==================== design 1
Figure 1. Placement view (design 1).
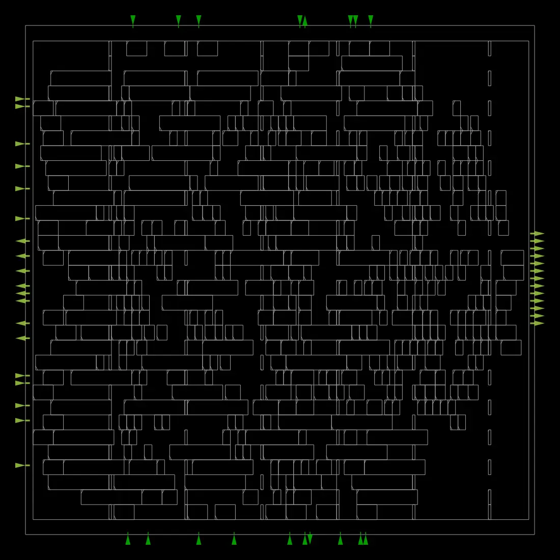

[config.mk]
export PLATFORM = sky130hd
export DESIGN_NAME = reg_wb_arbiter
export DESIGN_NICKNAME = d
export VERILOG_FILES = /design/src/rtl/reg_wb_arbiter_pkg.sv /design/src/rtl/wb_req_fifo.sv /design/src/rtl/reg_wb_arbiter.sv
export SDC_FILE = /design/constraint.sdc
export NUM_CORES = 1
export LEC_CHECK = 0
export ABC_AREA = 1
export CAP_MARGIN = 20
export CORE_UTILIZATION = 40
export CTS_CLUSTER_DIAMETER = 80
export DETAILED_ROUTE_END_ITERATION = 8
export HOLD_SLACK_MARGIN = 0.03
export PLACE_DENSITY = 0.6
export SLEW_MARGIN = 20
export SYNTH_ARGS = -nofsm -noshare
export SYNTH_HDL_FRONTEND = slang
export SYNTH_SLANG_ARGS = --single-unit
[constraint.sdc]
create_clock -name CLK -period 2.4 [get_ports CLK]
set_input_delay 0.72 -clock CLK [delete_from_list [all_inputs] [get_ports CLK]]
set_output_delay 0.72 -clock CLK [all_outputs]
set_load 0.02 [all_outputs]
[src/rtl/reg_wb_arbiter_pkg.sv]
// Shared definitions for the register-file write-back arbiter: source encoding,
// default geometry and the round-robin helper.
package reg_wb_arbiter_pkg;

    localparam int DEF_DEPTH  = 2;
    localparam int DEF_DATA_W = 8;
    localparam int DEF_ADDR_W = 3;
    localparam int DEF_NREG   = 8;

    typedef enum logic {
        SRC_ALU = 1'b0,
        SRC_MEM = 1'b1
    } src_e;

    // On a tie, the winner is whichever source did not win last time.
    function automatic src_e other_src(input src_e s);
        return (s == SRC_ALU) ? SRC_MEM : SRC_ALU;
    endfunction

endpackage

[src/rtl/wb_req_fifo.sv]
// Small write-back request FIFO holding {addr, data} pairs. Exposes the head, full and
// per-entry valid/address vectors so the top can build register-pending flags.
module wb_req_fifo
    import reg_wb_arbiter_pkg::*;
#(
    parameter int DEPTH  = DEF_DEPTH,
    parameter int DATA_W = DEF_DATA_W,
    parameter int ADDR_W = DEF_ADDR_W
) (
    input  logic                         clk_i,
    input  logic                         rst_i,
    input  logic                         push_i,
    input  logic [ADDR_W-1:0]            push_addr_i,
    input  logic [DATA_W-1:0]            push_data_i,
    input  logic                         pop_i,
    output logic                         full_o,
    output logic                         head_valid_o,
    output logic [ADDR_W-1:0]            head_addr_o,
    output logic [DATA_W-1:0]            head_data_o,
    output logic [DEPTH-1:0]             entry_valid_o,
    output logic [DEPTH-1:0][ADDR_W-1:0] entry_addr_o
);

    localparam int PTR_W = $clog2(DEPTH);
    localparam int CNT_W = $clog2(DEPTH + 1);

    logic [ADDR_W-1:0] addr_mem_q [DEPTH];
    logic [DATA_W-1:0] data_mem_q [DEPTH];
    logic [PTR_W-1:0]  wr_ptr_q, wr_ptr_d;
    logic [PTR_W-1:0]  rd_ptr_q, rd_ptr_d;
    logic [CNT_W-1:0]  count_q, count_d;
    logic              do_push;
    logic              do_pop;

    assign full_o       = (count_q == CNT_W'(DEPTH));
    assign head_valid_o = (count_q != '0);
    assign do_push      = push_i && !full_o;
    assign do_pop       = pop_i && head_valid_o;
    assign head_addr_o  = addr_mem_q[rd_ptr_q];
    assign head_data_o  = data_mem_q[rd_ptr_q];

    // NOTE: every always_comb output gets a default first so no path leaves it unassigned (no latch).
    always_comb begin
        wr_ptr_d = wr_ptr_q;
        rd_ptr_d = rd_ptr_q;
        if (do_push) wr_ptr_d = wr_ptr_q + PTR_W'(1);
        if (do_pop)  rd_ptr_d = rd_ptr_q + PTR_W'(1);
        count_d = count_q + CNT_W'(do_push) - CNT_W'(do_pop);
    end

    // NOTE: sequential state uses non-blocking assignments so all flops sample pre-edge values.
    always_ff @(posedge clk_i or posedge rst_i) begin
        if (rst_i) begin
            wr_ptr_q <= '0;
            rd_ptr_q <= '0;
            count_q  <= '0;
        end else begin
            wr_ptr_q <= wr_ptr_d;
            rd_ptr_q <= rd_ptr_d;
            count_q  <= count_d;
        end
    end

    // NOTE: storage is deliberately not reset; count_q and rd_ptr_q gate every use of its contents.
    always_ff @(posedge clk_i) begin
        if (do_push) begin
            addr_mem_q[wr_ptr_q] <= push_addr_i;
            data_mem_q[wr_ptr_q] <= push_data_i;
        end
    end

    for (genvar i = 0; i < DEPTH; i++) begin : g_entry
        logic [PTR_W-1:0] age;
        // Distance from the read pointer; entries younger than count_q are live.
        assign age              = PTR_W'(i) - rd_ptr_q;
        assign entry_valid_o[i] = (CNT_W'(age) < count_q);
        assign entry_addr_o[i]  = addr_mem_q[i];
    end

endmodule

[src/rtl/reg_wb_arbiter.sv]
// Shares the register file's single write port between ALU and load write-back FIFOs
// through a round-robin arbiter and a BUSYWAIT-stallable registered write stage.
module reg_wb_arbiter
    import reg_wb_arbiter_pkg::*;
#(
    parameter int DEPTH  = DEF_DEPTH,
    parameter int DATA_W = DEF_DATA_W,
    parameter int ADDR_W = DEF_ADDR_W,
    parameter int NREG   = DEF_NREG
) (
    input  logic              CLK,
    input  logic              RESET,
    input  logic              ALU_VALID,
    input  logic [ADDR_W-1:0] ALU_ADDR,
    input  logic [DATA_W-1:0] ALU_DATA,
    output logic              ALU_READY,
    input  logic              MEM_VALID,
    input  logic [ADDR_W-1:0] MEM_ADDR,
    input  logic [DATA_W-1:0] MEM_DATA,
    output logic              MEM_READY,
    input  logic              BUSYWAIT,
    output logic              WRITE,
    output logic [ADDR_W-1:0] INADDRESS,
    output logic [DATA_W-1:0] IN,
    output logic [NREG-1:0]   PENDING,
    output logic              IDLE
);

    logic                         alu_full, mem_full;
    logic                         alu_head_valid, mem_head_valid;
    logic [ADDR_W-1:0]            alu_head_addr, mem_head_addr;
    logic [DATA_W-1:0]            alu_head_data, mem_head_data;
    logic [DEPTH-1:0]             alu_entry_valid, mem_entry_valid;
    logic [DEPTH-1:0][ADDR_W-1:0] alu_entry_addr, mem_entry_addr;
    logic                         alu_pop, mem_pop;

    logic              write_q, write_d;
    logic [ADDR_W-1:0] addr_q, addr_d;
    logic [DATA_W-1:0] data_q, data_d;
    src_e              last_grant_q, last_grant_d;

    logic              stage_free;
    logic              grant_valid;
    src_e              grant_src;
    logic [NREG-1:0]   pending;

    wb_req_fifo #(.DEPTH(DEPTH), .DATA_W(DATA_W), .ADDR_W(ADDR_W)) u_alu_fifo (
        .clk_i         (CLK),
        .rst_i         (RESET),
        .push_i        (ALU_VALID),
        .push_addr_i   (ALU_ADDR),
        .push_data_i   (ALU_DATA),
        .pop_i         (alu_pop),
        .full_o        (alu_full),
        .head_valid_o  (alu_head_valid),
        .head_addr_o   (alu_head_addr),
        .head_data_o   (alu_head_data),
        .entry_valid_o (alu_entry_valid),
        .entry_addr_o  (alu_entry_addr)
    );

    wb_req_fifo #(.DEPTH(DEPTH), .DATA_W(DATA_W), .ADDR_W(ADDR_W)) u_mem_fifo (
        .clk_i         (CLK),
        .rst_i         (RESET),
        .push_i        (MEM_VALID),
        .push_addr_i   (MEM_ADDR),
        .push_data_i   (MEM_DATA),
        .pop_i         (mem_pop),
        .full_o        (mem_full),
        .head_valid_o  (mem_head_valid),
        .head_addr_o   (mem_head_addr),
        .head_data_o   (mem_head_data),
        .entry_valid_o (mem_entry_valid),
        .entry_addr_o  (mem_entry_addr)
    );

    // The stage accepts a new entry when empty or when its current write commits this edge.
    assign stage_free = !write_q || !BUSYWAIT;

    always_comb begin
        grant_valid = 1'b0;
        grant_src   = SRC_ALU;
        if (stage_free) begin
            if (alu_head_valid && mem_head_valid) begin
                grant_valid = 1'b1;
                grant_src   = other_src(last_grant_q);
            end else if (alu_head_valid) begin
                grant_valid = 1'b1;
                grant_src   = SRC_ALU;
            end else if (mem_head_valid) begin
                grant_valid = 1'b1;
                grant_src   = SRC_MEM;
            end
        end
    end

    assign alu_pop = grant_valid && (grant_src == SRC_ALU);
    assign mem_pop = grant_valid && (grant_src == SRC_MEM);

    always_comb begin
        write_d      = write_q;
        addr_d       = addr_q;
        data_d       = data_q;
        last_grant_d = last_grant_q;
        if (stage_free) begin
            write_d = grant_valid;
            if (grant_valid) begin
                last_grant_d = grant_src;
                addr_d       = (grant_src == SRC_ALU) ? alu_head_addr : mem_head_addr;
                data_d       = (grant_src == SRC_ALU) ? alu_head_data : mem_head_data;
            end
        end
    end

    always_ff @(posedge CLK or posedge RESET) begin
        if (RESET) begin
            write_q      <= 1'b0;
            addr_q       <= '0;
            data_q       <= '0;
            last_grant_q <= SRC_MEM;
        end else begin
            write_q      <= write_d;
            addr_q       <= addr_d;
            data_q       <= data_d;
            last_grant_q <= last_grant_d;
        end
    end

    // A register is pending while any live FIFO entry or the write stage targets it.
    always_comb begin
        pending = '0;
        for (int r = 0; r < NREG; r++) begin
            for (int i = 0; i < DEPTH; i++) begin
                if (alu_entry_valid[i] && (alu_entry_addr[i] == ADDR_W'(r))) pending[r] = 1'b1;
                if (mem_entry_valid[i] && (mem_entry_addr[i] == ADDR_W'(r))) pending[r] = 1'b1;
            end
            if (write_q && (addr_q == ADDR_W'(r))) pending[r] = 1'b1;
        end
    end

    assign ALU_READY = !alu_full;
    assign MEM_READY = !mem_full;
    assign WRITE     = write_q;
    assign INADDRESS = addr_q;
    assign IN        = data_q;
    assign PENDING   = pending;
    assign IDLE      = !alu_head_valid && !mem_head_valid && !write_q;

endmodule

==================== design 2
**src/rtl/dram_port_arbiter.sv**
```systemverilog
// Front end for the single-port DRAM macro: preload-only INIT phase, then round-robin preload/system sharing in RUN.
// Grant/ready are combinational with no added request latency; read data returns one cycle after grant; the losing side is held off.
module dram_port_arbiter #(
  parameter int unsigned          AddrWidth = 64,
  parameter int unsigned          DataWidth = 256,
  parameter logic [AddrWidth-1:0] BaseAddr  = 64'h8000_0000,
  parameter int unsigned          NumWords  = 2**25,
  localparam int unsigned         BeWidth   = DataWidth / 8,
  localparam int unsigned         ByteOff   = $clog2(BeWidth),
  localparam int unsigned         IdxWidth  = $clog2(NumWords)
) (
  input  logic                 clk_i,
  input  logic                 rst_ni,
  input  logic                 pl_valid_i,
  output logic                 pl_ready_o,
  input  logic [AddrWidth-1:0] pl_addr_i,
  input  logic [DataWidth-1:0] pl_data_i,
  input  logic                 pl_last_i,
  input  logic                 sys_req_i,
  output logic                 sys_gnt_o,
  input  logic                 sys_we_i,
  input  logic [AddrWidth-1:0] sys_addr_i,
  input  logic [DataWidth-1:0] sys_wdata_i,
  input  logic [BeWidth-1:0]   sys_be_i,
  output logic                 sys_rvalid_o,
  output logic [DataWidth-1:0] sys_rdata_o,
  output logic                 mem_req_o,
  output logic                 mem_we_o,
  output logic [IdxWidth-1:0]  mem_addr_o,
  output logic [DataWidth-1:0] mem_wdata_o,
  output logic [BeWidth-1:0]   mem_be_o,
  input  logic [DataWidth-1:0] mem_rdata_i,
  output logic                 init_done_o,
  output logic                 oob_err_o
);

  localparam logic [AddrWidth-1:0] Span = AddrWidth'(NumWords) * AddrWidth'(BeWidth);

  typedef enum logic {INIT, RUN} state_e;

  state_e               state_q;
  logic                 lw_q;       // last winner: 0 = preload, 1 = system
  logic                 rvalid_q;
  logic                 oob_q;
  logic [AddrWidth-1:0] pl_off;
  logic [AddrWidth-1:0] sys_off;
  logic                 pl_in_range;
  logic                 run;
  logic                 pl_fire;
  logic                 pl_write;
  logic                 unused_addr_bits;

  assign pl_off      = pl_addr_i - BaseAddr;
  assign sys_off     = sys_addr_i - BaseAddr;
  assign pl_in_range = (pl_addr_i >= BaseAddr) && (pl_off < Span);
  assign run         = (state_q == RUN);

  // When both sides request in RUN, whoever did not win last goes first.
  assign pl_ready_o = !run || !sys_req_i || lw_q;
  assign sys_gnt_o  = run && sys_req_i && (!pl_valid_i || !lw_q);
  assign pl_fire    = pl_valid_i && pl_ready_o;
  assign pl_write   = pl_fire && pl_in_range;

  always_comb begin
    mem_req_o   = 1'b0;
    mem_we_o    = 1'b0;
    mem_addr_o  = '0;
    mem_wdata_o = '0;
    mem_be_o    = '0;
    if (sys_gnt_o) begin
      mem_req_o   = 1'b1;
      mem_we_o    = sys_we_i;
      mem_addr_o  = sys_off[ByteOff +: IdxWidth];
      mem_wdata_o = sys_wdata_i;
      mem_be_o    = sys_be_i;
    end else if (pl_write) begin
      mem_req_o   = 1'b1;
      mem_we_o    = 1'b1;
      mem_addr_o  = pl_off[ByteOff +: IdxWidth];
      mem_wdata_o = pl_data_i;
      mem_be_o    = '1;
    end
  end

  always_ff @(posedge clk_i or negedge rst_ni) begin
    if (!rst_ni) begin
      state_q  <= INIT;
      lw_q     <= 1'b0;
      rvalid_q <= 1'b0;
      oob_q    <= 1'b0;
    end else begin
      rvalid_q <= sys_gnt_o && !sys_we_i;
      if (pl_fire) begin
        lw_q <= 1'b0;
        if (!pl_in_range) oob_q <= 1'b1;
        if (pl_last_i && state_q == INIT) state_q <= RUN;
      end else if (sys_gnt_o) begin
        lw_q <= 1'b1;
      end
    end
  end

  assign sys_rvalid_o = rvalid_q;
  assign sys_rdata_o  = mem_rdata_i;
  assign init_done_o  = run;
  assign oob_err_o    = oob_q;

  assign unused_addr_bits = ^{pl_off, sys_off};

endmodule

```
**config.mk**
```make
export PLATFORM = sky130hd
export DESIGN_NAME = dram_port_arbiter
export DESIGN_NICKNAME = d
export VERILOG_FILES = /design/src/rtl/dram_port_arbiter.sv
export SDC_FILE = /design/constraint.sdc
export NUM_CORES = 1
export LEC_CHECK = 0
export CORE_AREA = 2 2 588 590
export DETAILED_ROUTE_END_ITERATION = 6
export DIE_AREA = 0 0 590 592
export PLACE_DENSITY = 0.3
export SETUP_SLACK_MARGIN = 0.4
export SYNTH_ARGS = -nofsm -noshare
export SYNTH_HDL_FRONTEND = slang
export SYNTH_SLANG_ARGS = --single-unit
```
**constraint.sdc**
```tcl
create_clock -name clk_i -period 4.7 [get_ports clk_i]
set_input_delay 1.41 -clock clk_i [delete_from_list [all_inputs] [get_ports clk_i]]
set_output_delay 1.41 -clock clk_i [all_outputs]
set_load 0.01 [all_outputs]
```
Figure 2. Cell density map (design 1).
(4 px per um) The die is cut into 9 by 9 equal tiles; dark blue is low, red is high, 0 to 100% covered.
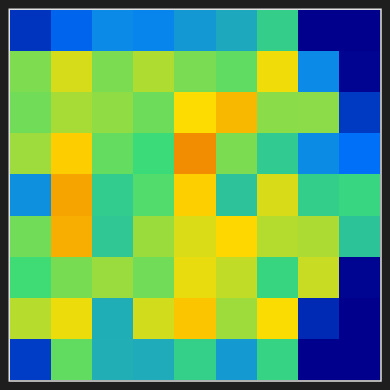
The mean over all tiles is 49%. 9.9% of the tiles are over 75% full. 8.6% of the tiles are nearly empty. The fullest tile reaches 84%. The emptiest ninth of the die: south-east.
core outline area: 0.00785 mm2
Core Density at Floorplan: 41.8%
Core Util, Final: 55.1%

Figure 3. Cells coloured by class (design 1).
(4 px per um)
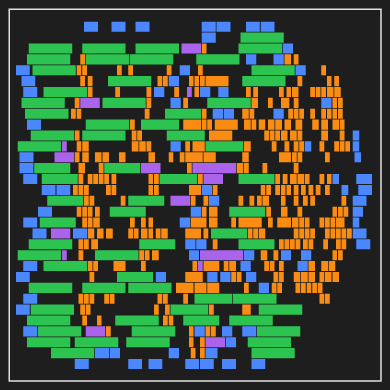
Key: flip-flops = green [cells 65]; clock drivers and dummy loads = purple [cells 15]; other buffers and delay cells = blue [cells 86]; all other logic = orange [cells 315]
final instance area: 0.00432 mm2
flop share of the area: 42.9%

About Figure 1:
well tap count: 102
# rows: 32
# fillers: 766

==> flow_metrics.tcl, design 1 <==
# yosys + openroad results
set metrics [dict create \
    cts_buffers 9 \
    diodes 0 \
    viasPerCell 4.63 \
    xor_area_share_pct 1.33 \
    numSynthFlops 65 \
    cts_resized 24 \
    n_clock_buffer 10 \
    chipHeight_um 92.6 \
    stdcell_count 583 \
    synth-async-reset-ratio_pct 32.3 \
    hpwl_um 5050 \
    total_power_w 0.00564 \
    ir_drop_mv 0.780 \
    rrSetupSlack_ns 0.48 \
    simple_gate_share_pct 30.4 \
    wl_met1_um 3280 \
    p_leak_nw 2.06 \
    ys_cells 390 \
    outcome "complete, no violations" \
    r2r_cells 12 \
    grt_overflow 0 \
    crit_path_top_delay_cell "edfxtp_1" \
    seq-power_w 0.00188 \
    skew_ns 0.00511 \
    edf_count 44 \
    path_max_fanout 5 \
    lay_top_count "nand2_1" \
    top_area_cell_class "flip-flops and latches" \
    yosysTopAreaCell "edfxtp_1" \
    io_buffers 49 \
    p_per_area_mw_per_mm2 1310 \
]
Figure 4. Cell density map (design 2).
(0.5 px per um) The die is cut into 30 by 30 equal tiles; dark blue is low, red is high, 0 to 100% covered.
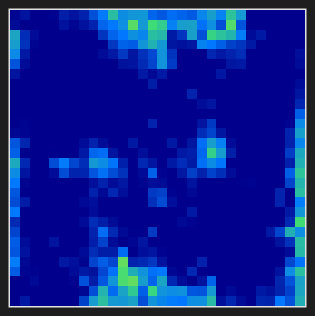
The mean over all tiles is 6.7%. 62% of the tiles are nearly empty. The emptiest ninth of the die: north-west. The fullest tile reaches 55%.
Core Density at Floorplan: 2.52%
core outline area: 0.342 mm2

==> flow_metrics.tcl, design 2 <==
# yosys + openroad results
set metrics [dict create \
    pwr-share-seq_pct 1.4 \
    ioPinCount 1510 \
    setup_slack_ns -0.983 \
    p_sw_w 0.00125 \
    top_area_cell_class "buffers" \
    wl_per_cell_um 35.4 \
    aoi_share_pct 28.6 \
    tritoncts_num_sinks 4 \
    ir_drop_mv 0.0969 \
    wl_met2_um 110000 \
    p_leak_nw 9.21 \
    grtUsageTotal_pct 13.3 \
    final.setup.tns_ns -259.87 \
    comb_power_share_pct 93.4 \
    grt_overflow 0 \
    ys_cells 1447 \
    hold_slack_ns 0.526 \
    drcViolationCount 0 \
    comb_power_w 0.00251 \
    seq-power_w 0.0000376 \
    well_tap_count 4557 \
    simple_gate_share_pct 38.1 \
    rrSetupSlack_ns 3.03 \
    finalHoldViolations 0 \
    diodes 74 \
    p_per_area_mw_per_mm2 91.1 \
    yosys-top-cells-count "nand2_1 (317), nand4_1 (286), o31ai_1 (281)" \
    buffers 1340 \
    place_area_mm2 0.0252 \
    chipHeight_um 592 \
    cp_num_cells 13 \
    cpPeakStageDelay_ns 0.57 \
    r2r_cells 5 \
    first_iter_violations 1024 \
    finalSetupViolCount 316 \
    use_met3_pct 13.1 \
    outcome "finished, violations left" \
    worstSetupPathType "input pin to output port" \
    final_area_mm2 0.0295 \
    dp_slack_ns -2.28 \
    powerClk_w 0.000141 \
    drt-pass1-iter-count 5 \
    cp_data_arrival_time_ns 4.27 \
    final_cell_mix "clkdlybuf4s50_1 (609), nand2_1 (317), nand4_1 (286), buf_4 (237), o31ai_4 (174)" \
    violations "negative setup slack" \
    wl_met1_um 73100 \
    ant_nets 0 \
    worstSkewPairLatency_ns 0.23 \
    drive_gt1_share_pct 42.1 \
    top_cell_area_share_pct 24.5 \
    cts-root-buf "clkbuf_16" \
    grt_pass1_vias 16500 \
    cap_violations 0 \
    top_layer_used "met5" \
    yosysTopAreaCell "o31ai_1" \
    tool_warnings 73 \
    min_path_cells 1 \
    wl_um 247000 \
    finalCriticalPeriod_ns 5.68 \
    synthMuxAreaShare_pct 0.116 \
    dp_cells 6780 \
    area_share_clock_buf_inv_pct 0.255 \
]

==================== design 3
Figure 5. Cells coloured by class (design 3).
(4 px per um)
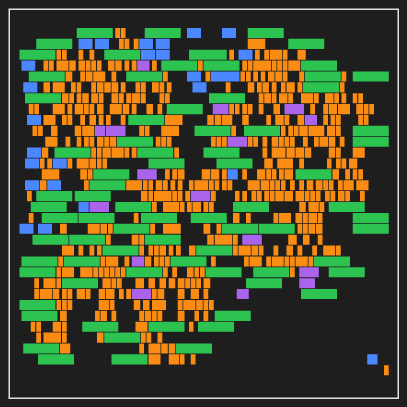

===== src/rtl/cpu_run_ctrl.sv =====
// cpu_run_ctrl: run/step/breakpoint controller for the single-cycle CPU.
// Produces a one-clk-wide clock enable (cpu_ce) for free run at two speeds,
// debounced single-step, and an optional PC breakpoint.
// The breakpoint logic is built only when CPU_RUN_CTRL_BP_EN is defined;
// otherwise bp_en/bp_addr/pc are ignored and brk stays 0.
module cpu_run_ctrl #(
  parameter int unsigned DIV_FAST  = 33554432,
  parameter int unsigned DIV_SLOW  = 134217728,
  parameter int unsigned DB_CYCLES = 1000000,
  parameter int unsigned PC_W      = 6,
  parameter int unsigned CNT_W     = 16
) (
  input  logic             clk,
  input  logic             rstn,
  input  logic             run_sw,
  input  logic             step_btn,
  input  logic             speed_sel,
  input  logic             bp_en,
  input  logic [PC_W-1:0]  bp_addr,
  input  logic [PC_W-1:0]  pc,
  output logic             cpu_ce,
  output logic             halted,
  output logic             brk,
  output logic [CNT_W-1:0] step_count
);

  localparam int unsigned DIV_MAX = (DIV_SLOW > DIV_FAST) ? DIV_SLOW : DIV_FAST;
  localparam int unsigned DIV_W   = $clog2(DIV_MAX + 1);
  localparam int unsigned DB_W    = $clog2(DB_CYCLES + 1);

  typedef enum logic [1:0] {
    ST_HALT  = 2'd0,
    ST_RUN   = 2'd1,
    ST_BREAK = 2'd2
  } state_t;

  state_t             state, state_nx;
  logic [DIV_W-1:0]   div_cnt, div_nx, period_m1;
  logic               ce_nx, brk_nx;

  logic               run_s1, run_s2, run_prev, run_rise;
  logic               btn_s1, btn_s2;
  logic [DB_W-1:0]    db_cnt;
  logic               db_state, db_prev, step_req;
  logic               bp_hit;

  // Two-flop synchronizers for the switch and button, plus run edge history
  always_ff @(posedge clk or negedge rstn) begin
    if (!rstn) begin
      run_s1   <= 1'b0;
      run_s2   <= 1'b0;
      run_prev <= 1'b0;
      btn_s1   <= 1'b0;
      btn_s2   <= 1'b0;
    end else begin
      run_s1   <= run_sw;
      run_s2   <= run_s1;
      run_prev <= run_s2;
      btn_s1   <= step_btn;
      btn_s2   <= btn_s1;
    end
  end

  // run_prev resets low, so a switch held on through reset still yields a rise
  assign run_rise = run_s2 & ~run_prev;

  // Debounce: counter runs only while the synced button disagrees with db_state;
  // any return to agreement clears it. step_req is a registered rising-edge pulse.
  always_ff @(posedge clk or negedge rstn) begin
    if (!rstn) begin
      db_cnt   <= '0;
      db_state <= 1'b0;
      db_prev  <= 1'b0;
      step_req <= 1'b0;
    end else begin
      db_prev  <= db_state;
      step_req <= db_state & ~db_prev;
      if (btn_s2 == db_state) begin
        db_cnt <= '0;
      end else if (db_cnt == DB_W'(DB_CYCLES - 1)) begin
        db_state <= btn_s2;
        db_cnt   <= '0;
      end else begin
        db_cnt <= db_cnt + 1'b1;
      end
    end
  end

  // Step period is re-sampled every cycle; the >= test absorbs a mid-count change
  assign period_m1 = speed_sel ? DIV_W'(DIV_SLOW - 1) : DIV_W'(DIV_FAST - 1);

`ifdef CPU_RUN_CTRL_BP_EN
  assign bp_hit = bp_en && (pc == bp_addr);
`else
  logic bp_unused;
  assign bp_hit    = 1'b0;
  assign bp_unused = ^{bp_en, bp_addr, pc};
`endif

  // Next-state, divider and pulse decision
  always_comb begin
    state_nx = state;
    div_nx   = div_cnt;
    ce_nx    = 1'b0;
    unique case (state)
      ST_HALT: begin
        if (run_rise) begin
          state_nx = ST_RUN;
          div_nx   = '0;
        end else if (step_req) begin
          ce_nx = 1'b1;
        end
      end
      ST_RUN: begin
        if (!run_s2) begin
          state_nx = ST_HALT;
          div_nx   = '0;
        end else if (div_cnt >= period_m1) begin
          div_nx = '0;
          if (bp_hit) state_nx = ST_BREAK;
          else        ce_nx    = 1'b1;
        end else begin
          div_nx = div_cnt + 1'b1;
        end
      end
      ST_BREAK: begin
        if (!run_s2) begin
          state_nx = ST_HALT;
        end else if (step_req) begin
          ce_nx    = 1'b1;
          state_nx = ST_HALT;
        end
      end
      default: begin
        state_nx = ST_HALT;
        div_nx   = '0;
      end
    endcase
  end

`ifdef CPU_RUN_CTRL_BP_EN
  assign brk_nx = (state_nx == ST_BREAK);
`else
  assign brk_nx = 1'b0;
`endif

  // State register with registered outputs and pulse counter
  always_ff @(posedge clk or negedge rstn) begin
    if (!rstn) begin
      state      <= ST_HALT;
      div_cnt    <= '0;
      cpu_ce     <= 1'b0;
      halted     <= 1'b1;
      brk        <= 1'b0;
      step_count <= '0;
    end else begin
      state   <= state_nx;
      div_cnt <= div_nx;
      cpu_ce  <= ce_nx;
      halted  <= (state_nx != ST_RUN);
      brk     <= brk_nx;
      if (ce_nx) step_count <= step_count + 1'b1;
    end
  end

endmodule


===== config.mk =====
export PLATFORM = sky130hd
export DESIGN_NAME = cpu_run_ctrl
export DESIGN_NICKNAME = d
export VERILOG_FILES = /design/src/rtl/cpu_run_ctrl.sv
export SDC_FILE = /design/constraint.sdc
export NUM_CORES = 1
export LEC_CHECK = 0
export ABC_AREA = 1
export CORE_MARGIN = 2
export CORE_UTILIZATION = 49
export DETAILED_ROUTE_END_ITERATION = 6
export HOLD_SLACK_MARGIN = 0.12
export PLACE_DENSITY = 0.78
export SYNTH_ARGS = -nofsm -noshare
export SYNTH_HDL_FRONTEND = slang
export SYNTH_SLANG_ARGS = --single-unit

===== constraint.sdc =====
create_clock -name clk -period 3 [get_ports clk]
set_clock_uncertainty 0.15 [all_clocks]
set_input_delay 0.75 -clock clk [delete_from_list [all_inputs] [get_ports clk]]
set_output_delay 0.75 -clock clk [all_outputs]
set_load 0.05 [all_outputs]

==================== design 4
File: config.mk
export PLATFORM = sky130hd
export DESIGN_NAME = role_loader_flat
export DESIGN_NICKNAME = d
export VERILOG_FILES = /design/src/rtl/role_loader_if.sv /design/src/rtl/role_loader.sv /design/src/flat_wrapper.sv
export SDC_FILE = /design/constraint.sdc
export NUM_CORES = 1
export LEC_CHECK = 0
export CAP_MARGIN = 10
export CORE_UTILIZATION = 40
export CTS_BUF_LIST = sky130_fd_sc_hd__clkbuf_8
export CTS_CLUSTER_DIAMETER = 40
export DETAILED_ROUTE_END_ITERATION = 7
export PLACE_DENSITY_LB_ADDON = 0.15
export SLEW_MARGIN = 30
export SYNTH_ARGS = -nofsm -noshare
export SYNTH_HDL_FRONTEND = slang
export SYNTH_SLANG_ARGS = --single-unit
File: constraint.sdc
create_clock -name clock -period 2.9 [get_ports clock]
set_input_delay 0.725 -clock clock [delete_from_list [all_inputs] [get_ports clock]]
set_output_delay 0.725 -clock clock [all_outputs]
set_load 0.01 [all_outputs]
File: src/rtl/role_loader_if.sv
// Role loader bus: start/next controls, seed ROM port and the role reveal outputs.
interface role_loader_if;
   logic       start;
   logic       next;
   logic [4:0] rom_address;
   logic [9:0] rom_data;
   logic [9:0] roles;
   logic [2:0] wolf_id;
   logic [2:0] doctor_id;
   logic [2:0] reveal_player;
   logic [1:0] reveal_role;
   logic       reveal_valid;
   logic       done;
   logic       error;

   modport master (
      output start, next, rom_data,
      input  rom_address, roles, wolf_id, doctor_id, reveal_player,
      input  reveal_role, reveal_valid, done, error
   );

   modport slave (
      input  start, next, rom_data,
      output rom_address, roles, wolf_id, doctor_id, reveal_player,
      output reveal_role, reveal_valid, done, error
   );
endinterface

File: src/rtl/role_loader.sv
// Draws a 5-player role word from a seed ROM, locates wolf/doctor and reveals roles one player at a time.
// Build macro ROLE_CHECK_EN enables ROM word validation; invalid words then land in ERROR.
module role_loader #(
   parameter int NUM_SEEDS = 20
) (
   input logic          clock,
   input logic          reset,
   role_loader_if.slave bus
);
   localparam logic [2:0] ST_IDLE   = 3'd0;
   localparam logic [2:0] ST_FETCH  = 3'd1;
   localparam logic [2:0] ST_WAIT   = 3'd2;
   localparam logic [2:0] ST_LOAD   = 3'd3;
   localparam logic [2:0] ST_CHECK  = 3'd4;
   localparam logic [2:0] ST_REVEAL = 3'd5;
   localparam logic [2:0] ST_DONE   = 3'd6;
   localparam logic [2:0] ST_ERROR  = 3'd7;

   localparam logic [4:0] SEED_LAST   = 5'(NUM_SEEDS - 1);
   localparam logic [2:0] NO_PLAYER   = 3'd7;
   localparam logic [2:0] LAST_PLAYER = 3'd4;
   localparam logic [1:0] ROLE_WOLF   = 2'b01;
   localparam logic [1:0] ROLE_DOCTOR = 2'b10;
   localparam logic [1:0] ROLE_BAD    = 2'b11;

   // Player 0 occupies the top field of the word
   function automatic logic [1:0] field_of(input logic [9:0] word, input logic [2:0] idx);
      case (idx)
         3'd0:    field_of = word[9:8];
         3'd1:    field_of = word[7:6];
         3'd2:    field_of = word[5:4];
         3'd3:    field_of = word[3:2];
         3'd4:    field_of = word[1:0];
         default: field_of = 2'b00;
      endcase
   endfunction

   function automatic logic [2:0] lowest_index(input logic [9:0] word, input logic [1:0] code);
      lowest_index = NO_PLAYER;
      for (int i = 4; i >= 0; i--) begin
         if (field_of(word, 3'(i)) == code) lowest_index = 3'(i);
      end
   endfunction

   function automatic logic [2:0] count_role(input logic [9:0] word, input logic [1:0] code);
      count_role = 3'd0;
      for (int i = 0; i < 5; i++) begin
         if (field_of(word, 3'(i)) == code) count_role = count_role + 3'd1;
      end
   endfunction

   logic [2:0] state_r, state_nx_s;
   logic [4:0] seed_r;
   logic [4:0] rom_address_r;
   logic [9:0] roles_r;
   logic [2:0] wolf_r, doctor_r, player_r;
   logic       valid_r, done_r, error_r;
   logic       capture_s, word_ok_s;

   // Decide whether the latched word may be revealed
   always_comb begin
`ifdef ROLE_CHECK_EN
      word_ok_s = (count_role(roles_r, ROLE_BAD) == 3'd0) &&
                  (count_role(roles_r, ROLE_WOLF) == 3'd1) &&
                  (count_role(roles_r, ROLE_DOCTOR) == 3'd1);
`else
      word_ok_s = 1'b1;
`endif
   end

   // Next-state logic; start is only honoured while idle, done or in error
   always_comb begin
      state_nx_s = state_r;
      capture_s  = 1'b0;
      case (state_r)
         ST_IDLE, ST_DONE, ST_ERROR: begin
            if (bus.start) begin
               capture_s  = 1'b1;
               state_nx_s = ST_FETCH;
            end else begin
               state_nx_s = state_r;
            end
         end
         ST_FETCH: state_nx_s = ST_WAIT;
         ST_WAIT:  state_nx_s = ST_LOAD;
         ST_LOAD:  state_nx_s = ST_CHECK;
         ST_CHECK: begin
            if (word_ok_s) state_nx_s = ST_REVEAL;
            else           state_nx_s = ST_ERROR;
         end
         ST_REVEAL: begin
            if (bus.next && (player_r == LAST_PLAYER)) state_nx_s = ST_DONE;
            else                                       state_nx_s = state_r;
         end
         default: state_nx_s = ST_IDLE;
      endcase
   end

   // Free-running seed counter
   always_ff @(posedge clock or posedge reset) begin
      if (reset) begin
         seed_r <= 5'd0;
      end else if (seed_r == SEED_LAST) begin
         seed_r <= 5'd0;
      end else begin
         seed_r <= seed_r + 5'd1;
      end
   end

   // State register and status flags registered from the next state
   always_ff @(posedge clock or posedge reset) begin
      if (reset) begin
         state_r <= ST_IDLE;
         valid_r <= 1'b0;
         done_r  <= 1'b0;
         error_r <= 1'b0;
      end else begin
         state_r <= state_nx_s;
         valid_r <= (state_nx_s == ST_REVEAL);
         done_r  <= (state_nx_s == ST_DONE);
`ifdef ROLE_CHECK_EN
         error_r <= (state_nx_s == ST_ERROR);
`else
         error_r <= 1'b0;
`endif
      end
   end

   // Draw datapath: seed capture, role latch, wolf/doctor search and reveal index
   always_ff @(posedge clock or posedge reset) begin
      if (reset) begin
         rom_address_r <= 5'd0;
         roles_r       <= 10'd0;
         wolf_r        <= NO_PLAYER;
         doctor_r      <= NO_PLAYER;
         player_r      <= 3'd0;
      end else begin
         if (capture_s) rom_address_r <= seed_r;
         if (state_r == ST_LOAD) roles_r <= bus.rom_data;
         if (state_r == ST_CHECK) begin
            wolf_r   <= lowest_index(roles_r, ROLE_WOLF);
            doctor_r <= lowest_index(roles_r, ROLE_DOCTOR);
            player_r <= 3'd0;
         end
         if ((state_r == ST_REVEAL) && bus.next && (player_r != LAST_PLAYER)) begin
            player_r <= player_r + 3'd1;
         end
      end
   end

   assign bus.rom_address   = rom_address_r;
   assign bus.roles         = roles_r;
   assign bus.wolf_id       = wolf_r;
   assign bus.doctor_id     = doctor_r;
   assign bus.reveal_player = player_r;
   assign bus.reveal_role   = field_of(roles_r, player_r);
   assign bus.reveal_valid  = valid_r;
   assign bus.done          = done_r;
   assign bus.error         = error_r;
endmodule
File: src/flat_wrapper.sv
// flat-port wrapper written by rule: the top's interface ports become plain ports
module role_loader_flat 
#(
   parameter int NUM_SEEDS = 20
)
  (clock, reset, bus_start, bus_next, bus_rom_data, bus_rom_address, bus_roles, bus_wolf_id, bus_doctor_id, bus_reveal_player, bus_reveal_role, bus_reveal_valid, bus_done, bus_error);
  role_loader_if bus_i ();
  input logic clock;
  input logic reset;
  input wire logic [$bits(bus_i.start)-1:0] bus_start;
  input wire logic [$bits(bus_i.next)-1:0] bus_next;
  input wire logic [$bits(bus_i.rom_data)-1:0] bus_rom_data;
  output wire logic [$bits(bus_i.rom_address)-1:0] bus_rom_address;
  output wire logic [$bits(bus_i.roles)-1:0] bus_roles;
  output wire logic [$bits(bus_i.wolf_id)-1:0] bus_wolf_id;
  output wire logic [$bits(bus_i.doctor_id)-1:0] bus_doctor_id;
  output wire logic [$bits(bus_i.reveal_player)-1:0] bus_reveal_player;
  output wire logic [$bits(bus_i.reveal_role)-1:0] bus_reveal_role;
  output wire logic [$bits(bus_i.reveal_valid)-1:0] bus_reveal_valid;
  output wire logic [$bits(bus_i.done)-1:0] bus_done;
  output wire logic [$bits(bus_i.error)-1:0] bus_error;
  assign bus_i.start = bus_start;
  assign bus_i.next = bus_next;
  assign bus_i.rom_data = bus_rom_data;
  assign bus_rom_address = bus_i.rom_address;
  assign bus_roles = bus_i.roles;
  assign bus_wolf_id = bus_i.wolf_id;
  assign bus_doctor_id = bus_i.doctor_id;
  assign bus_reveal_player = bus_i.reveal_player;
  assign bus_reveal_role = bus_i.reveal_role;
  assign bus_reveal_valid = bus_i.reveal_valid;
  assign bus_done = bus_i.done;
  assign bus_error = bus_i.error;
  role_loader #(.NUM_SEEDS(NUM_SEEDS)) u_core (.clock(clock), .reset(reset), .bus(bus_i));
endmodule
==================== design 5
$ cat config.mk
export PLATFORM = sky130hd
export DESIGN_NAME = reorder_buffer
export DESIGN_NICKNAME = d
export VERILOG_FILES = /design/src/rtl/reorder_buffer.sv
export SDC_FILE = /design/constraint.sdc
export NUM_CORES = 1
export LEC_CHECK = 0
export CAP_MARGIN = 5
export CORE_MARGIN = 2
export CORE_UTILIZATION = 60
export DETAILED_ROUTE_END_ITERATION = 7
export GPL_TIMING_DRIVEN = 0
export PLACE_DENSITY = 0.86
export SETUP_SLACK_MARGIN = 0.02
export SLEW_MARGIN = 20
export SYNTH_ARGS = -nofsm -noshare
export SYNTH_HDL_FRONTEND = slang
export SYNTH_SLANG_ARGS = --single-unit
$ cat constraint.sdc
create_clock -name clk -period 9.7 [get_ports clk]
set_input_delay 2.91 -clock clk [delete_from_list [all_inputs] [get_ports clk]]
set_output_delay 2.91 -clock clk [all_outputs]
set_load 0.02 [all_outputs]
$ cat src/rtl/reorder_buffer.sv
// rtl/reorder_buffer.sv - circular reorder buffer: tag allocation, CDB capture, in-order commit
module reorder_buffer #(
    parameter int ROB_WIDTH = 3,
    parameter int REG_WIDTH = 5
) (
    input  logic                             clk,
    input  logic                             rst,
    input  logic                             flush,
    input  logic                             issue,
    input  logic [REG_WIDTH-1:0]             issue_r0,
    output logic                             issue_ready,
    output logic [ROB_WIDTH-1:0]             issue_tag,
    input  logic                             cdb_valid,
    input  logic [ROB_WIDTH-1:0]             cdb_tag,
    input  logic [31:0]                      cdb_data,
    input  logic [1:0][ROB_WIDTH-1:0]        read_tag,
    output logic [1:0]                       read_done,
    output logic [1:0][31:0]                 read_data,
    output logic                             commit,
    output logic [ROB_WIDTH-1:0]             commit_tag,
    output logic [REG_WIDTH-1:0]             commit_r0,
    output logic [31:0]                      commit_data
);
    localparam int DEPTH = 1 << ROB_WIDTH;
    localparam int CW    = ROB_WIDTH + 1;

    logic [DEPTH-1:0]     busy_q, busy_d;
    logic [DEPTH-1:0]     done_q, done_d;
    logic [ROB_WIDTH-1:0] head_q, head_d;
    logic [ROB_WIDTH-1:0] tail_q, tail_d;
    logic [CW-1:0]        count_q, count_d;
    logic [REG_WIDTH-1:0] r0_q   [DEPTH];
    logic [31:0]          data_q [DEPTH];

    logic issue_acc;
    logic cdb_wr;

    assign issue_ready = (count_q != CW'(DEPTH));
    assign issue_tag   = tail_q;
    assign issue_acc   = issue && issue_ready;
    // A broadcast colliding with the slot being allocated is stale; allocation wins.
    assign cdb_wr      = cdb_valid && busy_q[cdb_tag] && !(issue_acc && (cdb_tag == tail_q));

    assign commit      = busy_q[head_q] && done_q[head_q] && !flush;
    assign commit_tag  = head_q;
    assign commit_r0   = r0_q[head_q];
    assign commit_data = data_q[head_q];

    always_comb begin
        busy_d  = busy_q;
        done_d  = done_q;
        head_d  = head_q;
        tail_d  = tail_q;
        count_d = count_q + CW'(issue_acc) - CW'(commit);
        if (commit) begin
            busy_d[head_q] = 1'b0;
            head_d         = head_q + 1'b1;
        end
        if (cdb_wr) begin
            done_d[cdb_tag] = 1'b1;
        end
        if (issue_acc) begin
            busy_d[tail_q] = 1'b1;
            done_d[tail_q] = 1'b0;
            tail_d         = tail_q + 1'b1;
        end
        if (flush) begin
            busy_d  = '0;
            done_d  = '0;
            head_d  = '0;
            tail_d  = '0;
            count_d = '0;
        end
    end

    always_ff @(posedge clk) begin
        if (rst) begin
            busy_q  <= '0;
            done_q  <= '0;
            head_q  <= '0;
            tail_q  <= '0;
            count_q <= '0;
        end else begin
            busy_q  <= busy_d;
            done_q  <= done_d;
            head_q  <= head_d;
            tail_q  <= tail_d;
            count_q <= count_d;
        end
    end

    // Payload fields are only meaningful while busy, so they carry no reset.
    always_ff @(posedge clk) begin
        if (!rst && !flush && issue_acc) begin
            r0_q[tail_q] <= issue_r0;
        end
        if (!rst && !flush && cdb_wr) begin
            data_q[cdb_tag] <= cdb_data;
        end
    end

    always_comb begin
        read_done = '0;
        read_data = '0;
        for (int i = 0; i < 2; i++) begin
            if (cdb_valid && (cdb_tag == read_tag[i])) begin
                read_done[i] = 1'b1;
                read_data[i] = cdb_data;
            end else begin
                read_done[i] = busy_q[read_tag[i]] && done_q[read_tag[i]];
                read_data[i] = data_q[read_tag[i]];
            end
        end
    end
endmodule
==================== design 6
$ cat config.mk
export PLATFORM = sky130hd
export DESIGN_NAME = pcileech_ft601_rx_deframer
export DESIGN_NICKNAME = d
export VERILOG_FILES = /design/src/rtl/pcileech_pkg.sv /design/src/rtl/pcileech_fifo_sync_fwft.sv /design/src/rtl/pcileech_ft601_rx_deframer.sv
export SDC_FILE = /design/constraint.sdc
export NUM_CORES = 2
export LEC_CHECK = 0
export CAP_MARGIN = 20
export CORE_MARGIN = 8
export CORE_UTILIZATION = 58
export CTS_BUF_LIST = sky130_fd_sc_hd__clkbuf_2 sky130_fd_sc_hd__clkbuf_4 sky130_fd_sc_hd__clkbuf_8
export DETAILED_ROUTE_END_ITERATION = 8
export GPL_TIMING_DRIVEN = 0
export HOLD_SLACK_MARGIN = 0.15
export PLACE_DENSITY = 0.78
export SLEW_MARGIN = 0
export SYNTH_ARGS = -nofsm -noshare
export SYNTH_HDL_FRONTEND = slang
export SYNTH_SLANG_ARGS = --single-unit
$ cat constraint.sdc
create_clock -name clk -period 4.3 [get_ports clk]
set_clock_uncertainty 0.15 [all_clocks]
set_input_delay 0.43 -clock clk [delete_from_list [all_inputs] [get_ports clk]]
set_output_delay 0.43 -clock clk [all_outputs]
set_load 0.05 [all_outputs]
$ cat src/rtl/pcileech_pkg.sv
// Shared constants, types and header helpers for the FT601 receive path.
package pcileech_pkg;

  typedef enum logic [1:0] {
    RX_TYPE_TLP = 2'd0,
    RX_TYPE_CFG = 2'd1,
    RX_TYPE_CMD = 2'd2
  } rx_type_t;

  typedef enum logic {
    PH_PAYLOAD = 1'b0,
    PH_HEADER  = 1'b1
  } rx_phase_t;

  localparam logic [31:0] RX_MAGIC  = 32'h6666_5555;
  localparam logic [7:0]  RX_MARKER = 8'h77;

  localparam int HDR_MARK_HI = 31;
  localparam int HDR_MARK_LO = 24;
  localparam int HDR_TYPE_HI = 17;
  localparam int HDR_TYPE_LO = 16;

  function automatic logic hdr_ok(
    input logic [31:0] h,
    input logic [7:0]  marker
  );
    return (h[HDR_MARK_HI:HDR_MARK_LO] == marker) &&
           (h[HDR_TYPE_HI:HDR_TYPE_LO] != 2'd3);
  endfunction

  function automatic logic [1:0] hdr_type(input logic [31:0] h);
    return h[HDR_TYPE_HI:HDR_TYPE_LO];
  endfunction

endpackage

$ cat src/rtl/pcileech_fifo_sync_fwft.sv
// First-word-fall-through synchronous FIFO on distributed RAM.
// Push while full only succeeds when a pop frees the slot in the same cycle.
module pcileech_fifo_sync_fwft #(
  parameter int WIDTH      = 66,
  parameter int DEPTH_LOG2 = 5,
  parameter int AF_MARGIN  = 4
) (
  input  logic             clk,
  input  logic             rst,
  input  logic [WIDTH-1:0] wr_data,
  input  logic             wr_en,
  input  logic             rd_en,
  output logic [WIDTH-1:0] rd_data,
  output logic             valid,
  output logic             full,
  output logic             almost_full
);

  localparam int DEPTH = 1 << DEPTH_LOG2;
  localparam logic [DEPTH_LOG2:0] FULL_CNT =
    (DEPTH_LOG2+1)'(DEPTH);
  localparam logic [DEPTH_LOG2:0] AF_CNT =
    (DEPTH_LOG2+1)'(DEPTH - AF_MARGIN);

  logic [WIDTH-1:0]      mem [DEPTH];
  logic [DEPTH_LOG2-1:0] wr_ptr;
  logic [DEPTH_LOG2-1:0] rd_ptr;
  logic [DEPTH_LOG2:0]   count;
  logic [DEPTH_LOG2:0]   count_nxt;
  logic                  do_wr;
  logic                  do_rd;

  assign valid   = (count != '0);
  assign full    = (count == FULL_CNT);
  assign do_wr   = wr_en && (!full || rd_en);
  assign do_rd   = rd_en && valid;
  assign rd_data = valid ? mem[rd_ptr] : '0;

  always_comb begin
    count_nxt = count;
    unique case ({do_wr, do_rd})
      2'b10:   count_nxt = count + 1'b1;
      2'b01:   count_nxt = count - 1'b1;
      default: count_nxt = count;
    endcase
  end

  always_ff @(posedge clk) begin
    if (do_wr) mem[wr_ptr] <= wr_data;
  end

  always_ff @(posedge clk or posedge rst) begin
    if (rst) begin
      wr_ptr      <= '0;
      rd_ptr      <= '0;
      count       <= '0;
      almost_full <= 1'b0;
    end else begin
      if (do_wr) wr_ptr <= wr_ptr + 1'b1;
      if (do_rd) rd_ptr <= rd_ptr + 1'b1;
      count       <= count_nxt;
      almost_full <= (count_nxt >= AF_CNT);
    end
  end

endmodule

$ cat src/rtl/pcileech_ft601_rx_deframer.sv
// FT601 DWORD stream to tagged 64-bit words: filler drop, pairing,
// header check, half-word timeout and status counters.
module pcileech_ft601_rx_deframer
  import pcileech_pkg::*;
#(
  parameter int          PARAM_DEPTH_LOG2 = 5,
  parameter int          PARAM_AF_MARGIN  = 4,
  parameter logic [15:0] PARAM_TIMEOUT    = 16'd1024,
  parameter logic [31:0] PARAM_MAGIC      = RX_MAGIC,
  parameter logic [7:0]  PARAM_MARKER     = RX_MARKER
) (
  input  logic        clk,
  input  logic        rst,
  input  logic [31:0] din,
  input  logic        din_valid,
  output logic        almost_full,
  output logic [63:0] dout,
  output logic [1:0]  dout_type,
  output logic        dout_valid,
  input  logic        dout_rd_en,
  output logic        overflow,
  output logic        sync_err,
  output logic [15:0] bad_cnt
);

  rx_phase_t   phase, phase_nxt;
  logic [31:0] payload_q, payload_nxt;
  logic [15:0] idle_q, idle_nxt;
  logic        stg_v, stg_v_nxt;
  logic [65:0] stg_data, stg_nxt;
  logic        reject;
  logic        timeout;
  logic        drop;
  logic        fifo_full;
  logic [65:0] fifo_dout;
  logic [1:0]  inc;
  logic [16:0] bad_sum;

  always_comb begin
    phase_nxt   = phase;
    payload_nxt = payload_q;
    idle_nxt    = idle_q;
    stg_v_nxt   = 1'b0;
    stg_nxt     = stg_data;
    reject      = 1'b0;
    timeout     = 1'b0;
    unique case (phase)
      PH_PAYLOAD: begin
        idle_nxt = '0;
        if (din_valid && din != PARAM_MAGIC) begin
          payload_nxt = din;
          phase_nxt   = PH_HEADER;
        end
      end
      PH_HEADER: begin
        // A header arriving on the timeout cycle still wins.
        if (din_valid) begin
          phase_nxt = PH_PAYLOAD;
          idle_nxt  = '0;
          if (hdr_ok(din, PARAM_MARKER)) begin
            stg_v_nxt = 1'b1;
            stg_nxt   = {hdr_type(din), din, payload_q};
          end else begin
            reject = 1'b1;
          end
        end else if (idle_q == PARAM_TIMEOUT - 16'd1) begin
          timeout   = 1'b1;
          phase_nxt = PH_PAYLOAD;
          idle_nxt  = '0;
        end else begin
          idle_nxt = idle_q + 16'd1;
        end
      end
      default: phase_nxt = PH_PAYLOAD;
    endcase
  end

  assign drop    = stg_v && fifo_full && !dout_rd_en;
  assign inc     = {1'b0, reject | timeout} + {1'b0, drop};
  assign bad_sum = {1'b0, bad_cnt} + {15'd0, inc};

  always_ff @(posedge clk or posedge rst) begin
    if (rst) begin
      phase     <= PH_PAYLOAD;
      payload_q <= '0;
      idle_q    <= '0;
      stg_v     <= 1'b0;
      stg_data  <= '0;
      overflow  <= 1'b0;
      sync_err  <= 1'b0;
      bad_cnt   <= '0;
    end else begin
      phase     <= phase_nxt;
      payload_q <= payload_nxt;
      idle_q    <= idle_nxt;
      stg_v     <= stg_v_nxt;
      stg_data  <= stg_nxt;
      sync_err  <= timeout;
      if (drop) overflow <= 1'b1;
      bad_cnt   <= bad_sum[16] ? 16'hFFFF : bad_sum[15:0];
    end
  end

  pcileech_fifo_sync_fwft #(
    .WIDTH      (66),
    .DEPTH_LOG2 (PARAM_DEPTH_LOG2),
    .AF_MARGIN  (PARAM_AF_MARGIN)
  ) u_fifo (
    .clk         (clk),
    .rst         (rst),
    .wr_data     (stg_data),
    .wr_en       (stg_v),
    .rd_en       (dout_rd_en),
    .rd_data     (fifo_dout),
    .valid       (dout_valid),
    .full        (fifo_full),
    .almost_full (almost_full)
  );

  assign dout      = fifo_dout[63:0];
  assign dout_type = fifo_dout[65:64];

endmodule

Figure 6. Cells coloured by class (design 4).
(6 px per um)
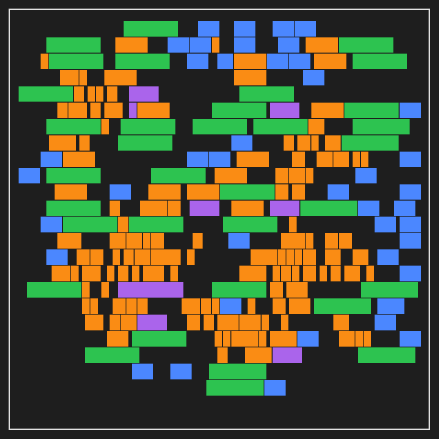
Key: clock drivers and dummy loads = purple [cells 8]; other buffers and delay cells = blue [cells 42]; all other logic = orange [cells 127]; flip-flops = green [cells 34]
# rows: 24
core outline area: 0.00438 mm2
flop share of the area: 36.1%
Core Util, Final: 54.4%

==> flow_metrics.tcl, design 4 <==
# yosys + openroad results
set metrics [dict create \
    grtUsageMet1_pct 19.4 \
    skew_ns 0.00652 \
    chipHeight_um 69.8 \
    fillers 378 \
    worstSetupPathType "flip-flop to output port" \
    busiest_layer "met2" \
    relSlewSlack_pct 60.2 \
    period_used_pct 95.9 \
    outcome "complete, no violations" \
    rrSetupSlack_ns 1.08 \
    finalSetupViolCount 0 \
    initial_core_util_pct 41.9 \
    numSynthFlops 34 \
    cpPeakStageDelay_ns 0.49 \
    cts_resized 0 \
    synth.most_common_cell "dfrtp_1" \
    hp-start "u_core.bus.wolf_id[0]$_DFFE_PP1P_" \
    grt_overflow 0 \
    setup_slack_ns 0.120 \
    cts_max_path_buffers 2 \
    critPathBufInv 1 \
    area_growth_pct 29.9 \
    place_congestion 0.872 \
    path_max_fanout 6 \
    path_cells "ha_1, ha_1, a222oi_1, nand2_1, clkdlybuf4s50_1" \
    syn-cell-area_mm2 0.00184 \
    final_cell_mix "clkdlybuf4s50_1 (40), dfrtp_1 (26), nand2_1 (21), mux2_4 (15), inv_1 (11)" \
    die_x_um 69.8 \
    finalHoldViolations 0 \
    drv_slew 0 \
    cts-htree-levels 2 \
    inv_count 10 \
    fa_ha_area_share_pct 4.77 \
]
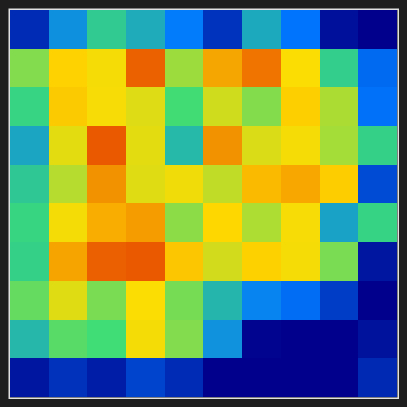
Figure 7: design 3, cell density map.
(4 px per um) The die is cut into 10 by 10 equal tiles; dark blue is low, red is high, 0 to 100% covered.
The mean over all tiles is 49%. 20% of the tiles are over 75% full. The fullest tile reaches 90%. 9.0% of the tiles are nearly empty. The emptiest ninth of the die: south-east.
Core Util, Final: 57.0%
core outline area: 0.00830 mm2
Core Density at Floorplan: 50.9%

Figure 8. Placement view (design 3).
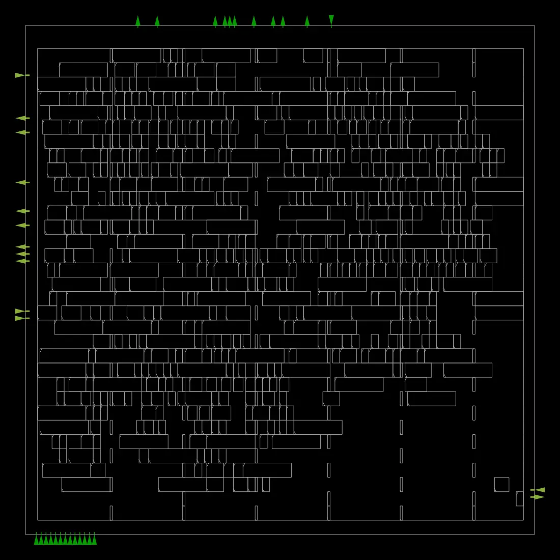
Seq cells: 76
flop share of the area: 40.2%

About Figure 5:
Key: all other logic = orange [cells 466]; other buffers and delay cells = blue [cells 25]; flip-flops = green [cells 76]; clock drivers and dummy loads = purple [cells 16]
final instance area: 0.00473 mm2
# rows: 33

==> flow_metrics.tcl, design 3 <==
# yosys + openroad results
set metrics [dict create \
    critPathBufInv 1 \
    internal_power_w 0.00147 \
    grt_pass1_wl_um 15600 \
    min_path_cells 0 \
    outcome "complete, no violations" \
    synth_cell_types 35 \
    finalHoldViolations 0 \
    yosysTopAreaCell "dfrtp_1" \
    top_cells_by_area "dfrtp_1 (44%), nand2_1 (13%), nor2_1 (7.5%)" \
    comb-cell-share_pct 42.5 \
    final-comb-area_mm2 0.00201 \
    top_area_cell_class "logic gates" \
    top_cell_area_share_pct 44.4 \
    xor_area_share_pct 7.05 \
    place_area_mm2 0.00455 \
    top_regs "div_cnt (28), db_cnt (20), step_count (16)" \
    crit_path_start "step_count[5]$_DFFE_PN0P_" \
    p_leak_nw 2.20 \
    use_met3_pct 4.41 \
    whs_endpoint "run_s2$_DFF_PN0_" \
    final.setup.tns_ns 0 \
    lay_top_count "nand2_1" \
    ir_drop_mv 0.386 \
    crit_family "buffers and inverters" \
    wl_um 8700 \
    final-seq-area_mm2 0.00190 \
    dp_slack_ns 0.200 \
    fa_ha_area_share_pct 2.67 \
    wl_met2_um 4280 \
    viasPerCell 5.26 \
    met2_usage_pct 33.4 \
    powerClk_w 0.000773 \
    ys_cells 552 \
]
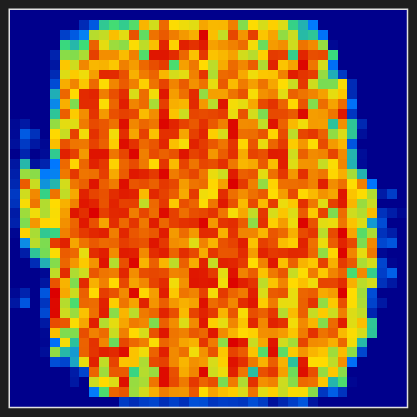
Figure 9: design 6, cell density map.
(1 px per um) The die is cut into 40 by 40 equal tiles; dark blue is low, red is high, 0 to 100% covered.
55% of the tiles are over 75% full. The emptiest ninth of the die: north-east. The mean over all tiles is 61%. The fullest tile reaches 100%. The densest ninth of the die: centre.
Core Density at Floorplan: 58.5%
Core Util, Final: 68.1%
core outline area: 0.144 mm2

Figure 10. Placement view (design 6).
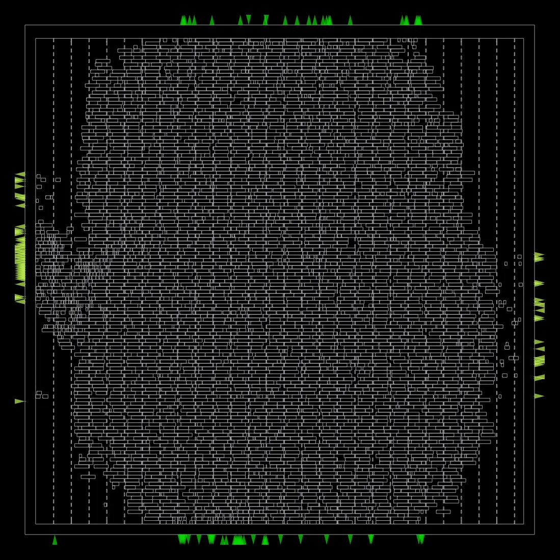
# fillers: 8206
Seq cells: 2197
# rows: 139
flop share of the area: 66.7%
well tap count: 1903

==> flow_metrics.tcl, design 6 <==
# yosys + openroad results
set metrics [dict create \
    outcome "complete, no violations" \
    powerClk_w 0.0175 \
    fin_nets 4184 \
    cp_data_arrival_time_ns 3.72 \
    final.setup.tns_ns 0 \
    use_met3_pct 8.57 \
    ioPinCount 122 \
    cp.required_ns 3.72 \
    ys_cells 3542 \
    rrSetupSlack_ns 0.25 \
    comb_power_share_pct 31.1 \
    synth_nets 3588 \
    area_growth_pct 16.4 \
    synthTopLogicFamily "multiplexers" \
    final-seq-area_mm2 0.0652 \
    path_cells "buf_4, buf_6, buf_4, mux4_2, mux2_2, o22ai_2, nor3_2, buf_2" \
    synth_cell_types 49 \
    antenna_found_initial 11 \
    cp-endpoint "dout[5]" \
    wl_met3_um 30900 \
    drcViolationCount 0 \
    viasPerCell 6.79 \
    worstSetupPathType "flip-flop to output port" \
    ir_drop_mv 0.505 \
    aoi_share_pct 1.05 \
    pwr-share-seq_pct 39.6 \
    postSynthCellCount 3542 \
    comb-cell-share_pct 18.6 \
    finalSetupViolCount 0 \
    cts_tree "built" \
    p_sw_w 0.0190 \
    xor_area_share_pct 0.396 \
    hold_buffers 15 \
    grtUsageMet1_pct 37.7 \
    final-comb-area_mm2 0.0182 \
    met2_usage_pct 43.5 \
    simple_gate_share_pct 1.25 \
    r2r_start "u_fifo.count[1]$_DFF_PP0_" \
    top_cells_by_area "edfxtp_1 (73%), mux4_2 (16%), dfrtp_1 (4.4%)" \
    internal_power_w 0.0407 \
    wl_met2_um 105000 \
    grt_pass1_wl_um 311000 \
    final-nonclk-buf-share_pct 5.31 \
    drt-pass1-iter-count 8 \
    path_clk_slew_ns 0.06 \
    comb_power_w 0.0185 \
    setup_slack_ns 0.000288 \
    fmax_mhz 233 \
    cap_violations 0 \
    stdcell_count 6307 \
    final_cell_mix "edfxtp_1 (2048), mux4_2 (590), clkbuf_8 (384), dfrtp_1 (149), mux2_2 (141)" \
    crit_family "buffers and inverters" \
    cts_buffers 345 \
    top_area_cell_class "flip-flops and latches" \
    synthMuxAreaShare_pct 18.3 \
    lay_top_count "edfxtp_1" \
    hold_slack_ns 0.232 \
    die_x_um 397 \
    finalCriticalPeriod_ns 4.30 \
    r2r_cells 11 \
    wl_per_cell_um 35.3 \
    place_congestion 0.789 \
    cts_resized 674 \
    largestPowerGroup "registers" \
    synth-async-reset-ratio_pct 6.78 \
    post_cts_buffers 4 \
    chipHeight_um 397 \
    num-multi-input-gates 1149 \
    num_vias 42800 \
]
Figure 11. Metal 1 (design 5).
(3 px per um) Supply wires on this layer in grey. Cells faint in the background.
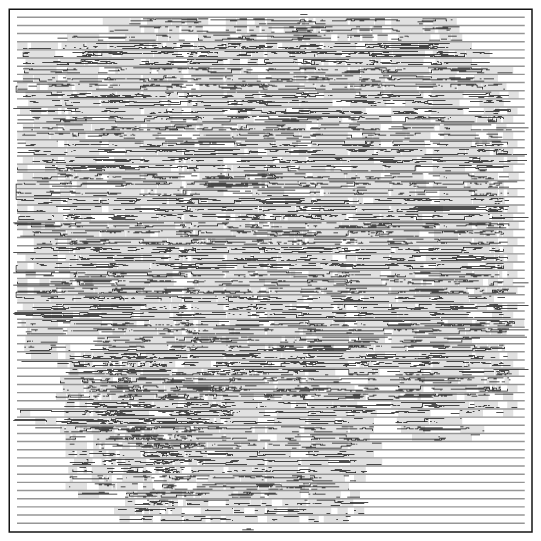
The wires run mostly horizontal. The layer carries 17100 um of wire. The layer holds 34% of the routed length. The longest straight run is 40.9 um.
met1 usage: 44.1%
vias: 11900
final WL: 50500 um

Figure 12. Cell density map (design 5).
(2 px per um) The die is cut into 17 by 17 equal tiles; dark blue is low, red is high, 0 to 100% covered.
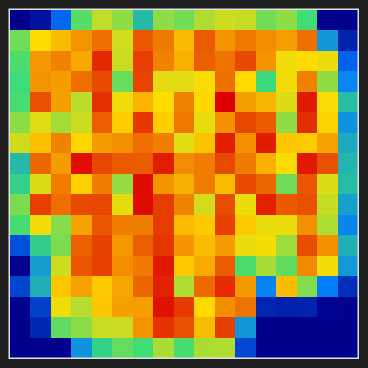
The emptiest ninth of the die: south-east. The fullest tile reaches 100%. 7.3% of the tiles are nearly empty. 53% of the tiles are over 75% full. The mean over all tiles is 67%.
Core Density at Floorplan: 60.6%
Core Util, Final: 72.5%
core outline area: 0.0285 mm2

==> flow_metrics.tcl, design 5 <==
# yosys + openroad results
set metrics [dict create \
    finalHoldViolations 0 \
    yosys-stat-area_mm2 0.0173 \
    relSlewSlack_pct 21.9 \
    place_congestion 0.874 \
    path_max_fanout 10 \
    dp_cells 1579 \
    die_x_um 174 \
    wl_met1_um 17100 \
    dp_slack_ns 0.495 \
    cts-htree-levels 2 \
    cap_violations 0 \
    place_area_mm2 0.0196 \
    seq_share_pct 45.8 \
    cp-endpoint "read_data[0]" \
    yosysTopAreaCell "edfxtp_1" \
    comb_power_w 0.000334 \
    regMostFlops "data_q" \
    hold_slack_ns 0.513 \
    p_per_area_mw_per_mm2 151 \
    syn-cell-area_mm2 0.0173 \
    yosys-top-cells-count "edfxtp_1 (296), mux4_2 (205), nor2_1 (83)" \
    crit_path_top_delay_cell "clkdlybuf4s50_1" \
    worstSetupPathType "input pin to output port" \
    grt_pass1_wl_um 75000 \
    ir_drop_mv 0.143 \
    cts-root-buf "clkbuf_16" \
    pwr-share-seq_pct 49.0 \
    buffers 249 \
    lay_top_count "edfxtp_1" \
    path_cells "clkdlybuf4s50_1, buf_1, buf_1, mux4_2, mux2i_1, a21oi_1, clkdlybuf4s50_1" \
    hpwl_um 32700 \
    end_kind "output port" \
    edf_count 296 \
    outcome "complete, no violations" \
    final-comb-area_mm2 0.00748 \
    min_path_cells 2 \
    n_clock_buffer 38 \
    inv_count 12 \
    final-nonclk-buf-share_pct 10.4 \
    top_area_cell_class "flip-flops and latches" \
    cts_resized 0 \
    r2r-end "data_q[2][27]$_DFFE_PP_" \
    chipHeight_um 174 \
    setup_slack_ns 0.388 \
    top_regs "data_q (256), r0_q (40)" \
    grt_pass1_vias 12300 \
    rows 62 \
    busiest_layer "met2" \
    crit_family "buffers and inverters" \
    drv_slew 0 \
    finalSetupViolCount 0 \
    use_met3_pct 8.68 \
    synth_nets 1090 \
    area_growth_pct 19.7 \
    yosysWarningCount 0 \
    p_sw_w 0.000734 \
    p_clk_share_pct 40.3 \
    r2r_cells 8 \
    path_clk_slew_ns 0.06 \
    antenna_found_initial 4 \
    largest_reg_flops 256 \
    diodes 3 \
]

==> gallery <==
Port wiring.
image #1
(4 px per um)
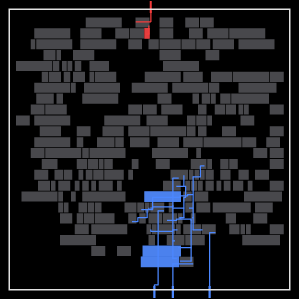
image #2
(3 px per um)
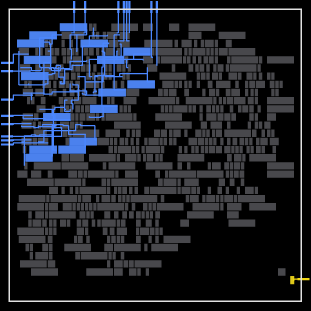
image #3
(1 px per um)
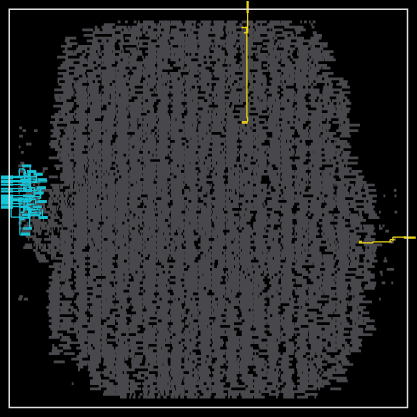
image #4
(1.5 px per um)
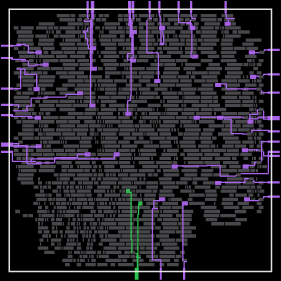
- design 5 = image #4
- design 3 = image #2
- design 6 = image #3
- design 4 = image #1
Of these, largest die: image #3
Of these, fewest cells: image #1



==> screenshots <==
Placement view.
picture 1
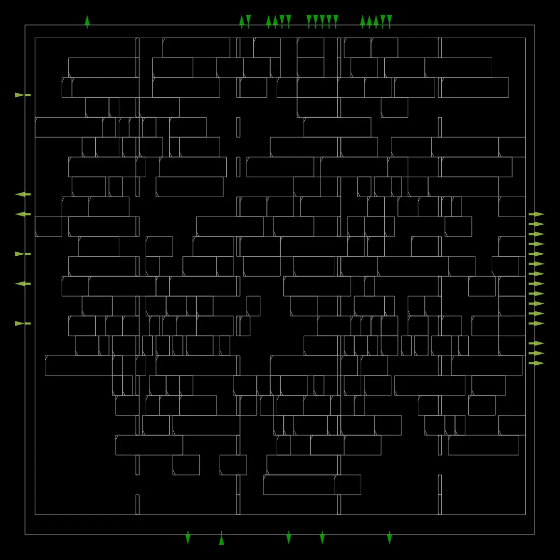
picture 2
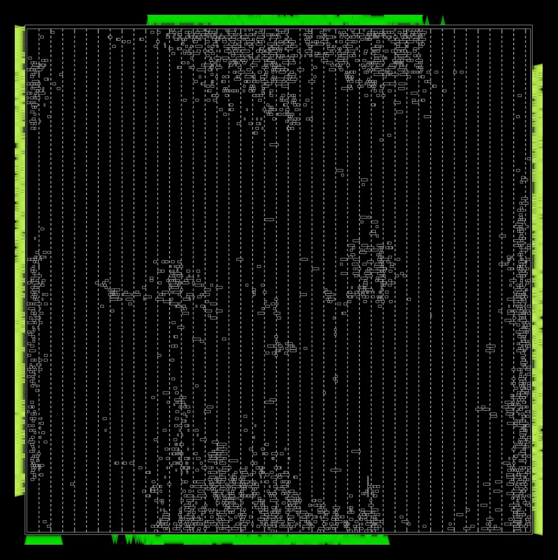
picture 3
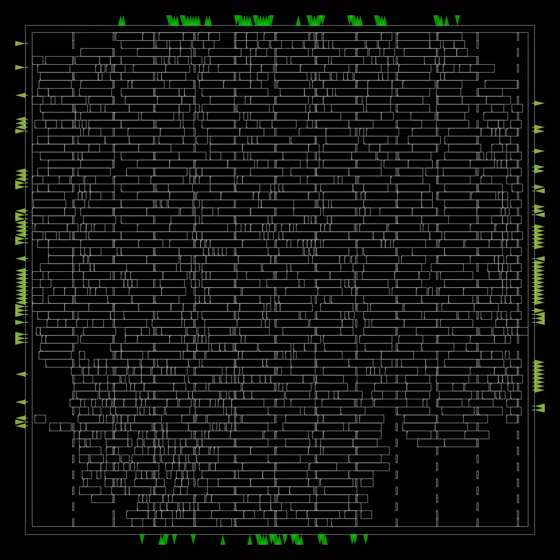
design 4 -> picture 1
design 2 -> picture 2
design 5 -> picture 3
The one with the fewest cells is picture 1.
The one with the highest utilization is picture 3.


==> layout pictures side by side <==
Cells coloured by class.
(a)
(1 px per um)
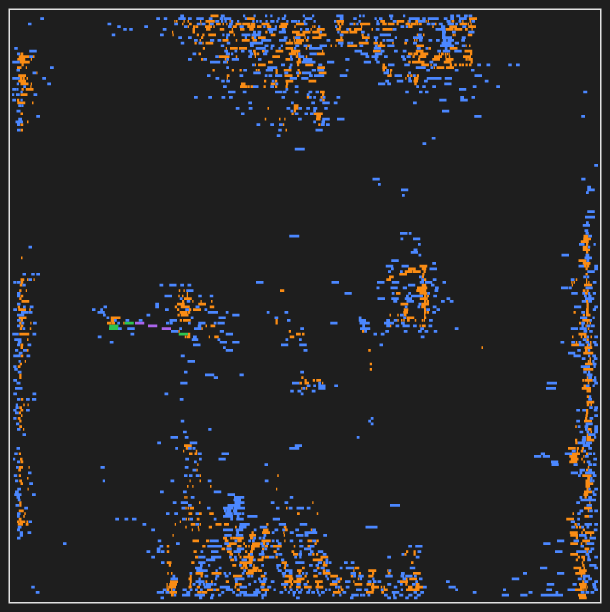
(b)
(2 px per um)
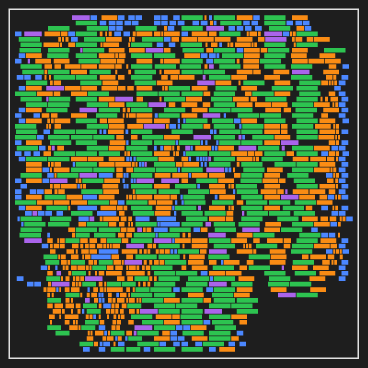
(c)
(1 px per um)
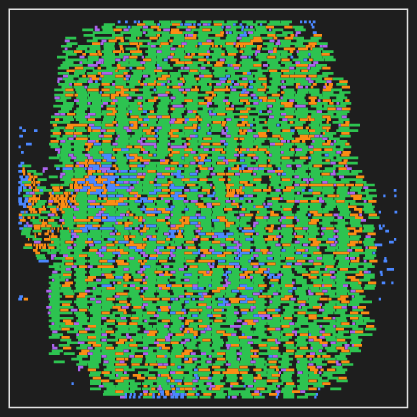
- largest die: (a)
- smallest die: (b)
(a) -> design 2
(b) -> design 5
(c) -> design 6

Power and IR drop assume default switching activity.
